=== segment_transition_ctl ===
==> segment_transition_ctl/cell_density.png <==
The die is cut into 13 by 13 equal tiles; white is low, dark blue is high, 0 to 100% covered.
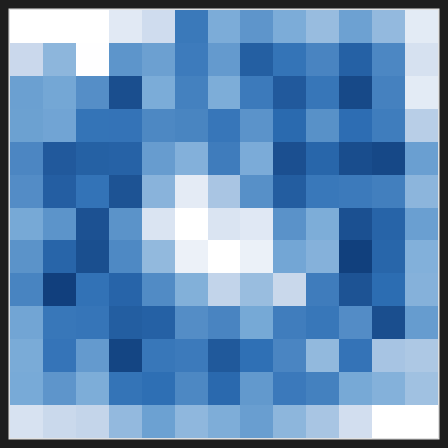

File: src/rtl/segment_transition_ctl.sv
// rtl/segment_transition_ctl.sv - double-buffered segment swap scheduler for modulation/STM engines
// Latches a swap request and commits it when its transition condition fires; tracks finite loop runs.
module segment_transition_ctl #(
   parameter int IDX_W      = 15,
   parameter int SYS_TIME_W = 56
) (
   input  logic                  CLK,
   input  logic                  RST,
   input  logic                  UPDATE,
   input  logic                  REQ_SEGMENT,
   input  logic [15:0]           REP,
   input  logic [7:0]            TRANSITION_MODE,
   input  logic [63:0]           TRANSITION_VALUE,
   input  logic [IDX_W-1:0]      IDX,
   input  logic [SYS_TIME_W-1:0] SYS_TIME,
   input  logic [3:0]            GPIO_IN,
   output logic                  SEGMENT,
   output logic                  STOP,
   output logic [15:0]           LOOP_CNT,
   output logic                  BUSY,
   output logic                  ERR
);

   localparam logic [1:0] S_RUN_INF = 2'd0;
   localparam logic [1:0] S_WAIT    = 2'd1;
   localparam logic [1:0] S_RUN_FIN = 2'd2;
   localparam logic [1:0] S_STOPPED = 2'd3;

   localparam logic [7:0] MODE_SYNC_IDX = 8'h00;
   localparam logic [7:0] MODE_SYS_TIME = 8'h01;
   localparam logic [7:0] MODE_GPIO     = 8'h02;
   localparam logic [7:0] MODE_EXT      = 8'hF0;

   logic [1:0]            state;
   logic [IDX_W-1:0]      idx_d;
   logic [3:0]            gpio_d;
   logic                  req_segment;
   logic [15:0]           req_rep;
   logic [7:0]            req_mode;
   // Holds the deadline for SYS_TIME mode; its low two bits double as the GPIO pin select.
   logic [SYS_TIME_W-1:0] req_value;

   logic                  wrap;
   logic                  mode_valid;
   logic                  gpio_rise;
   logic                  cond;
   logic                  loop_done;
   logic [16:0]           loop_next;
   logic                  unused_value;

   assign unused_value = ^TRANSITION_VALUE[63:SYS_TIME_W];
   assign BUSY         = (state == S_WAIT);

   always_comb begin
      wrap       = (IDX < idx_d);
      gpio_rise  = GPIO_IN[req_value[1:0]] & ~gpio_d[req_value[1:0]];
      mode_valid = (TRANSITION_MODE == MODE_SYNC_IDX) || (TRANSITION_MODE == MODE_SYS_TIME) ||
                   (TRANSITION_MODE == MODE_GPIO)     || (TRANSITION_MODE == MODE_EXT);
      case (req_mode)
         MODE_SYS_TIME: cond = (SYS_TIME >= req_value);
         MODE_GPIO:     cond = gpio_rise;
         default:       cond = wrap | STOP;
      endcase
      // 17-bit compare so REP+1 never aliases to zero.
      loop_next = {1'b0, LOOP_CNT} + 17'd1;
      loop_done = (loop_next == ({1'b0, req_rep} + 17'd1));
   end

   always_ff @(posedge CLK or posedge RST) begin
      if (RST) begin
         state       <= S_RUN_INF;
         idx_d       <= '0;
         gpio_d      <= '0;
         req_segment <= 1'b0;
         req_rep     <= '0;
         req_mode    <= '0;
         req_value   <= '0;
         SEGMENT     <= 1'b0;
         STOP        <= 1'b0;
         LOOP_CNT    <= '0;
         ERR         <= 1'b0;
      end else begin
         idx_d  <= IDX;
         gpio_d <= GPIO_IN;
         ERR    <= 1'b0;
         // A new request always wins over a pending commit in the same cycle.
         if (UPDATE) begin
            if (mode_valid) begin
               state       <= S_WAIT;
               req_segment <= REQ_SEGMENT;
               req_rep     <= REP;
               req_mode    <= TRANSITION_MODE;
               req_value   <= TRANSITION_VALUE[SYS_TIME_W-1:0];
            end else begin
               ERR <= 1'b1;
            end
         end else begin
            case (state)
               S_WAIT: begin
                  if (cond) begin
                     SEGMENT  <= req_segment;
                     LOOP_CNT <= '0;
                     STOP     <= 1'b0;
                     state    <= (req_rep == 16'hFFFF) ? S_RUN_INF : S_RUN_FIN;
                  end
               end
               S_RUN_FIN: begin
                  if (wrap) begin
                     if (loop_done && (req_mode == MODE_EXT)) begin
                        SEGMENT  <= ~SEGMENT;
                        LOOP_CNT <= '0;
                     end else if (loop_done) begin
                        state    <= S_STOPPED;
                        STOP     <= 1'b1;
                        LOOP_CNT <= loop_next[15:0];
                     end else begin
                        LOOP_CNT <= loop_next[15:0];
                     end
                  end
               end
               default: ;
            endcase
         end
      end
   end

endmodule

File: config.mk
export PLATFORM = sky130hd
export DESIGN_NAME = segment_transition_ctl
export DESIGN_NICKNAME = d
export VERILOG_FILES = /design/src/rtl/segment_transition_ctl.sv
export SDC_FILE = /design/constraint.sdc
export NUM_CORES = 1
export LEC_CHECK = 0
export CORE_MARGIN = 2
export CORE_UTILIZATION = 45
export CTS_CLUSTER_SIZE = 12
export DETAILED_ROUTE_END_ITERATION = 7
export PLACE_DENSITY = 0.75
export SETUP_SLACK_MARGIN = 0.15
export SLEW_MARGIN = 20
export SYNTH_ARGS = -nofsm -noshare
export SYNTH_HDL_FRONTEND = slang
export SYNTH_SLANG_ARGS = --single-unit
File: constraint.sdc
create_clock -name CLK -period 11.2 [get_ports CLK]
set_input_delay 2.24 -clock CLK [delete_from_list [all_inputs] [get_ports CLK]]
set_output_delay 2.24 -clock CLK [all_outputs]
set_load 0.02 [all_outputs]
=== alt_mult ===
===== config.mk =====
export PLATFORM = sky130hd
export DESIGN_NAME = alt_mult
export DESIGN_NICKNAME = d
export VERILOG_FILES = /design/src/rtl/alt_mult.sv
export SDC_FILE = /design/constraint.sdc
export NUM_CORES = 1
export LEC_CHECK = 0
export CAP_MARGIN = 25
export CORE_AREA = 2 2 39 41
export DETAILED_ROUTE_END_ITERATION = 8
export DIE_AREA = 0 0 41 43
export SLEW_MARGIN = 10
export SYNTH_ARGS = -nofsm -noshare
export SYNTH_HDL_FRONTEND = slang
export SYNTH_SLANG_ARGS = --single-unit

===== constraint.sdc =====
create_clock -name clk -period 4.9 [get_ports clk]
set_clock_uncertainty 0.15 [all_clocks]
set_input_delay 0.98 -clock clk [delete_from_list [all_inputs] [get_ports clk]]
set_output_delay 0.98 -clock clk [all_outputs]
set_load 0.1 [all_outputs]

===== src/rtl/alt_mult.sv =====
// alt_mult: 3x3 unsigned Vedic (Urdhva-Tiryagbhyam) multiplier, registered product.
// Build option ALT_MULT_INREG_EN adds an operand register stage (latency 2 vs 1).

module alt_mult_ha (
    input  logic x,
    input  logic y,
    output logic s,
    output logic c
);
    assign s = x ^ y;
    assign c = x & y;
endmodule

module alt_mult_fa (
    input  logic x,
    input  logic y,
    input  logic z,
    output logic s,
    output logic c
);
    assign s = x ^ y ^ z;
    assign c = (x & y) | (x & z) | (y & z);
endmodule

module alt_mult (
    input  logic       clk,
    input  logic       rst,
    input  logic [2:0] A,
    input  logic [2:0] B,
    output logic [5:0] p,
    output logic       p_valid
);
    logic [2:0] a_op;
    logic [2:0] b_op;
    logic       src_valid;

`ifdef ALT_MULT_INREG_EN
    logic [2:0] a_q;
    logic [2:0] b_q;
    logic       v_q;

    // operand stage: capture A/B and mark that real operands are in flight
    always_ff @(posedge clk) begin
        if (rst) begin
            a_q <= 3'd0;
            b_q <= 3'd0;
            v_q <= 1'b0;
        end else begin
            a_q <= A;
            b_q <= B;
            v_q <= 1'b1;
        end
    end

    assign a_op      = a_q;
    assign b_op      = b_q;
    assign src_valid = v_q;
`else
    assign a_op      = A;
    assign b_op      = B;
    assign src_valid = 1'b1;
`endif

    // partial products pp[i][j] = a_i & b_j
    logic [2:0] pp0;
    logic [2:0] pp1;
    logic [2:0] pp2;

    assign pp0 = a_op & {3{b_op[0]}};
    assign pp1 = a_op & {3{b_op[1]}};
    assign pp2 = a_op & {3{b_op[2]}};

    logic [5:0] prod;
    logic       c1;
    logic       s2a;
    logic       c2a;
    logic       c2b;
    logic [1:0] c2;
    logic       c3;
    logic       c4;

    // column 0: vertical a0b0
    assign prod[0] = pp0[0];

    // column 1: crosswise a1b0 + a0b1
    alt_mult_ha u_col1 (
        .x (pp0[1]),
        .y (pp1[0]),
        .s (prod[1]),
        .c (c1)
    );

    // column 2: a2b0 + a1b1 + a0b2 + c1, sum up to 4
    alt_mult_fa u_col2a (
        .x (pp0[2]),
        .y (pp1[1]),
        .z (pp2[0]),
        .s (s2a),
        .c (c2a)
    );

    alt_mult_ha u_col2b (
        .x (s2a),
        .y (c1),
        .s (prod[2]),
        .c (c2b)
    );

    // two-bit carry: c2 counts column-3 units (0..2)
    assign c2 = {c2a & c2b, c2a ^ c2b};

    // column 3: a2b1 + a1b2 + c2; c2[1] already weighs as column 4
    alt_mult_fa u_col3 (
        .x (pp1[2]),
        .y (pp2[1]),
        .z (c2[0]),
        .s (prod[3]),
        .c (c3)
    );

    // column 4: a2b2 + carries from column 3 and the high bit of c2
    alt_mult_fa u_col4 (
        .x (pp2[2]),
        .y (c3),
        .z (c2[1]),
        .s (prod[4]),
        .c (c4)
    );

    assign prod[5] = c4;

    // output register: product and validity, reset wins over sampling
    always_ff @(posedge clk) begin
        if (rst) begin
            p       <= 6'd0;
            p_valid <= 1'b0;
        end else begin
            p       <= prod;
            p_valid <= src_valid;
        end
    end

endmodule


==> alt_mult/congestion.png <==
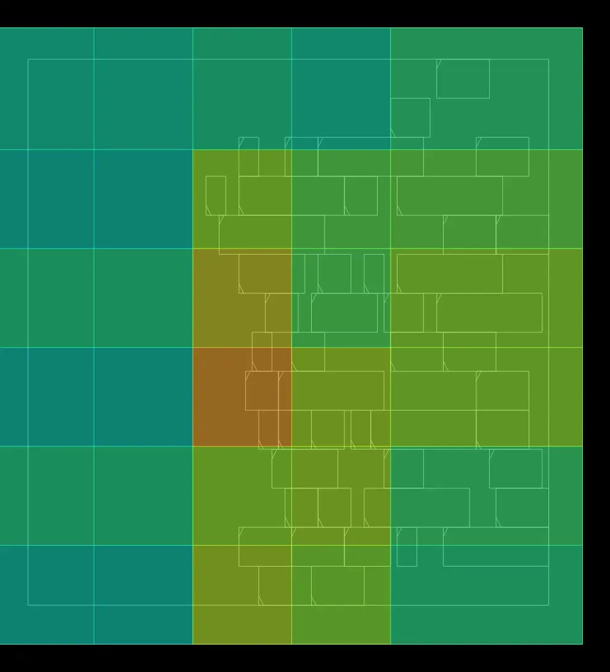
All-Layer GR Usage: 7.65%
met2 Usage GRT: 12.5%
drt wl/cell: 8.38 um
met1 Track Usage GR: 6.82%
grt peak-use layer: met2

==> flow_summary.json, alt_mult <==
{
  "clock_area_share_pct": 5.07,
  "cts_buffers": 3,
  "via_per_inst": 3.92,
  "worst_slew_pin_slew_ns": 0.964,
  "bufAreaShareNonClock_pct": 27.1,
  "synth.area.mux_share_pct": 0,
  "synth_seq_share_pct": 42.3,
  "async_flop_share_pct": 0,
  "powerClk_uw": 50.3,
  "wl_met2_um": 273,
  "clk_pin_slew_worst_paths_ns": 0.05,
  "drtIter0Drc": 2,
  "flop_cell": "dfxtp_1",
  "dr_wl_met3_um": 57,
  "nNonClkInverters": 3,
  "reg.largest.list": "p (6), p_valid (1)",
  "final_nets": 63,
  "status": "finished clean"
}
==> segment_transition_ctl/layer_met4.png <==
Scale bar: 50 um. Supply wires on this layer in grey. Cells faint in the background.
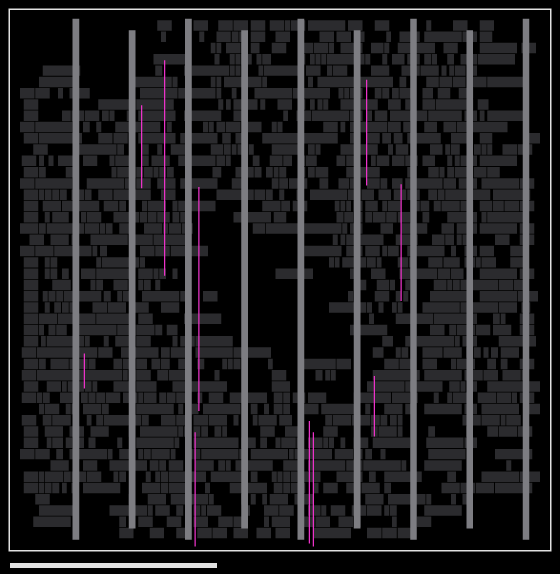
- longest straight run: 53.7 um
- share of all routed wire: 1.7%
- main direction: vertical
- wire length on this layer: 284 um
- nets with wire on the layer: 6
via count of the routed design: 6164
Routed WL: 17200 um

==> segment_transition_ctl/layer_met1.png <==
Supply wires on this layer in grey.
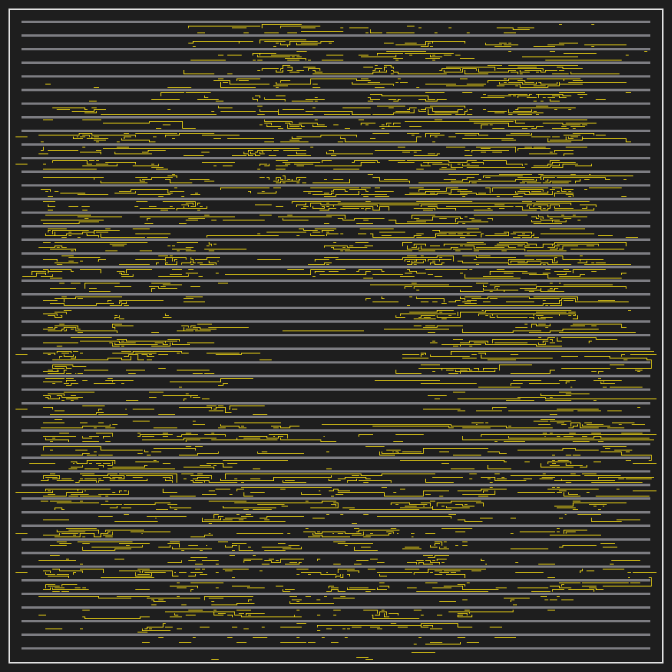
- wire length on this layer: 7520 um
- nets with wire on the layer: 1057
- share of all routed wire: 44%
met1 Track Usage GR: 25.8%

Notes on segment_transition_ctl/cell_density.png above:
- emptiest ninth of the die: centre
- nearly empty tiles: 4.7%
- tiles over 75% full: 20%
- mean over tiles: 56%
Final Util: 61.9%
Core Box Area: 15700 sq um

==> flow_summary.json, segment_transition_ctl <==
{
  "syn_avg_cell_area_sq_um": 9.10,
  "crit_path_start": "IDX[2]",
  "powerComb_uw": 447,
  "synth_nets": 1029,
  "cts_hold_buf": 0,
  "fin_worst_hold_slack_ns": 0.478,
  "lay_top_cells": "178 x clkdlybuf4s50_1, 162 x nand2_1, 121 x dfrtp_1",
  "powerClk_uw": 564,
  "status": "finished clean",
  "cts_setup_buffers": 0,
  "h-tree-depth": 4,
  "design_area_sq_um": 9730,
  "clock_area_share_pct": 6.31,
  "busiest_layer": "met2",
  "synthCells": 788,
  "num_rows": 46,
  "synth-simple-area-share_pct": 18.6,
  "drc_errors": 0,
  "die_width_um": 130,
  "grt_usage_pct": 21.3,
  "overflow": 0,
  "path_common_cell": "o21ai_0",
  "critPathMaxFanout": 23,
  "dieHeight_um": 130,
  "cts_resized": 0,
  "layout_top_cell": "clkdlybuf4s50_1",
  "crit_path_end": "LOOP_CNT[0]$_DFFE_PP0P_",
  "ios": 187,
  "ant_nets": 0
}

==> gallery <==
Placement by cell class.
panel A
Scale bar: 50 um. Fill, decap, tap and diode cells in grey.
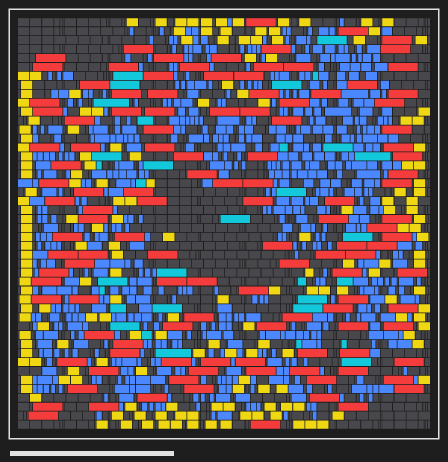
panel B
Scale bar: 10 um. Fill, decap, tap and diode cells in grey.
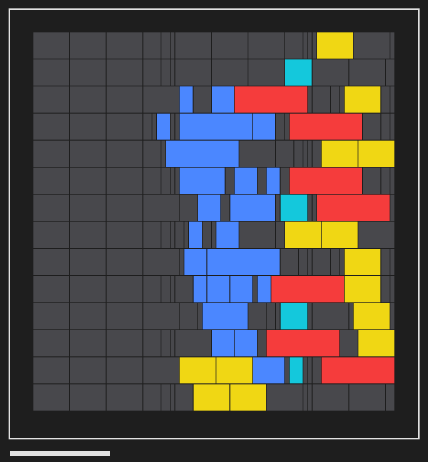
For alt_mult, see panel B.
For segment_transition_ctl, see panel A.
Of these, highest utilization: panel A
Of these, most sequential cells: panel A


=== dcache_write_buffer ===
==> dcache_write_buffer/layer_met1.png <==
Supply wires on this layer in grey.
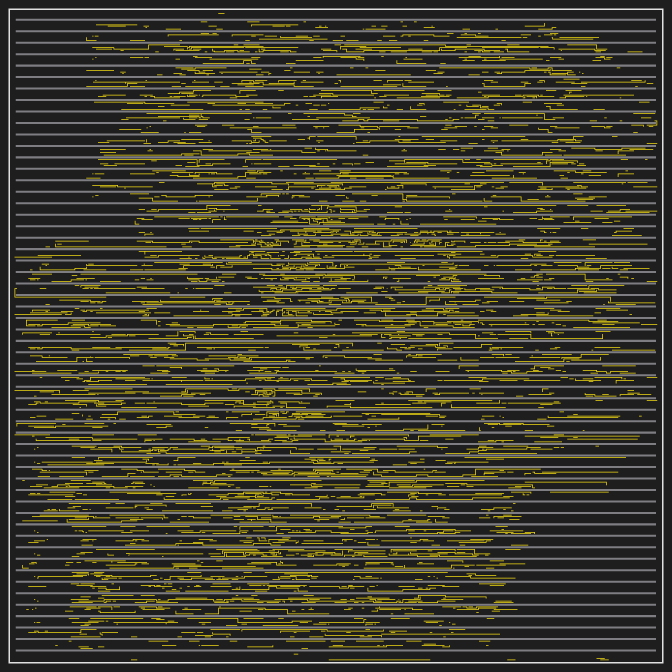

## src/rtl/dcache_write_buffer.sv

```systemverilog
// Posted-write buffer between the dcache memory master and the L1 arbiter.
// Writes are acked on enqueue and drained in order; reads pass only when the buffer is empty.
module dcache_write_buffer #(
  parameter int unsigned DEPTH    = 4,
  parameter bit          COALESCE = 1'b1
) (
  input  logic        clk,
  input  logic        rst,
  input  logic        up_request,
  input  logic [29:0] up_addr,
  input  logic        up_rnw,
  input  logic [4:0]  up_rlen,
  input  logic [31:0] up_wdata,
  input  logic [3:0]  up_wbe,
  output logic        up_ack,
  output logic        up_rvalid,
  output logic [31:0] up_rdata,
  output logic        up_write_outstanding,
  output logic        dn_request,
  output logic [29:0] dn_addr,
  output logic        dn_rnw,
  output logic [4:0]  dn_rlen,
  output logic [31:0] dn_wdata,
  output logic [3:0]  dn_wbe,
  input  logic        dn_ack,
  input  logic        dn_rvalid,
  input  logic [31:0] dn_rdata,
  input  logic        dn_write_outstanding
);

  localparam int unsigned PtrW = $clog2(DEPTH);

  typedef logic [PtrW-1:0] ptr_t;
  typedef logic [PtrW:0]   cnt_t;
  typedef enum logic [0:0] {StIdle, StReadWait} state_e;

  logic [29:0] addr_q [DEPTH];
  logic [31:0] data_q [DEPTH];
  logic [3:0]  wbe_q  [DEPTH];

  ptr_t       head_q, tail_q, last;
  cnt_t       count_q;
  state_e     state_q, state_d;
  logic [4:0] beat_q, beat_d;

  logic        full, empty, is_write, merge, write_acc, push, pop;
  logic [31:0] wmask;

  assign full      = (count_q == cnt_t'(DEPTH));
  assign empty     = (count_q == '0);
  assign last      = tail_q - ptr_t'(1);
  assign is_write  = up_request & ~up_rnw;
  // Only the youngest entry is a merge target, and never while it is also the head.
  assign merge     = COALESCE && (count_q >= cnt_t'(2)) && (addr_q[last] == up_addr);
  assign write_acc = is_write & (~full | merge);
  assign push      = write_acc & ~merge;
  assign pop       = (state_q == StIdle) & ~empty & dn_ack;

  assign wmask = {{8{up_wbe[3]}}, {8{up_wbe[2]}}, {8{up_wbe[1]}}, {8{up_wbe[0]}}};

  assign up_write_outstanding = ~empty | dn_write_outstanding;

  always_comb begin
    state_d    = state_q;
    beat_d     = beat_q;
    up_ack     = write_acc;
    up_rvalid  = 1'b0;
    up_rdata   = dn_rdata;
    dn_request = 1'b0;
    dn_addr    = addr_q[head_q];
    dn_rnw     = 1'b0;
    dn_rlen    = '0;
    dn_wdata   = data_q[head_q];
    dn_wbe     = wbe_q[head_q];
    unique case (state_q)
      StIdle: begin
        if (!empty) begin
          dn_request = 1'b1;
        end else if (up_request && up_rnw) begin
          dn_request = 1'b1;
          dn_addr    = up_addr;
          dn_rnw     = 1'b1;
          dn_rlen    = up_rlen;
          dn_wdata   = up_wdata;
          dn_wbe     = up_wbe;
          up_ack     = dn_ack;
          if (dn_ack) begin
            state_d = StReadWait;
            beat_d  = up_rlen;
          end
        end
      end
      StReadWait: begin
        up_rvalid = dn_rvalid;
        if (dn_rvalid) begin
          if (beat_q == '0) state_d = StIdle;
          else              beat_d  = beat_q - 5'd1;
        end
      end
      default: state_d = StIdle;
    endcase
  end

  always_ff @(posedge clk) begin
    if (!rst) begin
      state_q <= StIdle;
      beat_q  <= '0;
      head_q  <= '0;
      tail_q  <= '0;
      count_q <= '0;
    end else begin
      state_q <= state_d;
      beat_q  <= beat_d;
      head_q  <= head_q + ptr_t'(pop);
      tail_q  <= tail_q + ptr_t'(push);
      count_q <= count_q + cnt_t'(push) - cnt_t'(pop);
    end
  end

  // Disabled lanes are stored as zero so merged entries carry only written bytes.
  always_ff @(posedge clk) begin
    if (push) begin
      addr_q[tail_q] <= up_addr;
      data_q[tail_q] <= up_wdata & wmask;
      wbe_q[tail_q]  <= up_wbe;
    end else if (is_write && merge) begin
      for (int b = 0; b < 4; b++) begin
        if (up_wbe[b]) data_q[last][8*b +: 8] <= up_wdata[8*b +: 8];
      end
      wbe_q[last] <= wbe_q[last] | up_wbe;
    end
  end

endmodule

```

## config.mk

```make
export PLATFORM = sky130hd
export DESIGN_NAME = dcache_write_buffer
export DESIGN_NICKNAME = d
export VERILOG_FILES = /design/src/rtl/dcache_write_buffer.sv
export SDC_FILE = /design/constraint.sdc
export NUM_CORES = 1
export LEC_CHECK = 0
export CORE_UTILIZATION = 58
export CTS_BUF_LIST = sky130_fd_sc_hd__clkbuf_4 sky130_fd_sc_hd__clkbuf_8
export DETAILED_ROUTE_END_ITERATION = 6
export GPL_ROUTABILITY_DRIVEN = 0
export HOLD_SLACK_MARGIN = 0.08
export PLACE_DENSITY = 0.83
export SLEW_MARGIN = 25
export SYNTH_ARGS = -nofsm -noshare
export SYNTH_HDL_FRONTEND = slang
export SYNTH_SLANG_ARGS = --single-unit
```

## constraint.sdc

```tcl
create_clock -name clk -period 13.3 [get_ports clk]
set_input_delay 2.66 -clock clk [delete_from_list [all_inputs] [get_ports clk]]
set_output_delay 2.66 -clock clk [all_outputs]
set_load 0.02 [all_outputs]
```

=== m_wb_gpio ===
File: src/rtl/m_wb_gpio.sv
// -----------------------------------------------------------------------------
// m_wb_gpio
//
// Wishbone classic slave that puts general purpose I/O on the midgetv core bus.
// It provides NOUT registered outputs (LEDs) and NIN asynchronous inputs.
// Each input passes through a 2-FF synchroniser and has sticky rise/fall flags.
// Any set flag raises irq.
//
// Optional feature macro: WBGPIO_PWM_EN
//   defined   : per-output PWM duty register at ADR 3. A free-running PWMBITS
//               counter gates each output.
//   undefined : outputs follow OUT directly. ADR 3 reads 0 and ignores writes.
//
// Ports
//   CLK_I  in   1     clock, all flops on rising edge
//   RST_I  in   1     synchronous reset, active high
//   CYC_I  in   1     bus cycle
//   STB_I  in   1     strobe
//   WE_I   in   1     write enable
//   ADR_I  in   2     word select (bus ADR[3:2])
//   SEL_I  in   4     byte lane enables for writes
//   DAT_I  in   32    write data
//   DAT_O  out  32    read data, valid while ACK_O=1
//   ACK_O  out  1     registered acknowledge
//   gpi    in   NIN   asynchronous inputs
//   gpo    out  NOUT  registered outputs
//   irq    out  1     OR of all edge flags
//
// Register map (ADR_I)
//   0 OUT   rw   [NOUT-1:0]
//   1 IN    ro   synchronised gpi [NIN-1:0]
//   2 EDGE  w1c  rise [NIN-1:0], fall [16+NIN-1:16]
//   3 DUTY  rw   duty of output i at [i*PWMBITS +: PWMBITS] (PWM build only)
// -----------------------------------------------------------------------------
module m_wb_gpio #(
   parameter int NOUT    = 4,
   parameter int NIN     = 1,
   parameter int PWMBITS = 4
) (
   input  logic            CLK_I,
   input  logic            RST_I,
   input  logic            CYC_I,
   input  logic            STB_I,
   input  logic            WE_I,
   input  logic [1:0]      ADR_I,
   input  logic [3:0]      SEL_I,
   input  logic [31:0]     DAT_I,
   output logic [31:0]     DAT_O,
   output logic            ACK_O,
   input  logic [NIN-1:0]  gpi,
   output logic [NOUT-1:0] gpo,
   output logic            irq
);

   localparam logic [1:0] ADR_OUT  = 2'd0;
   localparam logic [1:0] ADR_IN   = 2'd1;
   localparam logic [1:0] ADR_EDGE = 2'd2;
   localparam logic [1:0] ADR_DUTY = 2'd3;

   // ---------------------------------------------------------------------------
   // Bus handshake
   // ---------------------------------------------------------------------------
   // Masking with ACK_O gives an idle cycle after every ack. An access held on
   // the bus is therefore accepted at most once every two cycles.
   logic        w_req;
   logic        w_wr;
   logic [31:0] w_be_mask;
   logic [31:0] w_rdata;

   assign w_req     = CYC_I & STB_I & ~ACK_O;
   assign w_wr      = w_req & WE_I;
   assign w_be_mask = {{8{SEL_I[3]}}, {8{SEL_I[2]}}, {8{SEL_I[1]}}, {8{SEL_I[0]}}};

   // ---------------------------------------------------------------------------
   // Output register
   // ---------------------------------------------------------------------------
   logic [NOUT-1:0] r_out;
   logic [NOUT-1:0] w_out_next;
   logic [NOUT-1:0] w_gpo_next;

   assign w_out_next = (r_out & ~w_be_mask[NOUT-1:0]) |
                       (DAT_I[NOUT-1:0] & w_be_mask[NOUT-1:0]);

   // ---------------------------------------------------------------------------
   // Input synchroniser and edge detection
   // ---------------------------------------------------------------------------
   logic [NIN-1:0] r_s1;
   logic [NIN-1:0] r_s2;
   logic [NIN-1:0] r_p;
   logic [1:0]     r_warm;
   logic           w_armed;
   logic [NIN-1:0] w_rise;
   logic [NIN-1:0] w_fall;
   logic [NIN-1:0] r_rise_flg;
   logic [NIN-1:0] r_fall_flg;
   logic [NIN-1:0] w_rise_clr;
   logic [NIN-1:0] w_fall_clr;
   logic [NIN-1:0] w_rise_next;
   logic [NIN-1:0] w_fall_next;

   assign w_rise = r_s2 & ~r_p;
   assign w_fall = ~r_s2 & r_p;

   // The chain comes out of reset as all zeros. An input held high through
   // reset would otherwise look like a rising edge while the chain fills.
   // Flags stay disarmed until the counter saturates.
   assign w_armed = (r_warm == 2'd3);

   assign w_rise_clr = (w_wr && ADR_I == ADR_EDGE) ?
                       (DAT_I[NIN-1:0] & w_be_mask[NIN-1:0]) : '0;
   assign w_fall_clr = (w_wr && ADR_I == ADR_EDGE) ?
                       (DAT_I[16 +: NIN] & w_be_mask[16 +: NIN]) : '0;

   // The set term is ORed in after the clear. If a new edge arrives on the
   // same cycle as its w1c, the flag stays set and the edge is not lost.
   assign w_rise_next = (r_rise_flg & ~w_rise_clr) | (w_armed ? w_rise : '0);
   assign w_fall_next = (r_fall_flg & ~w_fall_clr) | (w_armed ? w_fall : '0);

   assign irq = (|r_rise_flg) | (|r_fall_flg);

   // ---------------------------------------------------------------------------
   // Optional PWM
   // ---------------------------------------------------------------------------
`ifdef WBGPIO_PWM_EN
   localparam int DW = NOUT * PWMBITS;

   logic [DW-1:0]      r_duty;
   logic [DW-1:0]      w_duty_next;
   logic [PWMBITS-1:0] r_pwm_cnt;
   logic [NOUT-1:0]    w_pwm_on;

   assign w_duty_next = (r_duty & ~w_be_mask[DW-1:0]) |
                        (DAT_I[DW-1:0] & w_be_mask[DW-1:0]);

   // All-ones duty is a special case meaning solid on. Without it the top
   // count value would leave a one-cycle gap in every period.
   for (genvar gi = 0; gi < NOUT; gi++) begin : g_pwm
      logic [PWMBITS-1:0] w_duty;
      assign w_duty       = r_duty[gi*PWMBITS +: PWMBITS];
      assign w_pwm_on[gi] = (&w_duty) | (r_pwm_cnt < w_duty);
   end

   assign w_gpo_next = r_out & w_pwm_on;

   always_ff @(posedge CLK_I) begin
      if (RST_I) begin
         r_duty    <= '1;
         r_pwm_cnt <= '0;
      end else begin
         r_pwm_cnt <= r_pwm_cnt + 1'b1;
         if (w_wr && ADR_I == ADR_DUTY) begin
            r_duty <= w_duty_next;
         end
      end
   end
`else
   assign w_gpo_next = r_out;
`endif

   // ---------------------------------------------------------------------------
   // Read mux
   // ---------------------------------------------------------------------------
   always_comb begin
      w_rdata = '0;
      case (ADR_I)
         ADR_OUT:  w_rdata[NOUT-1:0] = r_out;
         ADR_IN:   w_rdata[NIN-1:0]  = r_s2;
         ADR_EDGE: begin
            w_rdata[NIN-1:0]  = r_rise_flg;
            w_rdata[16 +: NIN] = r_fall_flg;
         end
`ifdef WBGPIO_PWM_EN
         ADR_DUTY: w_rdata[DW-1:0] = r_duty;
`endif
         default:  w_rdata = '0;
      endcase
   end

   // ---------------------------------------------------------------------------
   // Registers
   // ---------------------------------------------------------------------------
   always_ff @(posedge CLK_I) begin
      if (RST_I) begin
         ACK_O      <= 1'b0;
         DAT_O      <= '0;
         r_out      <= '0;
         gpo        <= '0;
         r_s1       <= '0;
         r_s2       <= '0;
         r_p        <= '0;
         r_warm     <= '0;
         r_rise_flg <= '0;
         r_fall_flg <= '0;
      end else begin
         ACK_O <= w_req;
         DAT_O <= w_req ? w_rdata : '0;

         if (w_wr && ADR_I == ADR_OUT) begin
            r_out <= w_out_next;
         end

         // gpo samples the committed OUT value and lags a write by one edge.
         gpo <= w_gpo_next;

         r_s1 <= gpi;
         r_s2 <= r_s1;
         r_p  <= r_s2;
         if (!w_armed) begin
            r_warm <= r_warm + 2'd1;
         end

         r_rise_flg <= w_rise_next;
         r_fall_flg <= w_fall_next;
      end
   end

   // Some DAT_I and byte-mask bits have no destination in a given
   // configuration. Gathering them here makes that explicit.
   logic w_unused;
   assign w_unused = ^{DAT_I, w_be_mask};

endmodule

File: config.mk
export PLATFORM = sky130hd
export DESIGN_NAME = m_wb_gpio
export DESIGN_NICKNAME = d
export VERILOG_FILES = /design/src/rtl/m_wb_gpio.sv
export SDC_FILE = /design/constraint.sdc
export NUM_CORES = 1
export LEC_CHECK = 0
export ABC_CLOCK_PERIOD_IN_PS = 1200
export CORE_ASPECT_RATIO = 0.75
export CORE_MARGIN = 1
export CORE_UTILIZATION = 32
export CTS_CLUSTER_DIAMETER = 120
export DETAILED_ROUTE_END_ITERATION = 10
export PLACE_DENSITY = 0.91
export REMOVE_ABC_BUFFERS = 1
export SLEW_MARGIN = 20
export SYNTH_ARGS = -nofsm -noshare
export SYNTH_HDL_FRONTEND = slang
export SYNTH_SLANG_ARGS = --single-unit
export TNS_END_PERCENT = 10
File: constraint.sdc
create_clock -name CLK_I -period 1.2 [get_ports CLK_I]
set_input_delay 0.24 -clock CLK_I [delete_from_list [all_inputs] [get_ports CLK_I]]
set_output_delay 0.24 -clock CLK_I [all_outputs]
set_load 0.01 [all_outputs]
=== mult32x32_dispatch ===
## config.mk

```make
export PLATFORM = sky130hd
export DESIGN_NAME = mult32x32_dispatch
export DESIGN_NICKNAME = d
export VERILOG_FILES = /design/src/rtl/mult_pkg.sv /design/src/rtl/op_fifo.sv /design/src/rtl/mult32x32_dispatch.sv
export SDC_FILE = /design/constraint.sdc
export NUM_CORES = 1
export LEC_CHECK = 0
export ABC_AREA = 0
export CAP_MARGIN = 30
export CORE_MARGIN = 5
export CORE_UTILIZATION = 45
export DETAILED_ROUTE_END_ITERATION = 7
export GPL_TIMING_DRIVEN = 0
export HOLD_SLACK_MARGIN = 0.03
export PLACE_DENSITY_LB_ADDON = 0.08
export SKIP_LAST_GASP = 1
export SYNTH_ARGS = -nofsm -noshare
export SYNTH_HDL_FRONTEND = slang
export SYNTH_SLANG_ARGS = --single-unit
```

## constraint.sdc

```tcl
create_clock -name clk -period 12.7 [get_ports clk]
set_clock_uncertainty 0.2 [all_clocks]
set_input_delay 3.81 -clock clk [delete_from_list [all_inputs] [get_ports clk]]
set_output_delay 3.81 -clock clk [all_outputs]
set_load 0.005 [all_outputs]
```

## src/rtl/mult_pkg.sv

```systemverilog
`default_nettype none
// ============================================================================
//  Module      : mult_pkg
//  Description : Shared types for the mult32x32 dispatcher: operand and
//                product widths, and the dispatcher FSM state encoding.
//  Revision    : 1.0 - initial release
// ============================================================================
package mult_pkg;

    localparam int OPW   = 32;
    localparam int PRODW = 64;

    typedef logic [OPW-1:0]   operand_t;
    typedef logic [PRODW-1:0] product_t;

    // IDLE  : waiting for a queued pair and a free output register
    // START : one-cycle start pulse to the multiplier
    // RUN   : operands held until the multiplier drops busy
    typedef enum logic [1:0] {
        IDLE  = 2'd0,
        START = 2'd1,
        RUN   = 2'd2
    } disp_state_t;

endpackage : mult_pkg
`default_nettype wire

```

## src/rtl/op_fifo.sv

```systemverilog
`default_nettype none
// ============================================================================
//  Module      : op_fifo
//  Description : Synchronous FIFO of {a,b} operand pairs with occupancy
//                count. Pushes into a full FIFO and pops from an empty one
//                are ignored. Pointers wrap modulo DEPTH (power of two).
//  Ports       : clk, reset (async, active-high)
//                push, push_a, push_b   - write side
//                pop, head_a, head_b    - read side (head is show-ahead)
//                full, empty, count     - status, all from registered state
//  Revision    : 1.0 - initial release
// ============================================================================
module op_fifo
    import mult_pkg::*;
#(
    parameter int DEPTH = 4,
    parameter int CNT_W = $clog2(DEPTH) + 1
) (
    input  logic             clk,
    input  logic             reset,
    input  logic             push,
    input  operand_t         push_a,
    input  operand_t         push_b,
    input  logic             pop,
    output operand_t         head_a,
    output operand_t         head_b,
    output logic             full,
    output logic             empty,
    output logic [CNT_W-1:0] count
);

    localparam int PTR_W = $clog2(DEPTH);

    operand_t           r_mem_a [DEPTH];
    operand_t           r_mem_b [DEPTH];
    logic [PTR_W-1:0]   r_wptr;
    logic [PTR_W-1:0]   r_rptr;
    logic [CNT_W-1:0]   r_count;

    logic w_do_push;
    logic w_do_pop;

    // Status comes from the registered count only, so a full FIFO refuses a
    // push even in the cycle it is being popped.
    assign full      = (r_count == CNT_W'(DEPTH));
    assign empty     = (r_count == '0);
    assign count     = r_count;
    assign w_do_push = push && !full;
    assign w_do_pop  = pop && !empty;
    assign head_a    = r_mem_a[r_rptr];
    assign head_b    = r_mem_b[r_rptr];

    // Storage carries no reset; only pointers and count define validity.
    always_ff @(posedge clk) begin
        if (w_do_push) begin
            r_mem_a[r_wptr] <= push_a;
            r_mem_b[r_wptr] <= push_b;
        end
    end

    always_ff @(posedge clk or posedge reset) begin
        if (reset) begin
            r_wptr  <= '0;
            r_rptr  <= '0;
            r_count <= '0;
        end else begin
            if (w_do_push) begin
                r_wptr <= r_wptr + PTR_W'(1);
            end
            if (w_do_pop) begin
                r_rptr <= r_rptr + PTR_W'(1);
            end
            case ({w_do_push, w_do_pop})
                2'b10:   r_count <= r_count + CNT_W'(1);
                2'b01:   r_count <= r_count - CNT_W'(1);
                default: r_count <= r_count;
            endcase
        end
    end

endmodule : op_fifo
`default_nettype wire

```

## src/rtl/mult32x32_dispatch.sv

```systemverilog
`default_nettype none
// ============================================================================
//  Module      : mult32x32_dispatch
//  Description : Buffers a/b operand pairs from a valid/ready producer,
//                issues them one at a time to mult32x32 using its start/busy
//                protocol, and returns each 64-bit product through a
//                valid/ready consumer port. At most one result is in flight.
//  Ports       : clk, reset (async, active-high)
//                in_valid/in_ready/in_a/in_b        - operand input
//                out_valid/out_ready/out_product    - result output
//                mult_start/mult_a/mult_b           - to mult32x32
//                mult_busy/mult_product             - from mult32x32
//                fifo_count                         - operand FIFO occupancy
//  Revision    : 1.0 - initial release
// ============================================================================
module mult32x32_dispatch
    import mult_pkg::*;
#(
    parameter int DEPTH = 4,
    parameter int CNT_W = $clog2(DEPTH) + 1
) (
    input  logic             clk,
    input  logic             reset,
    input  logic             in_valid,
    output logic             in_ready,
    input  logic [31:0]      in_a,
    input  logic [31:0]      in_b,
    output logic             out_valid,
    input  logic             out_ready,
    output logic [63:0]      out_product,
    output logic             mult_start,
    output logic [31:0]      mult_a,
    output logic [31:0]      mult_b,
    input  logic             mult_busy,
    input  logic [63:0]      mult_product,
    output logic [CNT_W-1:0] fifo_count
);

    disp_state_t r_state;
    disp_state_t w_state_nxt;

    operand_t    r_mult_a;
    operand_t    r_mult_b;
    product_t    r_out_product;
    logic        r_out_valid;

    logic        w_push;
    logic        w_issue;
    logic        w_capture;
    logic        w_full;
    logic        w_empty;
    operand_t    w_head_a;
    operand_t    w_head_b;

    assign in_ready    = !w_full;
    assign w_push      = in_valid && !w_full;

    op_fifo #(
        .DEPTH (DEPTH),
        .CNT_W (CNT_W)
    ) u_op_fifo (
        .clk    (clk),
        .reset  (reset),
        .push   (w_push),
        .push_a (in_a),
        .push_b (in_b),
        .pop    (w_issue),
        .head_a (w_head_a),
        .head_b (w_head_b),
        .full   (w_full),
        .empty  (w_empty),
        .count  (fifo_count)
    );

    always_ff @(posedge clk or posedge reset) begin
        if (reset) begin
            r_state <= IDLE;
        end else begin
            r_state <= w_state_nxt;
        end
    end

    // Issue is gated by the registered out_valid, so a new operation starts
    // the cycle after the previous result is consumed. mult_busy is not
    // looked at outside RUN.
    always_comb begin
        w_state_nxt = r_state;
        w_issue     = 1'b0;
        w_capture   = 1'b0;
        case (r_state)
            IDLE: begin
                if (!w_empty && !r_out_valid) begin
                    w_issue     = 1'b1;
                    w_state_nxt = START;
                end
            end
            START: begin
                w_state_nxt = RUN;
            end
            RUN: begin
                // busy rises the cycle after start, so the first RUN cycle
                // already sees it high; low here means the product is ready.
                if (!mult_busy) begin
                    w_capture   = 1'b1;
                    w_state_nxt = IDLE;
                end
            end
            default: begin
                w_state_nxt = IDLE;
            end
        endcase
    end

    // Decoded from the state register so reset removes the pulse immediately.
    assign mult_start = (r_state == START);

    always_ff @(posedge clk or posedge reset) begin
        if (reset) begin
            r_mult_a <= '0;
            r_mult_b <= '0;
        end else if (w_issue) begin
            r_mult_a <= w_head_a;
            r_mult_b <= w_head_b;
        end
    end

    always_ff @(posedge clk or posedge reset) begin
        if (reset) begin
            r_out_valid   <= 1'b0;
            r_out_product <= '0;
        end else if (w_capture) begin
            r_out_valid   <= 1'b1;
            r_out_product <= mult_product;
        end else if (r_out_valid && out_ready) begin
            r_out_valid   <= 1'b0;
        end
    end

    assign mult_a      = r_mult_a;
    assign mult_b      = r_mult_b;
    assign out_valid   = r_out_valid;
    assign out_product = r_out_product;

endmodule : mult32x32_dispatch
`default_nettype wire

```

=== spi_frame_seq ===
$ cat config.mk
export PLATFORM = sky130hd
export DESIGN_NAME = spi_frame_seq
export DESIGN_NICKNAME = d
export VERILOG_FILES = /design/src/rtl/spi_frame_seq.sv
export SDC_FILE = /design/constraint.sdc
export NUM_CORES = 1
export LEC_CHECK = 0
export ABC_CLOCK_PERIOD_IN_PS = 2800
export CORE_MARGIN = 2
export CORE_UTILIZATION = 60
export CTS_BUF_LIST = sky130_fd_sc_hd__clkbuf_16
export CTS_CLUSTER_SIZE = 20
export DETAILED_ROUTE_END_ITERATION = 7
export DONT_BUFFER_PORTS = 1
export PLACE_DENSITY = 0.8
export SLEW_MARGIN = 10
export SYNTH_ARGS = -nofsm -noshare
export SYNTH_HDL_FRONTEND = slang
export SYNTH_SLANG_ARGS = --single-unit
export TNS_END_PERCENT = 20
$ cat constraint.sdc
create_clock -name clk -period 2.8 [get_ports clk]
set_clock_uncertainty 0.05 [all_clocks]
set_input_delay 0.28 -clock clk [delete_from_list [all_inputs] [get_ports clk]]
set_output_delay 0.28 -clock clk [all_outputs]
set_load 0.03 [all_outputs]
$ cat src/rtl/spi_frame_seq.sv
// spi_frame_seq: frame-level sequencer in front of a byte-wide SPI master.
// Owns chip-select timing, the SPI enable divider and the start/busy handshake.
module spi_frame_seq #(
    parameter int CLK_DIV         = 12,
    parameter int STARTUP_CYCLES  = 500,
    parameter int CS_SETUP_CYCLES = 64,
    parameter int CS_HOLD_CYCLES  = 16,
    parameter int MAX_BYTES       = 8,
    parameter int IDX_W           = 3,
    parameter int BUSY_TIMEOUT    = 1023
) (
    input  logic             clk,
    input  logic             rst,
    input  logic             req,
    input  logic             repeat_en,
    input  logic [IDX_W:0]   frame_len,
    input  logic [7:0]       byte_data,
    input  logic             busy_spi,
    output logic [IDX_W-1:0] byte_idx,
    output logic [7:0]       data_spi,
    output logic             start,
    output logic             ena_2clk,
    output logic             SSBar,
    output logic             ack,
    output logic             error,
    output logic             ready,
    output logic [3:0]       fsm_state
);

    typedef enum logic [3:0] {
        ST_STARTUP   = 4'd0,
        ST_IDLE      = 4'd1,
        ST_CS_SETUP  = 4'd2,
        ST_LOAD      = 4'd3,
        ST_SEND      = 4'd4,
        ST_WAIT_BUSY = 4'd5,
        ST_WAIT_LAST = 4'd6,
        ST_CS_HOLD   = 4'd7,
        ST_DONE      = 4'd8
    } state_t;

    localparam int DIV_W = (CLK_DIV > 1) ? $clog2(CLK_DIV) : 1;
    localparam logic [DIV_W-1:0] DIV_LAST     = DIV_W'(CLK_DIV - 1);
    localparam logic [31:0]      STARTUP_LAST = 32'(STARTUP_CYCLES - 1);
    localparam logic [31:0]      SETUP_LAST   = 32'(CS_SETUP_CYCLES - 1);
    localparam logic [31:0]      HOLD_LAST    = 32'(CS_HOLD_CYCLES - 1);
    localparam logic [31:0]      TIMEOUT_LAST = 32'(BUSY_TIMEOUT - 1);
    localparam logic [IDX_W:0]   MAX_LEN      = (IDX_W + 1)'(MAX_BYTES);

    state_t           state, state_n;
    logic [31:0]      tmr, tmr_n;
    logic [DIV_W-1:0] div_cnt;
    logic             busy_rg;
    logic             from_done;
    logic [IDX_W:0]   len, len_n;
    logic [IDX_W:0]   len_clamped;
    logic [IDX_W-1:0] idx_n;
    logic [7:0]       data_n;
    logic             start_n, ssbar_n, ack_n, error_n, ready_n;
    logic             spi_ready;
    logic             last_byte;

    assign fsm_state   = state;
    assign ena_2clk    = (div_cnt == DIV_LAST);
    assign spi_ready   = !busy_rg;
    assign len_clamped = (frame_len > MAX_LEN) ? MAX_LEN : frame_len;
    assign last_byte   = ({1'b0, byte_idx} == (len - 1'b1));

    // The divider is re-phased after every start so the master's first shift
    // happens a full CLK_DIV period later.
    always_ff @(posedge clk) begin
        if (rst) begin
            div_cnt <= '0;
        end else if (start || ena_2clk) begin
            div_cnt <= '0;
        end else begin
            div_cnt <= div_cnt + 1'b1;
        end
    end

    // busy_rg only falls on an enable tick, so a master that drops busy
    // between ticks is not treated as ready until it could take a new start.
    always_ff @(posedge clk) begin
        if (rst) begin
            busy_rg <= 1'b1;
        end else if (busy_spi) begin
            busy_rg <= 1'b1;
        end else if (ena_2clk) begin
            busy_rg <= 1'b0;
        end
    end

    always_ff @(posedge clk) begin
        if (rst) begin
            state     <= ST_STARTUP;
            tmr       <= '0;
            len       <= '0;
            byte_idx  <= '0;
            data_spi  <= 8'h00;
            start     <= 1'b0;
            SSBar     <= 1'b1;
            ack       <= 1'b0;
            error     <= 1'b0;
            ready     <= 1'b0;
            from_done <= 1'b0;
        end else begin
            state     <= state_n;
            tmr       <= tmr_n;
            len       <= len_n;
            byte_idx  <= idx_n;
            data_spi  <= data_n;
            start     <= start_n;
            SSBar     <= ssbar_n;
            ack       <= ack_n;
            error     <= error_n;
            ready     <= ready_n;
            from_done <= (state == ST_DONE);
        end
    end

    // Handshake: start is a one-clock pulse issued only when busy_rg and
    // busy_spi are both low; the byte is accepted once busy_rg rises, and it
    // has finished shifting once busy_rg has fallen again.
    always_comb begin
        state_n = state;
        tmr_n   = tmr;
        len_n   = len;
        idx_n   = byte_idx;
        data_n  = data_spi;
        start_n = 1'b0;
        ssbar_n = SSBar;
        error_n = error;
        unique case (state)
            ST_STARTUP: begin
                if (tmr == STARTUP_LAST) begin
                    tmr_n   = '0;
                    state_n = ST_IDLE;
                end else begin
                    tmr_n = tmr + 32'd1;
                end
            end
            ST_IDLE: begin
                if (req || (repeat_en && from_done)) begin
                    len_n   = len_clamped;
                    error_n = 1'b0;
                    tmr_n   = '0;
                    if (len_clamped == '0) begin
                        state_n = ST_DONE;
                    end else begin
                        ssbar_n = 1'b0;
                        state_n = ST_CS_SETUP;
                    end
                end
            end
            ST_CS_SETUP: begin
                if (tmr == SETUP_LAST) begin
                    tmr_n   = '0;
                    idx_n   = '0;
                    state_n = ST_LOAD;
                end else begin
                    tmr_n = tmr + 32'd1;
                end
            end
            ST_LOAD: begin
                data_n  = byte_data;
                state_n = ST_SEND;
            end
            ST_SEND: begin
                if (spi_ready && !busy_spi) begin
                    start_n = 1'b1;
                    tmr_n   = '0;
                    state_n = ST_WAIT_BUSY;
                end
            end
            ST_WAIT_BUSY: begin
                if (busy_rg) begin
                    tmr_n = '0;
                    if (last_byte) begin
                        state_n = ST_WAIT_LAST;
                    end else begin
                        idx_n   = byte_idx + 1'b1;
                        state_n = ST_LOAD;
                    end
                end else if (tmr == TIMEOUT_LAST) begin
                    error_n = 1'b1;
                    tmr_n   = '0;
                    state_n = ST_CS_HOLD;
                end else begin
                    tmr_n = tmr + 32'd1;
                end
            end
            ST_WAIT_LAST: begin
                if (spi_ready) begin
                    tmr_n   = '0;
                    state_n = ST_CS_HOLD;
                end
            end
            ST_CS_HOLD: begin
                if (tmr == HOLD_LAST) begin
                    tmr_n   = '0;
                    ssbar_n = 1'b1;
                    state_n = ST_DONE;
                end else begin
                    tmr_n = tmr + 32'd1;
                end
            end
            ST_DONE: begin
                idx_n   = '0;
                state_n = ST_IDLE;
            end
            default: begin
                tmr_n   = '0;
                ssbar_n = 1'b1;
                state_n = ST_STARTUP;
            end
        endcase
        ack_n   = (state_n == ST_DONE);
        ready_n = (state_n == ST_IDLE);
    end

endmodule

==> m_wb_gpio/cell_density.png <==
The die is cut into 7 by 5 equal tiles; white is low, dark blue is high, 0 to 100% covered.
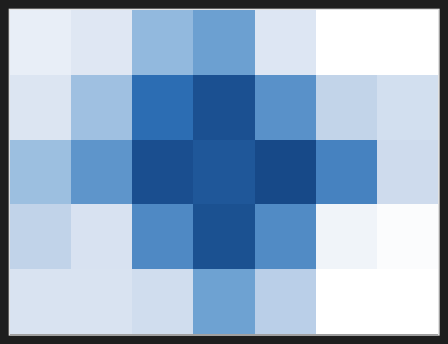
- emptiest ninth of the die: lower right
- tiles over 75% full: 17%
- mean over tiles: 38%
- densest ninth of the die: centre
FP Core Util: 35.5%
Final Util: 46.4%

==> m_wb_gpio/layer_met1.png <==
Supply wires on this layer in grey.
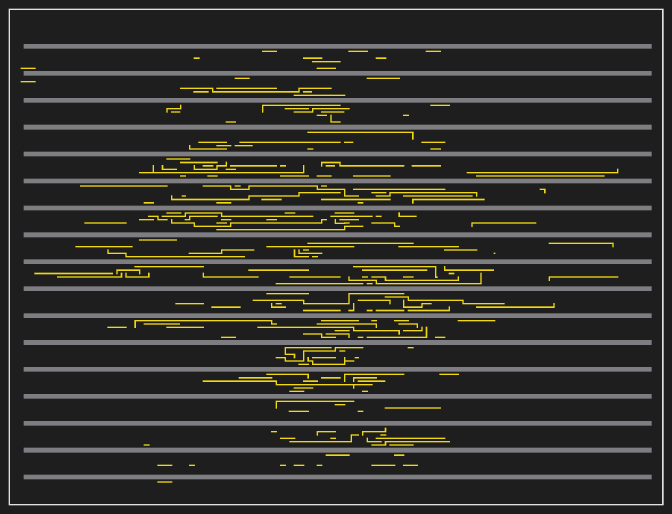
- share of all routed wire: 43%
- wire length on this layer: 842 um
- main direction: horizontal
- longest straight run: 16.6 um
Routed WL: 1930 um
met1 Track Usage GR: 14.6%

==> flow_summary.json, m_wb_gpio <==
{
  "syn_to_final_growth_pct": 30.8,
  "coreArea_sq_um": 2760,
  "ys_cells": 98,
  "synth.area.mux_share_pct": 2.04,
  "yosysUniqueCellTypes": 22,
  "p_sw_share_pct": 25.0,
  "fin_ws_ns": -0.0126,
  "status": "complete, but fails checks",
  "diodes": 0,
  "violations": "setup timing",
  "powerComb_uw": 206,
  "ys_sh_aoi_pct": 6.64,
  "common_cells": "27 x buf_4, 21 x dfxtp_1, 6 x a21oi_1",
  "setup_violations": 1,
  "placed_area_sq_um": 1200,
  "r2r-start": "ACK_O$_SDFF_PP0_",
  "cts_resized": 17,
  "hpwl_um": 1390,
  "p_seq_share_pct": 52.7,
  "finalMaxSlewViolations": 0,
  "busiest_layer": "met2",
  "topCellsByArea": "dfxtp_1 43%, buf_4 21%, a21oi_1 3.1%",
  "topCombFamilyByArea": "simple AND/OR/NAND/NOR gates"
}
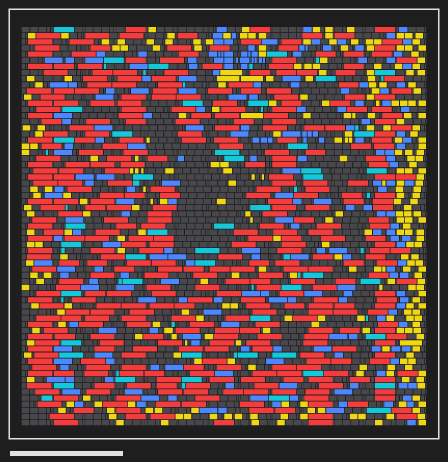
(mult32x32_dispatch/placement_by_type.png)
Scale bar: 50 um. Fill, decap, tap and diode cells in grey.
- red: sequential cells (cells 394; share of their area 60%)
- blue: combinational and other logic (cells 231; share of their area 17%)
- yellow: remaining buffers and delay cells (cells 299; share of their area 16%)
- cyan: clock drivers and dummy loads (cells 72; share of their area 7.0%)
Final Util: 60.4%
Core Box Area: 31700 sq um
design area: 19100 sq um
row cnt: 65

==> mult32x32_dispatch/cell_density.png <==
The die is cut into 19 by 19 equal tiles; white is low, dark blue is high, 0 to 100% covered.
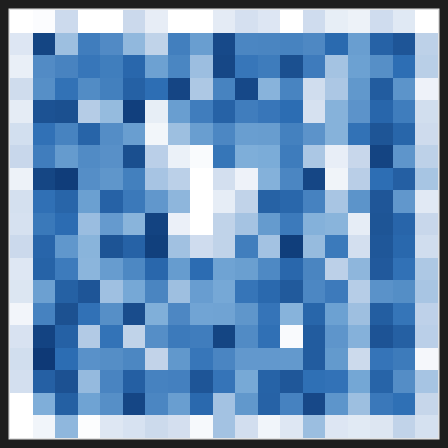
- fullest tile: 96%
- nearly empty tiles: 3.9%
- tiles over 75% full: 22%
FP Core Util: 45.7%

==> flow_summary.json, mult32x32_dispatch <==
{
  "status": "finished clean",
  "power_leakage_nw": 6.91,
  "grt_max_degree": 71,
  "pre_cts_slack_ns": 6.84,
  "cts_tree": "yes",
  "r2r-start": "r_state[1]$_DFFE_PP0P_",
  "routed_wl_um": 31200,
  "clock_path_buffers": 3,
  "portBuffers": 266,
  "final_nets": 1105,
  "relSlewSlack_pct": 48.2,
  "lay_top_cells": "266 x clkdlybuf4s50_1, 256 x edfxtp_1, 138 x dfrtp_1",
  "clock.latency.late_pin_ns": 0.52,
  "path_cells": "or3b_1 > clkdlybuf4s50_1",
  "drc_errors": 0,
  "ys_sh_xor_pct": 0.362,
  "clock_area_share_pct": 6.83,
  "h-tree-depth": 2,
  "drt_pass1_iterations": 4,
  "die_width_um": 190,
  "power_leader": "sequential cells",
  "crit_path_start_kind": "flip-flop",
  "warnings": 29,
  "power.switching_mw": 1.25,
  "hold_viol_final": 0,
  "fill_cells": 2312,
  "placed_area_sq_um": 17800,
  "drtIter0Drc": 266,
  "cp_slowest_cell": "or3b_1",
  "synth.area.mux_share_pct": 20.0,
  "powerClk_mw": 1.16
}
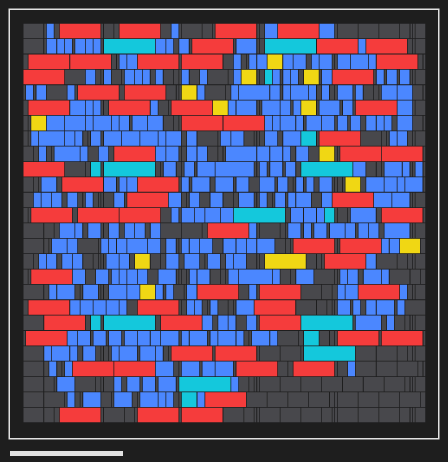
(spi_frame_seq/placement_by_type.png)
Scale bar: 20 um. Fill, decap, tap and diode cells in grey.
- yellow: remaining buffers and delay cells (cells 13; share of their area 3.3%)
- red: sequential cells (cells 62; share of their area 36%)
- cyan: clock drivers and dummy loads (cells 16; share of their area 7.8%)
- blue: combinational and other logic (cells 311; share of their area 53%)
Core Box Area: 5040 sq um
flop share of the area: 35.4%
Final Util: 69.5%
row cnt: 26
design area: 3500 sq um

==> flow_summary.json, spi_frame_seq <==
{
  "syn_area_sq_um": 3090,
  "status": "finished clean",
  "hold_viol_final": 0,
  "async_flop_share_pct": 0,
  "dr_wl_met3_um": 491,
  "met1_usage_pct": 33.3,
  "relSlewSlack_pct": 34.5,
  "power_leakage_nw": 1.26,
  "fin_setup_tns_ns": 0,
  "drt_pass1_iterations": 5,
  "grt_max_degree": 26,
  "cts_root_buf": "clkbuf_16",
  "comb_area_sq_um": 1750,
  "synth.area.mux_share_pct": 0.971,
  "clkbuf_count": 9,
  "p_sw_share_pct": 22.4,
  "p_comb_share_pct": 2.4,
  "topCombFamilyByArea": "simple AND/OR/NAND/NOR gates",
  "antenna_found_initial": 0,
  "path_common_cell": "a21oi_1",
  "period_minus_slack_ns": 2.57,
  "gp_congestion": 0.884,
  "finalMaxSlewViolations": 0,
  "ys_ff": 62,
  "initCoreUtil_pct": 61.3,
  "fin_worst_hold_slack_ns": 0.0209
}
==> dcache_write_buffer/placement_by_type.png <==
Scale bar: 50 um. Fill, decap, tap and diode cells in grey.
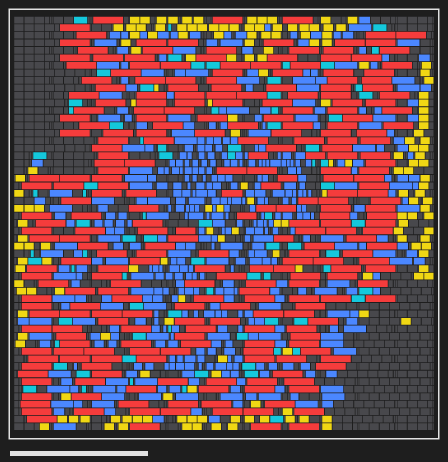
- red: sequential cells (cells 277; share of their area 53%)
- yellow: remaining buffers and delay cells (cells 172; share of their area 11%)
- blue: combinational and other logic (cells 451; share of their area 31%)
- cyan: clock drivers and dummy loads (cells 79; share of their area 5.4%)
Core Box Area: 22700 sq um
row cnt: 55

==> dcache_write_buffer/cell_density.png <==
The die is cut into 15 by 15 equal tiles; white is low, dark blue is high, 0 to 100% covered.
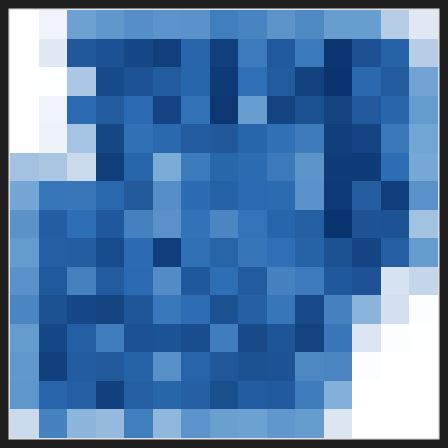
- emptiest ninth of the die: lower right
- nearly empty tiles: 8.0%
- tiles over 75% full: 49%
- fullest tile: 99%
- mean over tiles: 65%
Final Util: 70.2%
FP Core Util: 59.5%

## Picture notes: dcache_write_buffer/layer_met1.png
- wire length on this layer: 12100 um
- longest straight run: 52.4 um
- nets with wire on the layer: 938
- share of all routed wire: 41%
- main direction: horizontal
Routed WL: 29100 um
via count of the routed design: 7994

==> flow_summary.json, dcache_write_buffer <==
{
  "status": "finished clean",
  "ys_sh_aoi_pct": 6.09,
  "grt_usage_pct": 24.8,
  "peakVddDrop_v": 0.000104,
  "power_mw": 2.60,
  "crit_path_end": "up_ack",
  "crit_cells": 12,
  "fin_worst_hold_slack_ns": 0.553,
  "bufAreaShareNonClock_pct": 10.4,
  "ys_cells": 810,
  "synthCells": 810,
  "grt_max_degree": 68,
  "reg2reg_slack_ns": 7.12,
  "clock_area_share_pct": 5.31,
  "layoutNonFillerInstCount": 1264,
  "power_leakage_nw": 5.12,
  "critPathMaxFanout": 45,
  "critical-path-max-stage-delay_ns": 0.78,
  "synth-simple-area-share_pct": 4.07,
  "use_met3_pct": 4.15,
  "relSlewSlack_pct": 28.6,
  "min_to": "beat_q[1]$_SDFFE_PN0P_",
  "topCellsByArea": "edfxtp_1 59%, mux4_2 14%, mux2_2 5.7%",
  "lay_top_cells": "264 x edfxtp_1, 153 x clkdlybuf4s50_1, 85 x mux4_2",
  "drc_errors": 0,
  "cts_hold_buf": 0,
  "synth_nets": 930,
  "async_flop_share_pct": 0,
  "regToRegEndpoint": "data_q[2][1]$_DFFE_PP_",
  "cp_num_buf_inv": 4
}

=== nibble_serial_adder_ctrl ===
==> nibble_serial_adder_ctrl/layer_met1.png <==
Supply wires on this layer in grey.
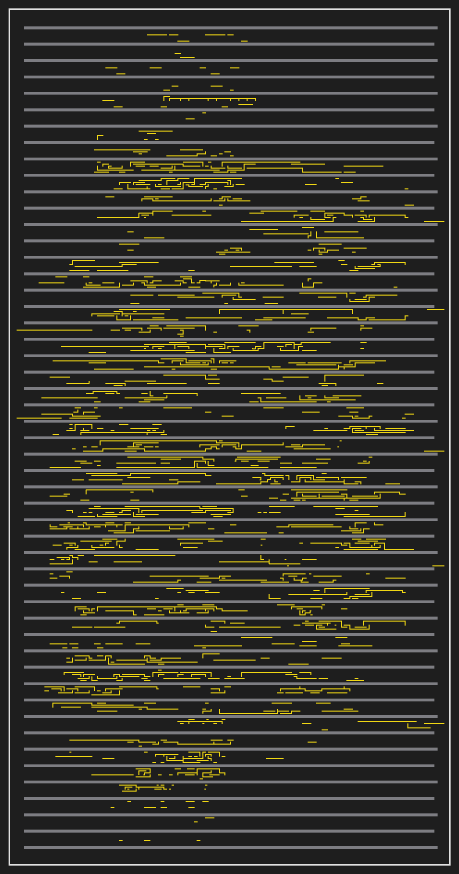

**src/rtl/nibble_serial_adder_ctrl_pkg.sv**
```systemverilog
// Shared types and constants for the nibble-serial add/subtract sequencer.
package nibble_serial_adder_ctrl_pkg;

    localparam int NIBBLE_W = 4;

    typedef enum logic [1:0] {
        IDLE = 2'd0,
        ADD  = 2'd1,
        DONE = 2'd2
    } state_t;

endpackage

```
**src/rtl/nibble_serial_adder_ctrl_rca4_slice.sv**
```systemverilog
// Combinational 4-bit ripple-carry adder built from four full-adder cells.
module rca4_slice (
    input  logic [3:0] x,
    input  logic [3:0] y,
    input  logic       ci,
    output logic [3:0] s,
    output logic       co
);

    logic [4:0] c;

    assign c[0] = ci;

    for (genvar i = 0; i < 4; i++) begin : g_fa
        assign s[i]   = x[i] ^ y[i] ^ c[i];
        assign c[i+1] = (x[i] & y[i]) | (c[i] & (x[i] ^ y[i]));
    end

    assign co = c[4];

endmodule

```
**src/rtl/nibble_serial_adder_ctrl.sv**
```systemverilog
// Wide add/subtract performed one nibble per clock through a single shared 4-bit adder.
module nibble_serial_adder_ctrl
    import nibble_serial_adder_ctrl_pkg::*;
#(
    parameter int NIBBLES = 4
) (
    input  logic                          clock,
    input  logic                          resetn,
    input  logic                          start,
    input  logic                          sub,
    input  logic                          cin,
    input  logic [NIBBLE_W*NIBBLES-1:0]   a,
    input  logic [NIBBLE_W*NIBBLES-1:0]   b,
    output logic                          busy,
    output logic                          done,
    output logic [NIBBLE_W*NIBBLES-1:0]   sum,
    output logic                          cout,
    output logic                          overflow
);

    localparam int W     = NIBBLE_W * NIBBLES;
    localparam int IDX_W = (NIBBLES > 1) ? $clog2(NIBBLES) : 1;
    localparam logic [IDX_W-1:0] LAST_IDX = IDX_W'(NIBBLES - 1);

    state_t           state_q, state_d;
    logic [W-1:0]     a_sr_q, a_sr_d;
    logic [W-1:0]     b_sr_q, b_sr_d;
    logic [W-1:0]     res_q, res_d;
    logic             carry_q, carry_d;
    logic [IDX_W-1:0] idx_q, idx_d;
    logic             a_msb_q, a_msb_d;
    logic             beff_msb_q, beff_msb_d;
    logic             busy_q, busy_d;
    logic             done_q, done_d;
    logic [W-1:0]     sum_q, sum_d;
    logic             cout_q, cout_d;
    logic             ovf_q, ovf_d;

    logic [3:0]       slice_s;
    logic             slice_co;
    logic [W-1:0]     res_shift;

    rca4_slice u_rca4 (
        .x  (a_sr_q[3:0]),
        .y  (b_sr_q[3:0]),
        .ci (carry_q),
        .s  (slice_s),
        .co (slice_co)
    );

    // New nibble enters at the top; after NIBBLES shifts the LS nibble lands at bit 0.
    assign res_shift = W'({slice_s, res_q} >> NIBBLE_W);

    always_comb begin
        state_d    = state_q;
        a_sr_d     = a_sr_q;
        b_sr_d     = b_sr_q;
        res_d      = res_q;
        carry_d    = carry_q;
        idx_d      = idx_q;
        a_msb_d    = a_msb_q;
        beff_msb_d = beff_msb_q;
        busy_d     = busy_q;
        done_d     = 1'b0;
        sum_d      = sum_q;
        cout_d     = cout_q;
        ovf_d      = ovf_q;

        unique case (state_q)
            IDLE: begin
                if (start) begin
                    a_sr_d     = a;
                    b_sr_d     = sub ? ~b : b;
                    carry_d    = sub | cin;
                    idx_d      = '0;
                    res_d      = '0;
                    a_msb_d    = a[W-1];
                    beff_msb_d = b[W-1] ^ sub;
                    busy_d     = 1'b1;
                    state_d    = ADD;
                end
            end
            ADD: begin
                res_d   = res_shift;
                a_sr_d  = a_sr_q >> NIBBLE_W;
                b_sr_d  = b_sr_q >> NIBBLE_W;
                carry_d = slice_co;
                idx_d   = IDX_W'(idx_q + 1'b1);
                if (idx_q == LAST_IDX) begin
                    state_d = DONE;
                    done_d  = 1'b1;
                    sum_d   = res_shift;
                    cout_d  = slice_co;
                    ovf_d   = (a_msb_q == beff_msb_q) && (res_shift[W-1] != a_msb_q);
                end
            end
            DONE: begin
                busy_d  = 1'b0;
                state_d = IDLE;
            end
            default: begin
                busy_d  = 1'b0;
                state_d = IDLE;
            end
        endcase
    end

    always_ff @(posedge clock or negedge resetn) begin
        if (!resetn) begin
            state_q    <= IDLE;
            a_sr_q     <= '0;
            b_sr_q     <= '0;
            res_q      <= '0;
            carry_q    <= 1'b0;
            idx_q      <= '0;
            a_msb_q    <= 1'b0;
            beff_msb_q <= 1'b0;
            busy_q     <= 1'b0;
            done_q     <= 1'b0;
            sum_q      <= '0;
            cout_q     <= 1'b0;
            ovf_q      <= 1'b0;
        end else begin
            state_q    <= state_d;
            a_sr_q     <= a_sr_d;
            b_sr_q     <= b_sr_d;
            res_q      <= res_d;
            carry_q    <= carry_d;
            idx_q      <= idx_d;
            a_msb_q    <= a_msb_d;
            beff_msb_q <= beff_msb_d;
            busy_q     <= busy_d;
            done_q     <= done_d;
            sum_q      <= sum_d;
            cout_q     <= cout_d;
            ovf_q      <= ovf_d;
        end
    end

    assign busy     = busy_q;
    assign done     = done_q;
    assign sum      = sum_q;
    assign cout     = cout_q;
    assign overflow = ovf_q;

endmodule

```
**config.mk**
```make
export PLATFORM = sky130hd
export DESIGN_NAME = nibble_serial_adder_ctrl
export DESIGN_NICKNAME = d
export VERILOG_FILES = /design/src/rtl/nibble_serial_adder_ctrl_pkg.sv /design/src/rtl/nibble_serial_adder_ctrl_rca4_slice.sv /design/src/rtl/nibble_serial_adder_ctrl.sv
export SDC_FILE = /design/constraint.sdc
export NUM_CORES = 1
export LEC_CHECK = 0
export ABC_AREA = 1
export ABC_CLOCK_PERIOD_IN_PS = 4950
export CAP_MARGIN = 20
export CORE_ASPECT_RATIO = 2
export CORE_MARGIN = 2
export CORE_UTILIZATION = 35
export DETAILED_ROUTE_END_ITERATION = 8
export GPL_ROUTABILITY_DRIVEN = 0
export HOLD_SLACK_MARGIN = 0.1
export PLACE_DENSITY = 0.64
export SYNTH_ARGS = -nofsm -noshare
export SYNTH_HDL_FRONTEND = slang
export SYNTH_SLANG_ARGS = --single-unit
```
**constraint.sdc**
```tcl
create_clock -name clock -period 4.95 [get_ports clock]
set_input_delay 0.7425 -clock clock [delete_from_list [all_inputs] [get_ports clock]]
set_output_delay 0.7425 -clock clock [all_outputs]
set_load 0.01 [all_outputs]
```
=== load_arbiter ===
[src/rtl/load_arbiter.sv]
// load_arbiter: round-robin arbiter granting 4 requesters one-cycle loads of a shared 4-bit register,
// followed by HOLD idle cycles and a done pulse.
module load_arbiter #(
  parameter int HOLD = 2
) (
  input  logic       clk,
  input  logic       rst_n,
  input  logic [3:0] req,
  input  logic [3:0] data0,
  input  logic [3:0] data1,
  input  logic [3:0] data2,
  input  logic [3:0] data3,
  output logic [3:0] gnt,
  output logic       load,
  output logic [3:0] in,
  output logic [1:0] owner,
  output logic       busy,
  output logic       done
);
  typedef enum logic [1:0] {S_IDLE, S_LOAD, S_HOLD} state_t;
  state_t     state_q, state_d;
  logic [3:0] cnt_q, cnt_d;
  logic [1:0] last_q, last_d;
  logic [3:0] gnt_q, gnt_d;
  logic       load_q, load_d;
  logic [3:0] in_q, in_d;
  logic [1:0] owner_q, owner_d;
  logic       busy_q, busy_d;
  logic       done_q, done_d;
  logic [1:0] w;
  logic [1:0] idx;
  logic       any;
  logic       grant;
  logic [3:0] dsel;
  // Scan from the farthest candidate down so the nearest one after last_q wins.
  always_comb begin
    w = last_q;
    any = 1'b0;
    idx = 2'd0;
    for (int k = 3; k >= 0; k--) begin
      idx = last_q + 2'(k + 1);
      if (req[idx]) begin
        w = idx;
        any = 1'b1;
      end
    end
    dsel = (w == 2'd0) ? data0 : (w == 2'd1) ? data1 : (w == 2'd2) ? data2 : data3;
  end
  always_comb begin
    state_d = state_q;
    cnt_d   = cnt_q;
    last_d  = last_q;
    gnt_d   = 4'b0000;
    load_d  = 1'b0;
    in_d    = in_q;
    owner_d = owner_q;
    busy_d  = 1'b0;
    done_d  = 1'b0;
    grant   = 1'b0;
    case (state_q)
      S_IDLE: grant = any;
      S_LOAD: begin
        if (HOLD == 0) begin
          state_d = S_IDLE;
          done_d  = 1'b1;
        end else begin
          state_d = S_HOLD;
          cnt_d   = 4'(HOLD - 1);
          busy_d  = 1'b1;
        end
      end
      S_HOLD: begin
        if (cnt_q == 4'd0) begin
          state_d = S_IDLE;
          done_d  = 1'b1;
          grant   = any;
        end else begin
          cnt_d  = cnt_q - 4'd1;
          busy_d = 1'b1;
        end
      end
      default: state_d = S_IDLE;
    endcase
    if (grant) begin
      state_d = S_LOAD;
      load_d  = 1'b1;
      busy_d  = 1'b1;
      gnt_d   = 4'b0001 << w;
      in_d    = dsel;
      owner_d = w;
      last_d  = w;
    end
  end
  always_ff @(posedge clk or negedge rst_n) begin
    if (!rst_n) begin
      state_q <= S_IDLE;
      cnt_q   <= 4'd0;
      last_q  <= 2'd3;
      gnt_q   <= 4'b0000;
      load_q  <= 1'b0;
      in_q    <= 4'h0;
      owner_q <= 2'd0;
      busy_q  <= 1'b0;
      done_q  <= 1'b0;
    end else begin
      state_q <= state_d;
      cnt_q   <= cnt_d;
      last_q  <= last_d;
      gnt_q   <= gnt_d;
      load_q  <= load_d;
      in_q    <= in_d;
      owner_q <= owner_d;
      busy_q  <= busy_d;
      done_q  <= done_d;
    end
  end
  assign gnt   = gnt_q;
  assign load  = load_q;
  assign in    = in_q;
  assign owner = owner_q;
  assign busy  = busy_q;
  assign done  = done_q;
endmodule

[config.mk]
export PLATFORM = sky130hd
export DESIGN_NAME = load_arbiter
export DESIGN_NICKNAME = d
export VERILOG_FILES = /design/src/rtl/load_arbiter.sv
export SDC_FILE = /design/constraint.sdc
export NUM_CORES = 1
export LEC_CHECK = 0
export CORE_ASPECT_RATIO = 1.5
export CORE_MARGIN = 3
export CORE_UTILIZATION = 47
export DETAILED_ROUTE_END_ITERATION = 16
export GPL_TIMING_DRIVEN = 0
export PLACE_DENSITY_LB_ADDON = 0.15
export SLEW_MARGIN = 40
export SYNTH_ARGS = -nofsm -noshare
export SYNTH_HDL_FRONTEND = slang
export SYNTH_SLANG_ARGS = --single-unit
[constraint.sdc]
create_clock -name clk -period 2.2 [get_ports clk]
set_clock_uncertainty 0.2 [all_clocks]
set_input_delay 0.44 -clock clk [delete_from_list [all_inputs] [get_ports clk]]
set_output_delay 0.44 -clock clk [all_outputs]
set_load 0.05 [all_outputs]
=== cmp_strobe_sampler ===
### src/rtl/cmp_strobe_sampler_pkg.sv
// Shared definitions for the comparator strobe/sample front end.
// Holds the FSM state type and the width helpers used by the sampler.
package cmp_strobe_sampler_pkg;

    typedef enum logic [2:0] {
        ST_IDLE   = 3'd0,
        ST_SETTLE = 3'd1,
        ST_PULSE  = 3'd2,
        ST_WAIT   = 3'd3,
        ST_SAMPLE = 3'd4,
        ST_DONE   = 3'd5
    } smp_state_t;

    // Bits needed to hold a count from 0 to n inclusive.
    function automatic int cnt_width(input int n);
        return (n < 1) ? 1 : $clog2(n + 1);
    endfunction

    // Bits needed to hold the largest reload value (longest phase minus one).
    function automatic int tmr_width(input int a, input int b, input int c);
        int m;
        m = a;
        if (b > m) m = b;
        if (c > m) m = c;
        return (m < 2) ? 1 : $clog2(m);
    endfunction

endpackage

### src/rtl/cmp_strobe_sampler_cdc_sync2.sv
// Two-flop synchroniser for an asynchronous comparator output.
// Both stages clear on the synchronous reset.
module cdc_sync2 (
    input  logic i_clk,
    input  logic i_rst,
    input  logic i_d,
    output logic o_q
);

    logic r_meta;
    logic r_sync;

    always_ff @(posedge i_clk) begin
        if (i_rst) begin
            r_meta <= 1'b0;
            r_sync <= 1'b0;
        end else begin
            r_meta <= i_d;
            r_sync <= r_meta;
        end
    end

    assign o_q = r_sync;

endmodule

### src/rtl/cmp_strobe_sampler.sv
// Strobe/sample front end: settles the delay line, fires comparator strobes,
// counts synchronised master/slave results and returns a majority vote.
//
// state  | meaning
// IDLE   | waiting for stb_req_i
// SETTLE | delay line settling before the first strobe
// PULSE  | strobe_o high
// WAIT   | comparator delay plus synchroniser latency
// SAMPLE | accumulate one synchronised sample pair
// DONE   | one-cycle result-valid pulse
module cmp_strobe_sampler
    import cmp_strobe_sampler_pkg::*;
#(
    parameter int SETTLE_CYCLES = 16,
    parameter int NUM_SAMPLES   = 15,
    parameter int STB_WIDTH     = 2,
    parameter int CMP_LAT       = 3,
    localparam int CW = cnt_width(NUM_SAMPLES)
) (
    input  logic          clk_i,
    input  logic          rst_i,
    input  logic          stb_req_i,
    input  logic          abort_i,
    input  logic          m_cmp_i,
    input  logic          s_cmp_i,
    output logic          strobe_o,
    output logic          stb_valid_o,
    output logic          m_cmp_out_o,
    output logic          s_cmp_out_o,
    output logic [CW-1:0] m_cnt_o,
    output logic [CW-1:0] s_cnt_o,
    output logic          busy_o
);

    localparam int TW = tmr_width(SETTLE_CYCLES, STB_WIDTH, CMP_LAT);
    localparam int IW = (NUM_SAMPLES < 2) ? 1 : $clog2(NUM_SAMPLES);

    localparam logic [TW-1:0] LD_SETTLE = TW'((SETTLE_CYCLES > 0) ? SETTLE_CYCLES - 1 : 0);
    localparam logic [TW-1:0] LD_PULSE  = TW'(STB_WIDTH - 1);
    localparam logic [TW-1:0] LD_WAIT   = TW'(CMP_LAT - 1);
    localparam logic [IW-1:0] IDX_LAST  = IW'(NUM_SAMPLES - 1);
    localparam logic [CW:0]   NS_LIM    = (CW + 1)'(NUM_SAMPLES);

    if ((NUM_SAMPLES < 1) || ((NUM_SAMPLES % 2) == 0)) begin : g_bad_num_samples
        $error("cmp_strobe_sampler: NUM_SAMPLES must be odd and >= 1");
    end
    if (SETTLE_CYCLES < 0) begin : g_bad_settle
        $error("cmp_strobe_sampler: SETTLE_CYCLES must be >= 0");
    end
    if (STB_WIDTH < 1) begin : g_bad_stb_width
        $error("cmp_strobe_sampler: STB_WIDTH must be >= 1");
    end
    if (CMP_LAT < 2) begin : g_bad_cmp_lat
        $error("cmp_strobe_sampler: CMP_LAT must be >= 2");
    end

    smp_state_t    r_state;
    smp_state_t    w_state_nxt;
    logic [TW-1:0] r_tmr;
    logic [TW-1:0] w_tmr_nxt;
    logic [IW-1:0] r_idx;
    logic [CW-1:0] r_m_acc;
    logic [CW-1:0] r_s_acc;
    logic [CW-1:0] w_m_tot;
    logic [CW-1:0] w_s_tot;
    logic          w_m_sync;
    logic          w_s_sync;
    logic          r_strobe;
    logic          r_valid;
    logic          r_m_out;
    logic          r_s_out;
    logic [CW-1:0] r_m_cnt;
    logic [CW-1:0] r_s_cnt;

    cdc_sync2 u_sync_m (
        .i_clk (clk_i),
        .i_rst (rst_i),
        .i_d   (m_cmp_i),
        .o_q   (w_m_sync)
    );

    cdc_sync2 u_sync_s (
        .i_clk (clk_i),
        .i_rst (rst_i),
        .i_d   (s_cmp_i),
        .o_q   (w_s_sync)
    );

    // Totals including the sample taken this cycle; used when entering DONE.
    assign w_m_tot = r_m_acc + CW'(w_m_sync);
    assign w_s_tot = r_s_acc + CW'(w_s_sync);

    always_comb begin
        w_state_nxt = r_state;
        w_tmr_nxt   = (r_tmr != '0) ? (r_tmr - TW'(1)) : '0;
        unique case (r_state)
            ST_IDLE: begin
                if (stb_req_i) begin
                    if (SETTLE_CYCLES == 0) begin
                        w_state_nxt = ST_PULSE;
                        w_tmr_nxt   = LD_PULSE;
                    end else begin
                        w_state_nxt = ST_SETTLE;
                        w_tmr_nxt   = LD_SETTLE;
                    end
                end
            end
            ST_SETTLE: begin
                if (r_tmr == '0) begin
                    w_state_nxt = ST_PULSE;
                    w_tmr_nxt   = LD_PULSE;
                end
            end
            ST_PULSE: begin
                if (r_tmr == '0) begin
                    w_state_nxt = ST_WAIT;
                    w_tmr_nxt   = LD_WAIT;
                end
            end
            ST_WAIT: begin
                if (r_tmr == '0) begin
                    w_state_nxt = ST_SAMPLE;
                end
            end
            ST_SAMPLE: begin
                if (r_idx == IDX_LAST) begin
                    w_state_nxt = ST_DONE;
                end else begin
                    w_state_nxt = ST_PULSE;
                    w_tmr_nxt   = LD_PULSE;
                end
            end
            ST_DONE: begin
                w_state_nxt = ST_IDLE;
            end
            default: begin
                w_state_nxt = ST_IDLE;
            end
        endcase
        if (abort_i) begin
            w_state_nxt = ST_IDLE;
        end
    end

    always_ff @(posedge clk_i) begin
        if (rst_i) begin
            r_state  <= ST_IDLE;
            r_tmr    <= '0;
            r_idx    <= '0;
            r_m_acc  <= '0;
            r_s_acc  <= '0;
            r_strobe <= 1'b0;
            r_valid  <= 1'b0;
            r_m_out  <= 1'b0;
            r_s_out  <= 1'b0;
            r_m_cnt  <= '0;
            r_s_cnt  <= '0;
        end else begin
            r_state  <= w_state_nxt;
            r_tmr    <= w_tmr_nxt;
            r_strobe <= (w_state_nxt == ST_PULSE);
            r_valid  <= (w_state_nxt == ST_DONE);

            if (r_state == ST_IDLE) begin
                r_idx   <= '0;
                r_m_acc <= '0;
                r_s_acc <= '0;
            end else if (r_state == ST_SAMPLE) begin
                r_m_acc <= w_m_tot;
                r_s_acc <= w_s_tot;
                if (r_idx != IDX_LAST) begin
                    r_idx <= r_idx + IW'(1);
                end
            end

            if (w_state_nxt == ST_DONE) begin
                r_m_cnt <= w_m_tot;
                r_s_cnt <= w_s_tot;
                r_m_out <= ({w_m_tot, 1'b0} > NS_LIM);
                r_s_out <= ({w_s_tot, 1'b0} > NS_LIM);
            end
        end
    end

    assign strobe_o    = r_strobe;
    assign stb_valid_o = r_valid;
    assign m_cmp_out_o = r_m_out;
    assign s_cmp_out_o = r_s_out;
    assign m_cnt_o     = r_m_cnt;
    assign s_cnt_o     = r_s_cnt;
    assign busy_o      = (r_state != ST_IDLE);

endmodule
### config.mk
export PLATFORM = sky130hd
export DESIGN_NAME = cmp_strobe_sampler
export DESIGN_NICKNAME = d
export VERILOG_FILES = /design/src/rtl/cmp_strobe_sampler_pkg.sv /design/src/rtl/cmp_strobe_sampler_cdc_sync2.sv /design/src/rtl/cmp_strobe_sampler.sv
export SDC_FILE = /design/constraint.sdc
export NUM_CORES = 1
export LEC_CHECK = 0
export CAP_MARGIN = 20
export CORE_UTILIZATION = 54
export DETAILED_ROUTE_END_ITERATION = 16
export MAX_ROUTING_LAYER = met4
export PLACE_DENSITY = 0.78
export SLEW_MARGIN = 0
export SYNTH_ARGS = -nofsm -noshare
export SYNTH_HDL_FRONTEND = slang
export SYNTH_SLANG_ARGS = --single-unit
### constraint.sdc
create_clock -name clk_i -period 1.89 [get_ports clk_i]
set_clock_uncertainty 0.15 [all_clocks]
set_input_delay 0.4725 -clock clk_i [delete_from_list [all_inputs] [get_ports clk_i]]
set_output_delay 0.4725 -clock clk_i [all_outputs]
set_load 0.005 [all_outputs]
=== indexed_up_packer_flat ===
[src/rtl/indexed_up_packer_if.sv]
// Field-in / word-out handshake bundle for indexed_up_packer.
// out_data keeps the caller's [MSB:LSB] range and direction.
interface indexed_up_packer_if #(
    parameter int MSB   = 0,
    parameter int LSB   = 0,
    parameter int CHUNK = 2
);
    localparam int unsigned N  = (MSB > LSB) ? (MSB - LSB + 1) : (LSB - MSB + 1);
    localparam int unsigned BW = $clog2(N + 1);

    logic             in_valid;
    logic             in_ready;
    logic [CHUNK-1:0] in_data;
    logic             flush;
    logic             out_valid;
    logic             out_ready;
    logic [MSB:LSB]   out_data;
    logic [BW-1:0]    out_bits;

    modport master (
        output in_valid, in_data, flush, out_ready,
        input  in_ready, out_valid, out_data, out_bits
    );

    modport slave (
        input  in_valid, in_data, flush, out_ready,
        output in_ready, out_valid, out_data, out_bits
    );
endinterface

[src/rtl/indexed_up_packer.sv]
// Packs CHUNK-bit fields into a [MSB:LSB] word at an ascending index,
// emitting the word when full or on flush. Works for either range direction.
module indexed_up_packer #(
    parameter int MSB   = 0,
    parameter int LSB   = 0,
    parameter int CHUNK = 2
) (
    input logic              clk,
    input logic              rst_n,
    indexed_up_packer_if.slave bus
);
    localparam int          LO  = (MSB < LSB) ? MSB : LSB;
    localparam bit          BIG = (MSB < LSB);
    localparam int unsigned N   = (MSB > LSB) ? (MSB - LSB + 1) : (LSB - MSB + 1);
    localparam int unsigned BW  = $clog2(N + 1);
    localparam int unsigned PW  = $clog2(N + CHUNK + 1);

    typedef enum logic {FILL, HOLD} state_t;

    state_t        state;
    logic [PW-1:0] ptr;          // offset from LO, so ptr == 0 means index LO
    logic [N-1:0]  word;         // word[p] holds index LO+p
    logic          in_ready;
    logic          out_valid;
    logic [BW-1:0] out_bits;

    logic [N-1:0]  wr_word;
    logic [PW-1:0] ptr_add;
    logic          fire;
    logic          full;
    logic [BW-1:0] hold_bits;

    // Per-position write: only the bits addressed by the current field change,
    // and indices past the top of the word simply have no position to land in.
    for (genvar p = 0; p < int'(N); p++) begin : g_pos
        logic [CHUNK-1:0] hit;
        logic [CHUNK-1:0] src;
        for (genvar k = 0; k < CHUNK; k++) begin : g_bit
            assign hit[k] = (32'(ptr) + 32'(k) == 32'(p));
            assign src[k] = bus.in_data[BIG ? (CHUNK - 1 - k) : k];
        end
        assign wr_word[p] = (|hit) ? (|(hit & src)) : word[p];
    end

    always_comb begin
        fire      = (state == FILL) && bus.in_valid && in_ready;
        ptr_add   = ptr + PW'(CHUNK);
        full      = (32'(ptr) + 32'(CHUNK)) >= N;
        hold_bits = fire ? (full ? BW'(N) : BW'(ptr_add)) : BW'(ptr);
    end

    // Single-process FSM; a word is emitted when full or flushed non-empty.
    always_ff @(posedge clk or negedge rst_n) begin
        if (!rst_n) begin
            state     <= FILL;
            ptr       <= '0;
            word      <= '0;
            in_ready  <= 1'b0;
            out_valid <= 1'b0;
            out_bits  <= '0;
        end else begin
            case (state)
                FILL: begin
                    in_ready <= 1'b1;
                    if (fire) begin
                        word <= wr_word;
                        ptr  <= ptr_add;
                    end
                    if ((fire && full) || (bus.flush && ((ptr != '0) || fire))) begin
                        state     <= HOLD;
                        in_ready  <= 1'b0;
                        out_valid <= 1'b1;
                        out_bits  <= hold_bits;
                    end
                end
                HOLD: begin
                    if (bus.out_ready) begin
                        state     <= FILL;
                        in_ready  <= 1'b1;
                        out_valid <= 1'b0;
                        out_bits  <= '0;
                        word      <= '0;
                        ptr       <= '0;
                    end
                end
                default: state <= FILL;
            endcase
        end
    end

    assign bus.in_ready  = in_ready;
    assign bus.out_valid = out_valid;
    assign bus.out_bits  = out_bits;

    for (genvar gi = 0; gi < int'(N); gi++) begin : g_out
        assign bus.out_data[LO + gi] = word[gi];
    end
endmodule
[src/flat_wrapper.sv]
// flat-port wrapper written by rule: the top's interface ports become plain ports
module indexed_up_packer_flat 
#(
    parameter int MSB   = 0,
    parameter int LSB   = 0,
    parameter int CHUNK = 2
)
  (clk, rst_n, bus_in_valid, bus_in_data, bus_flush, bus_out_ready, bus_in_ready, bus_out_valid, bus_out_data, bus_out_bits);
  indexed_up_packer_if #(.MSB(MSB), .LSB(LSB), .CHUNK(CHUNK)) bus_i ();
  input logic clk;
  input logic rst_n;
  input wire logic [$bits(bus_i.in_valid)-1:0] bus_in_valid;
  input wire logic [$bits(bus_i.in_data)-1:0] bus_in_data;
  input wire logic [$bits(bus_i.flush)-1:0] bus_flush;
  input wire logic [$bits(bus_i.out_ready)-1:0] bus_out_ready;
  output wire logic [$bits(bus_i.in_ready)-1:0] bus_in_ready;
  output wire logic [$bits(bus_i.out_valid)-1:0] bus_out_valid;
  output wire logic [$bits(bus_i.out_data)-1:0] bus_out_data;
  output wire logic [$bits(bus_i.out_bits)-1:0] bus_out_bits;
  assign bus_i.in_valid = bus_in_valid;
  assign bus_i.in_data = bus_in_data;
  assign bus_i.flush = bus_flush;
  assign bus_i.out_ready = bus_out_ready;
  assign bus_in_ready = bus_i.in_ready;
  assign bus_out_valid = bus_i.out_valid;
  assign bus_out_data = bus_i.out_data;
  assign bus_out_bits = bus_i.out_bits;
  indexed_up_packer #(.MSB(MSB), .LSB(LSB), .CHUNK(CHUNK)) u_core (.clk(clk), .rst_n(rst_n), .bus(bus_i));
endmodule
[config.mk]
export PLATFORM = sky130hd
export DESIGN_NAME = indexed_up_packer_flat
export DESIGN_NICKNAME = d
export VERILOG_FILES = /design/src/rtl/indexed_up_packer_if.sv /design/src/rtl/indexed_up_packer.sv /design/src/flat_wrapper.sv
export SDC_FILE = /design/constraint.sdc
export NUM_CORES = 1
export LEC_CHECK = 0
export ABC_AREA = 1
export CAP_MARGIN = 20
export CORE_AREA = 2 2 39 41
export CTS_CLUSTER_DIAMETER = 30
export DETAILED_ROUTE_END_ITERATION = 10
export DIE_AREA = 0 0 41 43
export GPL_TIMING_DRIVEN = 0
export HOLD_SLACK_MARGIN = 0.03
export SYNTH_ARGS = -nofsm -noshare
export SYNTH_HDL_FRONTEND = slang
export SYNTH_SLANG_ARGS = --single-unit
export TNS_END_PERCENT = 1
[constraint.sdc]
create_clock -name clk -period 1 [get_ports clk]
set_clock_uncertainty 0.2 [all_clocks]
set_input_delay 0.2 -clock clk [delete_from_list [all_inputs] [get_ports clk]]
set_output_delay 0.2 -clock clk [all_outputs]
set_load 0.02 [all_outputs]

## Gallery

Signal wires on met1.
Supply wires on this layer in grey.
(a)
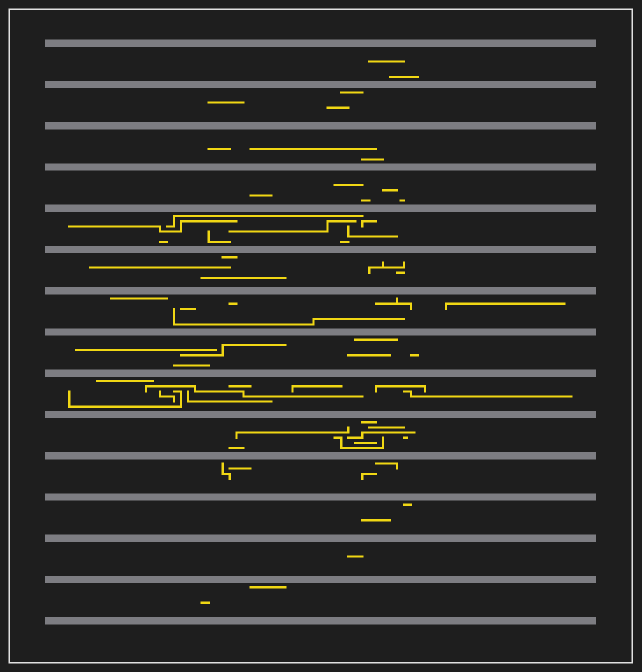
(b)
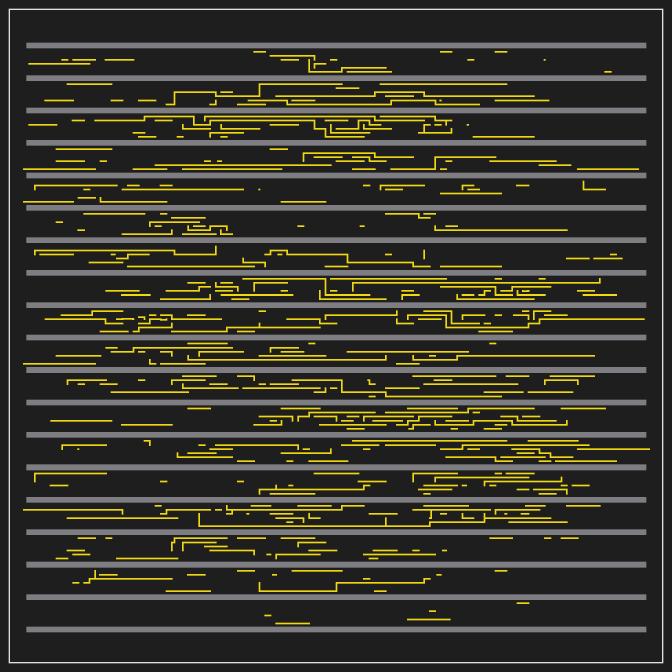
(c)
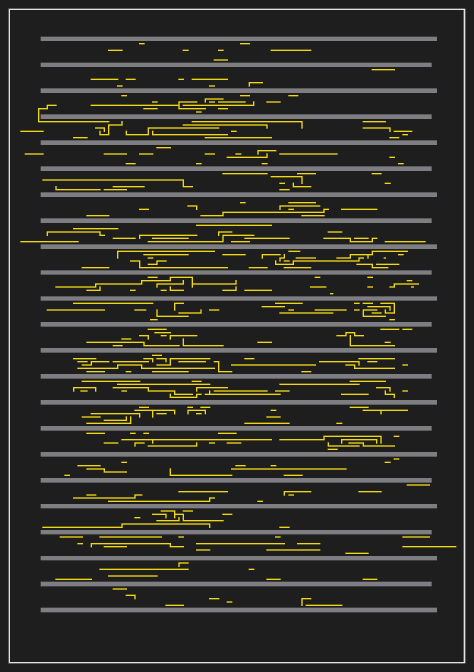
indexed_up_packer_flat: (a)
cmp_strobe_sampler: (b)
load_arbiter: (c)

==> nibble_serial_adder_ctrl/placement_by_type.png <==
Scale bar: 20 um. Fill, decap, tap and diode cells in grey.
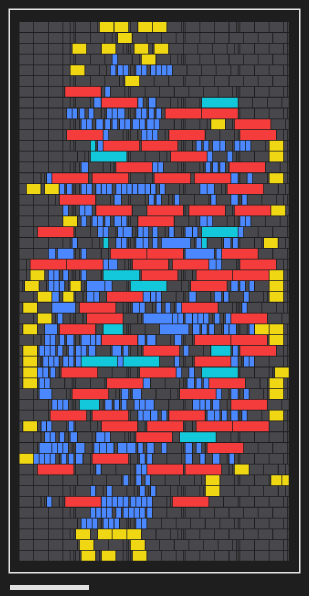
- red: sequential cells (cells 71; share of their area 44%)
- blue: combinational and other logic (cells 320; share of their area 35%)
- cyan: clock drivers and dummy loads (cells 15; share of their area 6.9%)
- yellow: remaining buffers and delay cells (cells 59; share of their area 14%)
design area: 4170 sq um
row cnt: 50
flop share of the area: 42.6%

==> nibble_serial_adder_ctrl/layer_met4.png <==
Scale bar: 20 um. Supply wires on this layer in grey. Cells faint in the background.
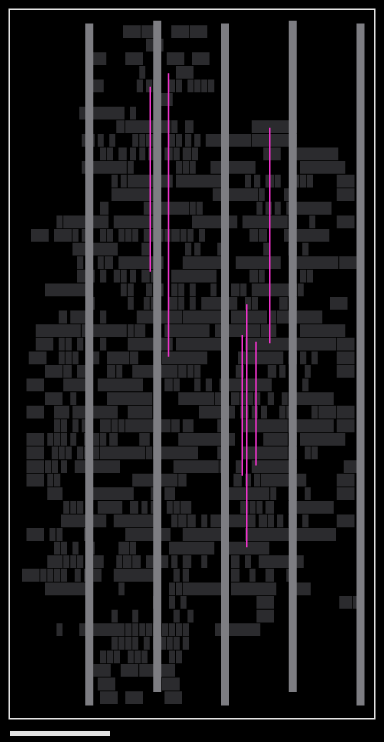
- nets with wire on the layer: 5
- wire length on this layer: 237 um
- main direction: vertical
- longest straight run: 56.4 um
via count of the routed design: 2657
Routed WL: 7150 um

## Picture notes: nibble_serial_adder_ctrl/layer_met1.png
- main direction: horizontal
- nets with wire on the layer: 439
- longest straight run: 22.1 um
- wire length on this layer: 2750 um
- share of all routed wire: 39%
met1 Track Usage GR: 16.5%

==> flow_summary.json, nibble_serial_adder_ctrl <==
{
  "clock.latency.late_pin_ns": 0.33,
  "clk_pin_slew_worst_paths_ns": 0.05,
  "p_sw_share_pct": 36.6,
  "power_density_nw_per_um2": 589,
  "most_common_cell": "nand2_1",
  "overflow": 0,
  "critPathMaxFanout": 3,
  "pg_seq_uw": 980,
  "status": "finished clean",
  "clock_path_buffers": 2,
  "lay_top_cells": "202 x nand2_1, 71 x dfrtp_1, 55 x clkdlybuf4s50_1",
  "ios": 57,
  "topCombFamilyByArea": "simple AND/OR/NAND/NOR gates",
  "synth.area.mux_share_pct": 0,
  "critPathCaptureType": "flip-flop",
  "wl_met1_um": 2750,
  "holdCritPathClass": "reg2reg",
  "grt_max_degree": 72,
  "p_seq_share_pct": 39.9,
  "path_common_cell": "fa_1",
  "ys.warnings.count": 0,
  "ant_nets": 0,
  "cts_hold_buf": 0,
  "skew_ns": 0.00288
}
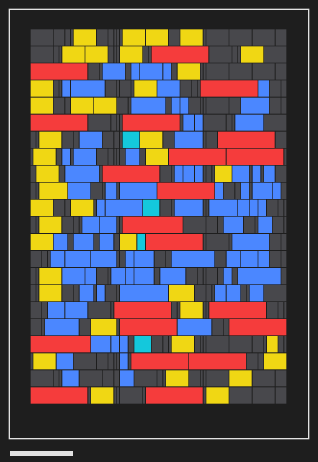
(load_arbiter/placement_by_type.png)
Scale bar: 10 um. Fill, decap, tap and diode cells in grey.
- cyan: clock drivers and dummy loads (cells 4; share of their area 1.6%)
- red: sequential cells (cells 21; share of their area 33%)
- blue: combinational and other logic (cells 83; share of their area 41%)
- yellow: remaining buffers and delay cells (cells 39; share of their area 24%)
Final Util: 66.7%
Core Box Area: 2450 sq um
row cnt: 22
design area: 1630 sq um
flop share of the area: 32.3%

==> flow_summary.json, load_arbiter <==
{
  "status": "finished clean",
  "drv_cap": 0,
  "p_seq_share_pct": 27.7,
  "crit_path_end": "in[3]",
  "clock_path_buffers": 2,
  "layoutNonFillerInstCount": 171,
  "ys_cells": 107,
  "bufAreaShareNonClock_pct": 23.6,
  "routed_wl_um": 2600,
  "holdCritPathClass": "reg2reg",
  "power_leakage_nw": 0.711,
  "topCombFamilyByArea": "simple AND/OR/NAND/NOR gates",
  "warnings": 29,
  "synth.area.mux_share_pct": 8.74,
  "most_common_cell": "dfrtp_1",
  "power_mw": 2.49,
  "crit_type": "reg2out",
  "cts_buffers": 3,
  "placed_area_sq_um": 1580,
  "synth_seq_share_pct": 43.4,
  "comb_cells": 77,
  "drtIter0Drc": 22,
  "clkPwrFrac_pct": 7.6,
  "ant_nets": 0,
  "drc_errors": 0,
  "pre_cts_slack_ns": -0.152,
  "finalMaxSlewViolations": 0,
  "clk_pin_slew_worst_paths_ns": 0.12,
  "lay_top_cells": "32 x clkdlybuf4s50_1, 19 x dfrtp_1, 15 x nand2_1",
  "met1_usage_pct": 17.2,
  "vias": 948,
  "syn_to_final_growth_pct": 34.4,
  "clkbuf_count": 4,
  "use_met3_pct": 3.16,
  "via_per_inst": 5.54,
  "synth-edff-count": 0,
  "hpwl_um": 2110,
  "pg_seq_uw": 690
}
==> indexed_up_packer_flat/cell_density.png <==
The die is cut into 8 by 9 equal tiles; white is low, dark blue is high, 0 to 100% covered.
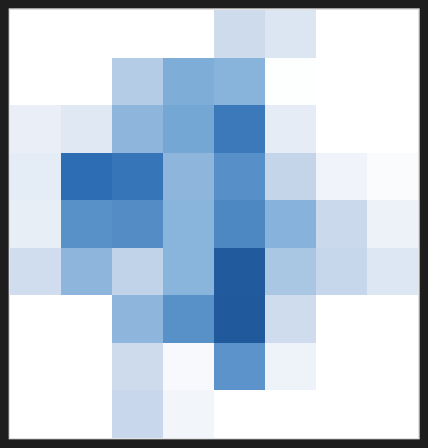
- fullest tile: 83%
- densest ninth of the die: centre
- tiles over 75% full: 4.2%
- nearly empty tiles: 38%
- mean over tiles: 22%
FP Core Util: 19.3%
Final Util: 29.9%
Core Box Area: 1380 sq um

==> flow_summary.json, indexed_up_packer_flat <==
{
  "cp_slowest_cell": "dfrtp_2",
  "critical-path-max-stage-delay_ns": 0.40,
  "grt_pass1_wl_um": 841,
  "path_cells": "buf_6",
  "diodes": 0,
  "relSlewSlack_pct": 82.0,
  "comb_cells": 20,
  "clock_path_buffers": 2,
  "pg_seq_uw": 460,
  "fmax_mhz": 850,
  "drv_cap": 0,
  "cts_setup_buffers": 1,
  "rsz0062_at_grt": "true",
  "use_met3_pct": 4.71,
  "clkbuf_count": 4,
  "clk_pin_slew_worst_paths_ns": 0.05,
  "setup_violations": 10,
  "fin_worst_hold_slack_ns": -0.0112,
  "wl_met1_um": 236,
  "status": "complete, but fails checks",
  "busiest_layer": "met2",
  "warnings": 32,
  "hold_viol_final": 6,
  "fin_ws_ns": -0.177,
  "ys_sh_xor_pct": 0,
  "reg2reg_slack_ns": -0.10,
  "worst_slew_pin_slew_ns": 0.269,
  "placed_cells": 54,
  "ys_ff": 6,
  "seq_area_sq_um": 153,
  "period_used_pct": 118,
  "crit_type": "reg2out",
  "bufAreaShareNonClock_pct": 23.3,
  "violations": "hold timing, setup timing",
  "powerClk_uw": 245,
  "power_leader": "combinational logic",
  "grt_usage_pct": 8.00,
  "ys_sh_aoi_pct": 0,
  "r2r-start": "u_core.bus.in_ready$_DFFE_PN0P_",
  "drc_errors": 0,
  "power_mw": 1.25
}
==> cmp_strobe_sampler/congestion.png <==
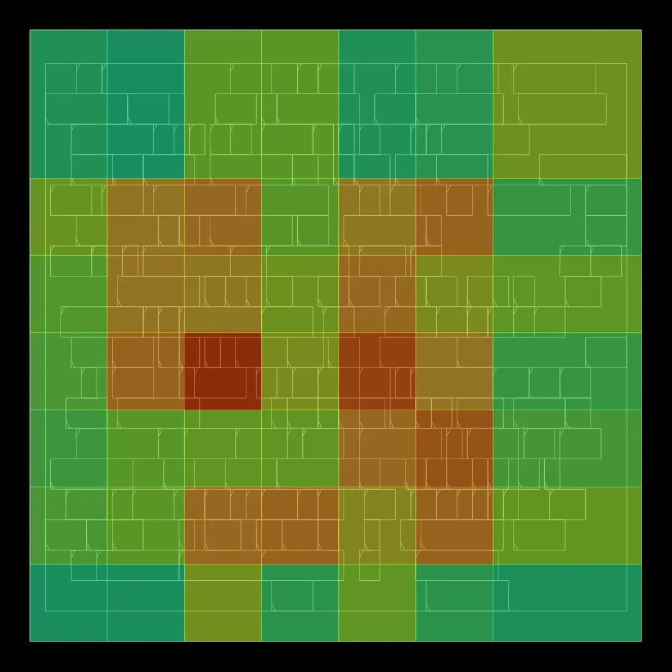
met1 Track Usage GR: 27.4%
grt peak-use layer: met2
All-Layer GR Usage: 23.5%
Final Util: 71.2%

==> flow_summary.json, cmp_strobe_sampler <==
{
  "bufAreaShareNonClock_pct": 14.6,
  "most_common_cell": "dfxtp_1",
  "powerClk_uw": 364,
  "period_minus_slack_ns": 1.85,
  "reg2reg_depth": 5,
  "synth-edff-count": 0,
  "min_to": "u_sync_s.o_q$_SDFF_PP0_",
  "whs_path_depth": 1,
  "wl_per_cell_um": 13.5,
  "tap-cell-count": 30,
  "grt_pass1_wl_um": 4680,
  "crit_type": "reg2out",
  "critPathMaxFanout": 2,
  "regToRegEndpoint": "s_cmp_out_o$_SDFFE_PP0N_",
  "drc_errors": 0,
  "p_int_uw": 920,
  "largest_area_cell": "dfxtp_1",
  "via_per_inst": 5.45,
  "seq_share_pct": 36.8,
  "fin_ws_ns": 0.0404,
  "coreArea_sq_um": 2540,
  "syn_area_sq_um": 1500,
  "status": "finished clean",
  "buffers": 30,
  "vias": 1193,
  "topCellsByArea": "dfxtp_1 44%, ha_1 6.7%, nor2_1 4.3%",
  "drtIter0Drc": 37,
  "use_met3_pct": 5.83,
  "top_area_share_pct": 44.1,
  "holdCritPathClass": "reg2reg",
  "overflow": 0,
  "num_rows": 18,
  "ys_ff": 33,
  "fill_cells": 209,
  "diodes": 0,
  "antenna_found_initial": 0
}

=== modmul_barrett_seq ===
==> src/rtl/modmul_pkg.sv <==
// Shared types and width helpers for the Barrett modular multiplier.
// Latency / backpressure: not applicable (declarations only).
// Holds the FSM state encoding, the default correction limit and width functions.
package modmul_pkg;

  typedef enum logic [2:0] {
    IDLE,
    MUL,
    QEST,
    QS,
    SUB,
    CORR,
    DONE
  } modmul_state_t;

  // Largest number of r - s steps allowed after the Barrett estimate.
  localparam int DEFAULT_MAX_CORR = 2;

  // Full a*b product width.
  function automatic int prod_w(input int n);
    return 2 * n;
  endfunction

  // Width of (ab >> (N-1)) * m, both factors N+1 bits.
  function automatic int qest_w(input int n);
    return 2 * n + 2;
  endfunction

  // Remainder width: wide enough for r < 3s plus the wrap of ab - qs.
  function automatic int r_w(input int n);
    return n + 2;
  endfunction

endpackage

==> src/rtl/modmul_barrett_seq.sv <==
// Purpose: multi-cycle r = a*b mod s by Barrett reduction, s and m = floor(2^(2N)/s) given per request.
// Latency: out_valid rises 5 + k cycles after the accept edge, k = corrections applied (0..MAX_CORR).
// Backpressure: one request in flight; in_ready only in IDLE; result held in DONE until out_ready.
// Ports: clk/reset (async active-low); s_i, m_i, a_i, b_i, tag_i with in_valid/in_ready;
//        r_o, tag_o, err_o with out_valid/out_ready. err_o means the correction limit was hit.
module modmul_barrett_seq
  import modmul_pkg::*;
#(
  parameter int N        = 8,
  parameter int TAG_W    = 4,
  parameter int MAX_CORR = DEFAULT_MAX_CORR
) (
  input  logic             clk,
  input  logic             reset,
  input  logic [N-1:0]     s_i,
  input  logic [N:0]       m_i,
  input  logic [N-1:0]     a_i,
  input  logic [N-1:0]     b_i,
  input  logic [TAG_W-1:0] tag_i,
  input  logic             in_valid,
  output logic             in_ready,
  output logic [N-1:0]     r_o,
  output logic [TAG_W-1:0] tag_o,
  output logic             err_o,
  output logic             out_valid,
  input  logic             out_ready
);

  localparam int PROD_W = prod_w(N);
  localparam int QEST_W = qest_w(N);
  localparam int R_W    = r_w(N);
  localparam int QS_W   = 2 * N + 1;
  localparam int CNT_W  = $clog2(MAX_CORR + 2);

  modmul_state_t    state;
  logic [N-1:0]     a_q;
  logic [N-1:0]     b_q;
  logic [N-1:0]     s_q;
  logic [N:0]       m_q;
  logic [TAG_W-1:0] tag_q;
  logic [PROD_W-1:0] ab_q;
  logic [N:0]       q_q;
  logic [QS_W-1:0]  qs_q;
  logic [R_W-1:0]   r_q;
  logic [CNT_W-1:0] cnt_q;
  logic             err_q;

  logic [QEST_W-1:0] qest_prod;
  logic [R_W-1:0]    s_ext;
  logic              r_ge_s;

  // ab >> (N-1) leaves N+1 bits, so the product with m fits 2N+2 bits exactly.
  assign qest_prod = QEST_W'(ab_q[PROD_W-1:N-1]) * QEST_W'(m_q);
  assign s_ext     = R_W'(s_q);
  assign r_ge_s    = (r_q >= s_ext);

  assign in_ready  = (state == IDLE);
  assign out_valid = (state == DONE);
  assign r_o       = r_q[N-1:0];
  assign tag_o     = tag_q;
  assign err_o     = err_q;

  always_ff @(posedge clk or negedge reset) begin
    if (!reset) begin
      state <= IDLE;
      a_q   <= '0;
      b_q   <= '0;
      s_q   <= '0;
      m_q   <= '0;
      tag_q <= '0;
      ab_q  <= '0;
      q_q   <= '0;
      qs_q  <= '0;
      r_q   <= '0;
      cnt_q <= '0;
      err_q <= 1'b0;
    end else begin
      case (state)
        IDLE: begin
          if (in_valid) begin
            a_q   <= a_i;
            b_q   <= b_i;
            s_q   <= s_i;
            m_q   <= m_i;
            tag_q <= tag_i;
            cnt_q <= '0;
            err_q <= 1'b0;
            state <= MUL;
          end
        end
        MUL: begin
          ab_q  <= PROD_W'(a_q) * PROD_W'(b_q);
          state <= QEST;
        end
        QEST: begin
          q_q   <= qest_prod[QEST_W-1:N+1];
          state <= QS;
        end
        QS: begin
          qs_q  <= QS_W'(q_q) * QS_W'(s_q);
          state <= SUB;
        end
        SUB: begin
          // Only the low N+2 bits matter: the true difference is < 3s < 2^(N+2).
          r_q   <= ab_q[R_W-1:0] - qs_q[R_W-1:0];
          state <= CORR;
        end
        CORR: begin
          if (r_ge_s) begin
            if (cnt_q < CNT_W'(MAX_CORR)) begin
              r_q   <= r_q - s_ext;
              cnt_q <= cnt_q + CNT_W'(1);
            end else begin
              // Bound exhausted (bad m or operands): report r unreduced.
              err_q <= 1'b1;
              state <= DONE;
            end
          end else begin
            state <= DONE;
          end
        end
        DONE: begin
          if (out_ready) state <= IDLE;
        end
        default: state <= IDLE;
      endcase
    end
  end

endmodule
==> config.mk <==
export PLATFORM = sky130hd
export DESIGN_NAME = modmul_barrett_seq
export DESIGN_NICKNAME = d
export VERILOG_FILES = /design/src/rtl/modmul_pkg.sv /design/src/rtl/modmul_barrett_seq.sv
export SDC_FILE = /design/constraint.sdc
export NUM_CORES = 1
export LEC_CHECK = 0
export CAP_MARGIN = 20
export CELL_PAD_IN_SITES_DETAIL_PLACEMENT = 0
export CELL_PAD_IN_SITES_GLOBAL_PLACEMENT = 1
export CORE_UTILIZATION = 25
export CTS_BUF_LIST = sky130_fd_sc_hd__clkbuf_2
export CTS_CLUSTER_SIZE = 16
export DETAILED_ROUTE_END_ITERATION = 7
export PLACE_DENSITY = 0.49
export SKIP_LAST_GASP = 1
export SLEW_MARGIN = 40
export SYNTH_ARGS = -nofsm -noshare
export SYNTH_HDL_FRONTEND = slang
export SYNTH_SLANG_ARGS = --single-unit
==> constraint.sdc <==
create_clock -name clk -period 4.1 [get_ports clk]
set_input_delay 0.615 -clock clk [delete_from_list [all_inputs] [get_ports clk]]
set_output_delay 0.615 -clock clk [all_outputs]
set_load 0.02 [all_outputs]
=== stall_producer ===
==> config.mk <==
export PLATFORM = sky130hd
export DESIGN_NAME = stall_producer
export DESIGN_NICKNAME = d
export VERILOG_FILES = /design/src/rtl/stall_producer.sv
export SDC_FILE = /design/constraint.sdc
export NUM_CORES = 1
export LEC_CHECK = 0
export ABC_AREA = 1
export CAP_MARGIN = 5
export CELL_PAD_IN_SITES_DETAIL_PLACEMENT = 1
export CELL_PAD_IN_SITES_GLOBAL_PLACEMENT = 2
export CORE_ASPECT_RATIO = 0.5
export CORE_UTILIZATION = 31
export DETAILED_ROUTE_END_ITERATION = 8
export PLACE_DENSITY = 0.93
export SYNTH_ARGS = -nofsm -noshare
export SYNTH_HDL_FRONTEND = slang
export SYNTH_SLANG_ARGS = --single-unit
==> constraint.sdc <==
create_clock -name clk -period 2.9 [get_ports clk]
set_input_delay 0.87 -clock clk [delete_from_list [all_inputs] [get_ports clk]]
set_output_delay 0.87 -clock clk [all_outputs]
set_load 0.01 [all_outputs]
==> src/rtl/stall_producer.sv <==
// Two-lane stimulus generator: issues NUM_ITEMS seeded data words per lane per run,
// honours per-lane backpressure and emits periodic single-cycle flush pulses.
module stall_producer #(
   parameter int unsigned NUM_ITEMS    = 64,
   parameter int unsigned FLUSH_PERIOD = 16,
   parameter logic [31:0] SEED_1       = 32'h0000_1000,
   parameter logic [31:0] SEED_2       = 32'h0000_2000
) (
   input  logic        clk,
   input  logic        reset,
   input  logic        start,
   input  logic        stall_1,
   input  logic        stall_2,
   output logic [31:0] pipeline1_inputs,
   output logic [31:0] pipeline2_inputs,
   output logic [1:0]  in_valid,
   output logic        flush_1,
   output logic        flush_2,
   output logic        done
);

   typedef enum logic [1:0] {TOP_IDLE, TOP_RUN, TOP_DONE} top_state_e;
   typedef enum logic [1:0] {LANE_ACTIVE, LANE_FLUSH, LANE_FINISHED} lane_state_e;

   localparam logic [15:0]      NUM_ITEMS_C    = 16'(NUM_ITEMS);
   localparam logic [15:0]      FLUSH_PERIOD_C = 16'(FLUSH_PERIOD);
   localparam logic [1:0][31:0] SEED           = {SEED_2, SEED_1};

   top_state_e  top_q, top_d;
   lane_state_e lane_q [2];
   lane_state_e lane_d [2];
   logic [15:0] cnt_q  [2];
   logic [15:0] cnt_d  [2];
   logic [15:0] fcnt_q [2];
   logic [15:0] fcnt_d [2];
   logic [31:0] data_q [2];
   logic [31:0] data_d [2];
   logic [1:0]  valid_q, valid_d;
   logic [1:0]  flush_q, flush_d;
   logic        done_q, done_d;
   logic [1:0]  stall;

   assign stall = {stall_2, stall_1};

   // fcnt counts accepts since the last flush, so no divider is needed for the period check.
   always_comb begin
      // NOTE: every next-state signal gets a default first so no path leaves it unassigned (no latches).
      top_d   = top_q;
      done_d  = done_q;
      valid_d = valid_q;
      flush_d = '0;
      lane_d  = lane_q;
      cnt_d   = cnt_q;
      fcnt_d  = fcnt_q;
      data_d  = data_q;
      case (top_q)
         TOP_IDLE: begin
            if (start) begin
               top_d = TOP_RUN;
               for (int i = 0; i < 2; i++) begin
                  lane_d[i[0]]  = LANE_ACTIVE;
                  cnt_d[i[0]]   = '0;
                  fcnt_d[i[0]]  = '0;
                  data_d[i[0]]  = SEED[i[0]];
                  valid_d[i[0]] = 1'b1;
               end
            end
         end
         TOP_RUN: begin
            if (lane_q[0] == LANE_FINISHED && lane_q[1] == LANE_FINISHED) begin
               top_d  = TOP_DONE;
               done_d = 1'b1;
            end
            for (int i = 0; i < 2; i++) begin
               case (lane_q[i[0]])
                  LANE_ACTIVE: begin
                     if (!stall[i[0]]) begin
                        cnt_d[i[0]] = cnt_q[i[0]] + 16'd1;
                        if (cnt_d[i[0]] == NUM_ITEMS_C) begin
                           lane_d[i[0]]  = LANE_FINISHED;
                           valid_d[i[0]] = 1'b0;
                        end else if (FLUSH_PERIOD_C != 16'd0 &&
                                     fcnt_q[i[0]] + 16'd1 == FLUSH_PERIOD_C) begin
                           lane_d[i[0]]  = LANE_FLUSH;
                           fcnt_d[i[0]]  = '0;
                           flush_d[i[0]] = 1'b1;
                           valid_d[i[0]] = 1'b0;
                        end else begin
                           fcnt_d[i[0]] = fcnt_q[i[0]] + 16'd1;
                           data_d[i[0]] = SEED[i[0]] + {16'd0, cnt_d[i[0]]};
                        end
                     end
                  end
                  LANE_FLUSH: begin
                     lane_d[i[0]]  = LANE_ACTIVE;
                     valid_d[i[0]] = 1'b1;
                     data_d[i[0]]  = SEED[i[0]] + {16'd0, cnt_q[i[0]]};
                  end
                  default: ;
               endcase
            end
         end
         TOP_DONE: begin
            if (!start) begin
               top_d  = TOP_IDLE;
               done_d = 1'b0;
            end
         end
         default: top_d = TOP_IDLE;
      endcase
   end

   always_ff @(posedge clk) begin
      // NOTE: sequential state uses non-blocking assignments so all registers update together.
      if (reset) begin
         top_q   <= TOP_IDLE;
         done_q  <= 1'b0;
         valid_q <= '0;
         flush_q <= '0;
         for (int i = 0; i < 2; i++) begin
            lane_q[i[0]] <= LANE_FINISHED;
            cnt_q[i[0]]  <= '0;
            fcnt_q[i[0]] <= '0;
            data_q[i[0]] <= '0;
         end
      end else begin
         top_q   <= top_d;
         done_q  <= done_d;
         valid_q <= valid_d;
         flush_q <= flush_d;
         lane_q  <= lane_d;
         cnt_q   <= cnt_d;
         fcnt_q  <= fcnt_d;
         data_q  <= data_d;
      end
   end

   assign pipeline1_inputs = data_q[0];
   assign pipeline2_inputs = data_q[1];
   assign in_valid         = valid_q;
   assign flush_1          = flush_q[0];
   assign flush_2          = flush_q[1];
   assign done             = done_q;

endmodule


==> gallery <==
Placement by cell class.
Scale bar: 50 um. Fill, decap, tap and diode cells in grey.
picture 1
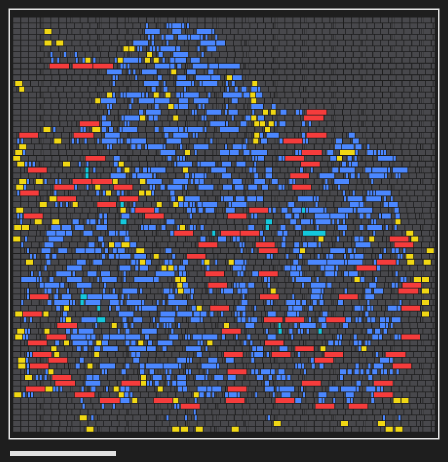
picture 2
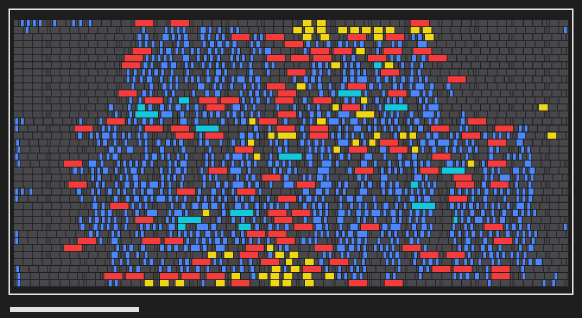
The one with the largest die is picture 1.
The one with the highest utilization is picture 2.
picture 1 -> modmul_barrett_seq
picture 2 -> stall_producer

==> modmul_barrett_seq/layer_met4.png <==
Scale bar: 50 um. Supply wires on this layer in grey. Cells faint in the background.
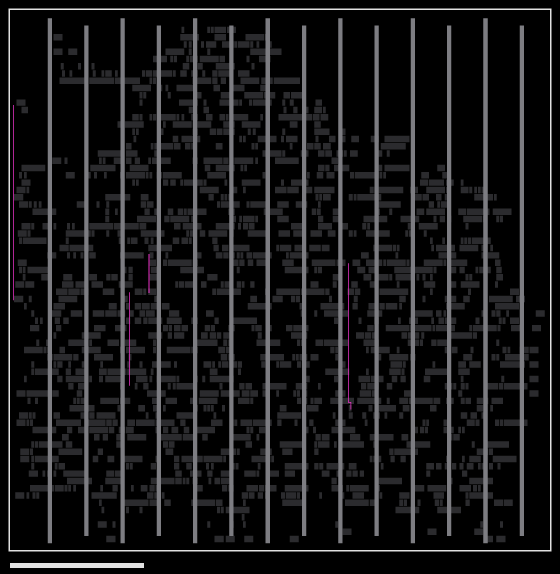
- nets with wire on the layer: 2
- wire length on this layer: 177 um
- longest straight run: 72.8 um
- main direction: vertical
via count of the routed design: 7366
Routed WL: 24500 um

==> modmul_barrett_seq/cell_density.png <==
The die is cut into 20 by 20 equal tiles; white is low, dark blue is high, 0 to 100% covered.
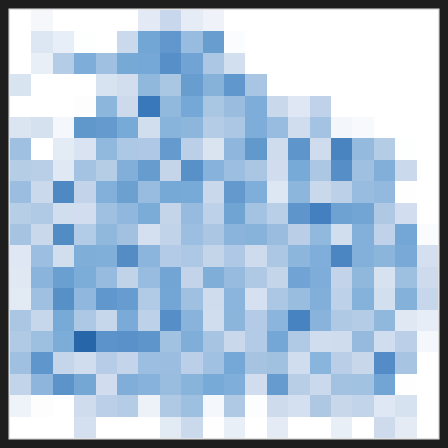
- nearly empty tiles: 22%
- mean over tiles: 28%
- emptiest ninth of the die: upper right
- fullest tile: 78%
Core Box Area: 39000 sq um
Final Util: 30.9%
FP Core Util: 25.6%

==> flow_summary.json, modmul_barrett_seq <==
{
  "grt_max_degree": 51,
  "status": "complete, but fails checks",
  "seq_share_pct": 18.5,
  "dieHeight_um": 202,
  "placed_cells": 1745,
  "yosysUniqueCellTypes": 56,
  "worstPathArrival_ns": 5.00,
  "setup_violations": 13,
  "wl_met1_um": 12500,
  "critical-path-max-stage-delay_ns": 0.54,
  "violations": "setup timing",
  "cp_num_buf_inv": 3,
  "fin_ws_ns": -0.369
}
==> stall_producer/layer_met1.png <==
Supply wires on this layer in grey.
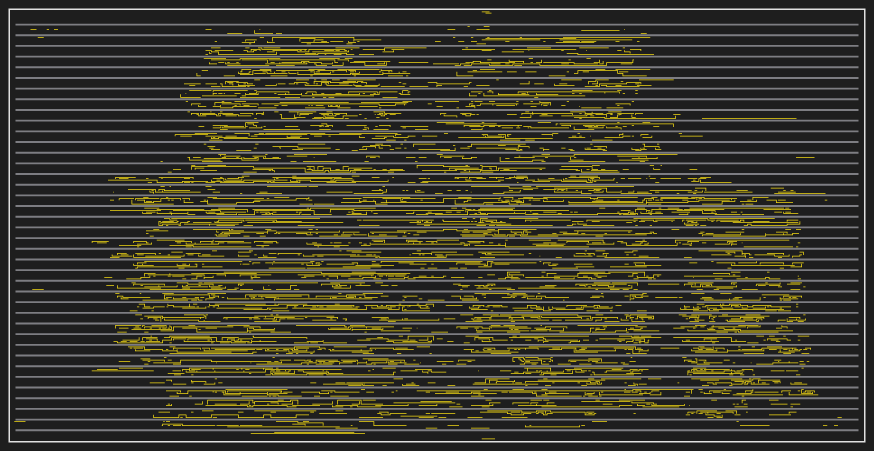
- share of all routed wire: 48%
- nets with wire on the layer: 1126
- main direction: horizontal
met1 Track Usage GR: 23.2%
via count of the routed design: 7477
Routed WL: 22100 um

==> flow_summary.json, stall_producer <==
{
  "seq_share_pct": 26.9,
  "worstHoldStart": "done$_SDFFE_PP0P_",
  "cts_buffers": 9,
  "layoutNonFillerInstCount": 1506,
  "placed_cells": 1490,
  "status": "finished clean",
  "via_per_inst": 4.96,
  "critPathMaxFanout": 34,
  "hpwl_um": 16500,
  "dr.max_layer_used": "met4",
  "fin_setup_tns_ns": 0,
  "skew_ns": 0.00956,
  "fmax_mhz": 384,
  "synth-simple-area-share_pct": 42.9,
  "ant_nets": 0,
  "reg.largest.list": "cnt_q (32), fcnt_q (32)",
  "cts_resized": 0,
  "use_met3_pct": 3.21,
  "ys.warnings.count": 0,
  "fill_cells": 2944
}


==> screenshots <==
M4 wires.
shot_01.png
Scale bar: 20 um. Supply wires on this layer in grey. Cells faint in the background.
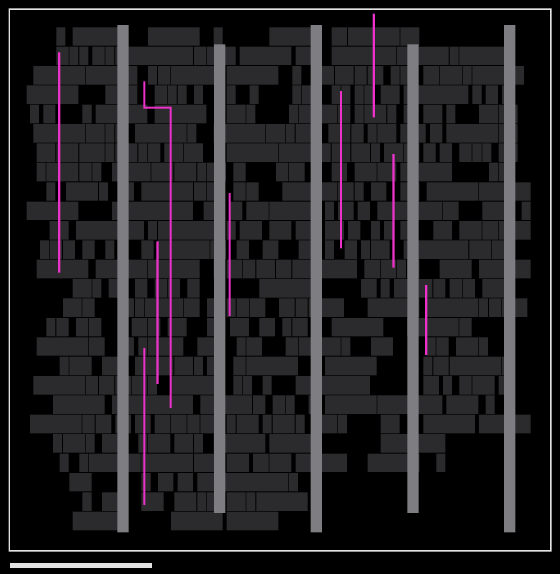
shot_02.png
Scale bar: 50 um. Supply wires on this layer in grey. Cells faint in the background.
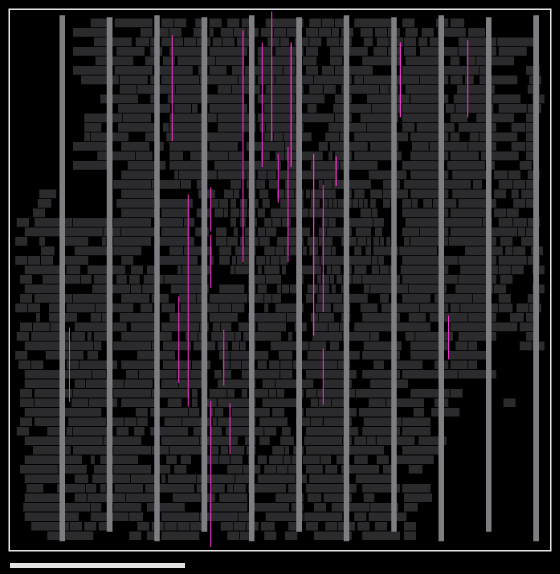
shot_03.png
Scale bar: 50 um. Supply wires on this layer in grey. Cells faint in the background.
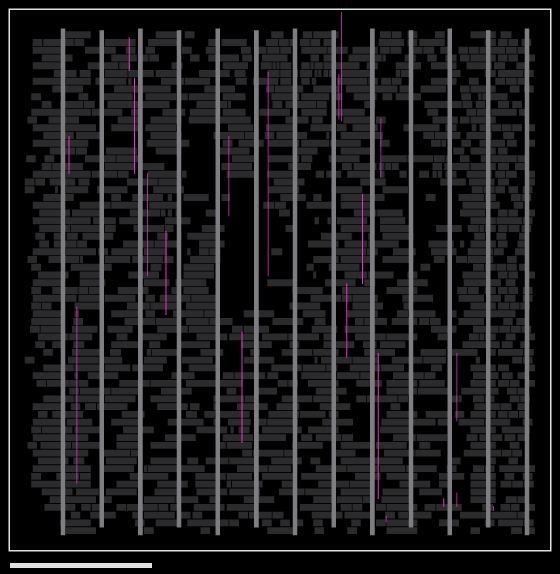
shot_04.png
Scale bar: 50 um. Supply wires on this layer in grey. Cells faint in the background.
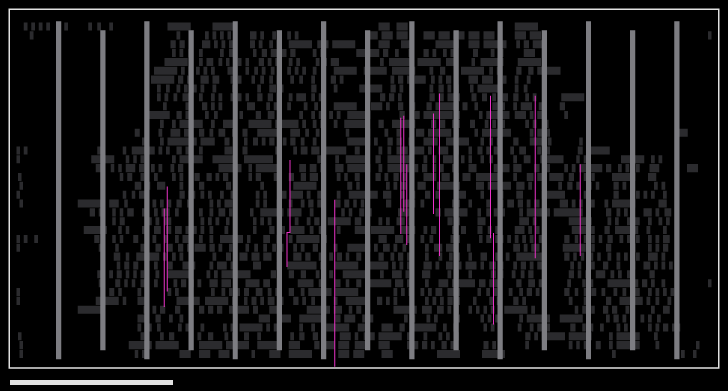
spi_frame_seq -> shot_01.png
stall_producer -> shot_04.png
dcache_write_buffer -> shot_02.png
mult32x32_dispatch -> shot_03.png
The one with the largest die is shot_03.png.
The one with the smallest die is shot_01.png.


==> notes/layouts.md <==
Pictures saved along the way, in no particular order.

Placement by cell class.
image #1
Scale bar: 20 um. Fill, decap, tap and diode cells in grey.
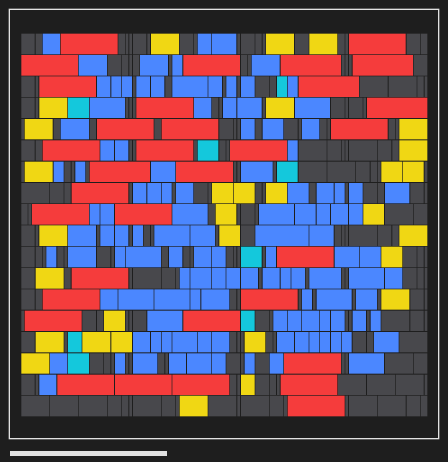
image #2
Scale bar: 20 um. Fill, decap, tap and diode cells in grey.
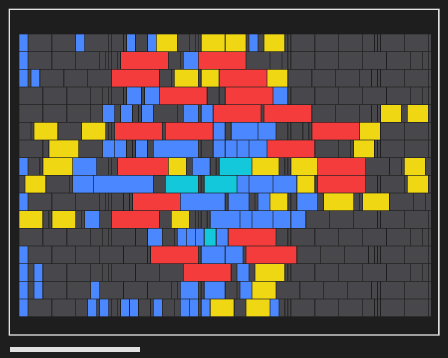
image #3
Scale bar: 10 um. Fill, decap, tap and diode cells in grey.
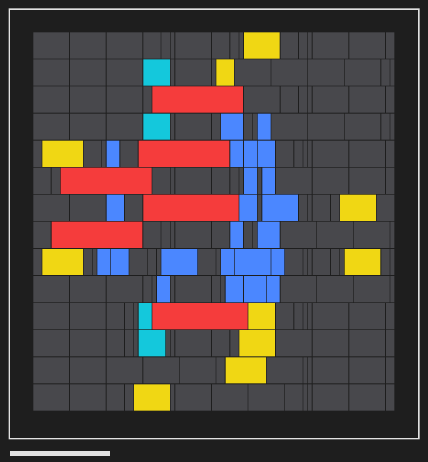
m_wb_gpio -> image #2
cmp_strobe_sampler -> image #1
indexed_up_packer_flat -> image #3

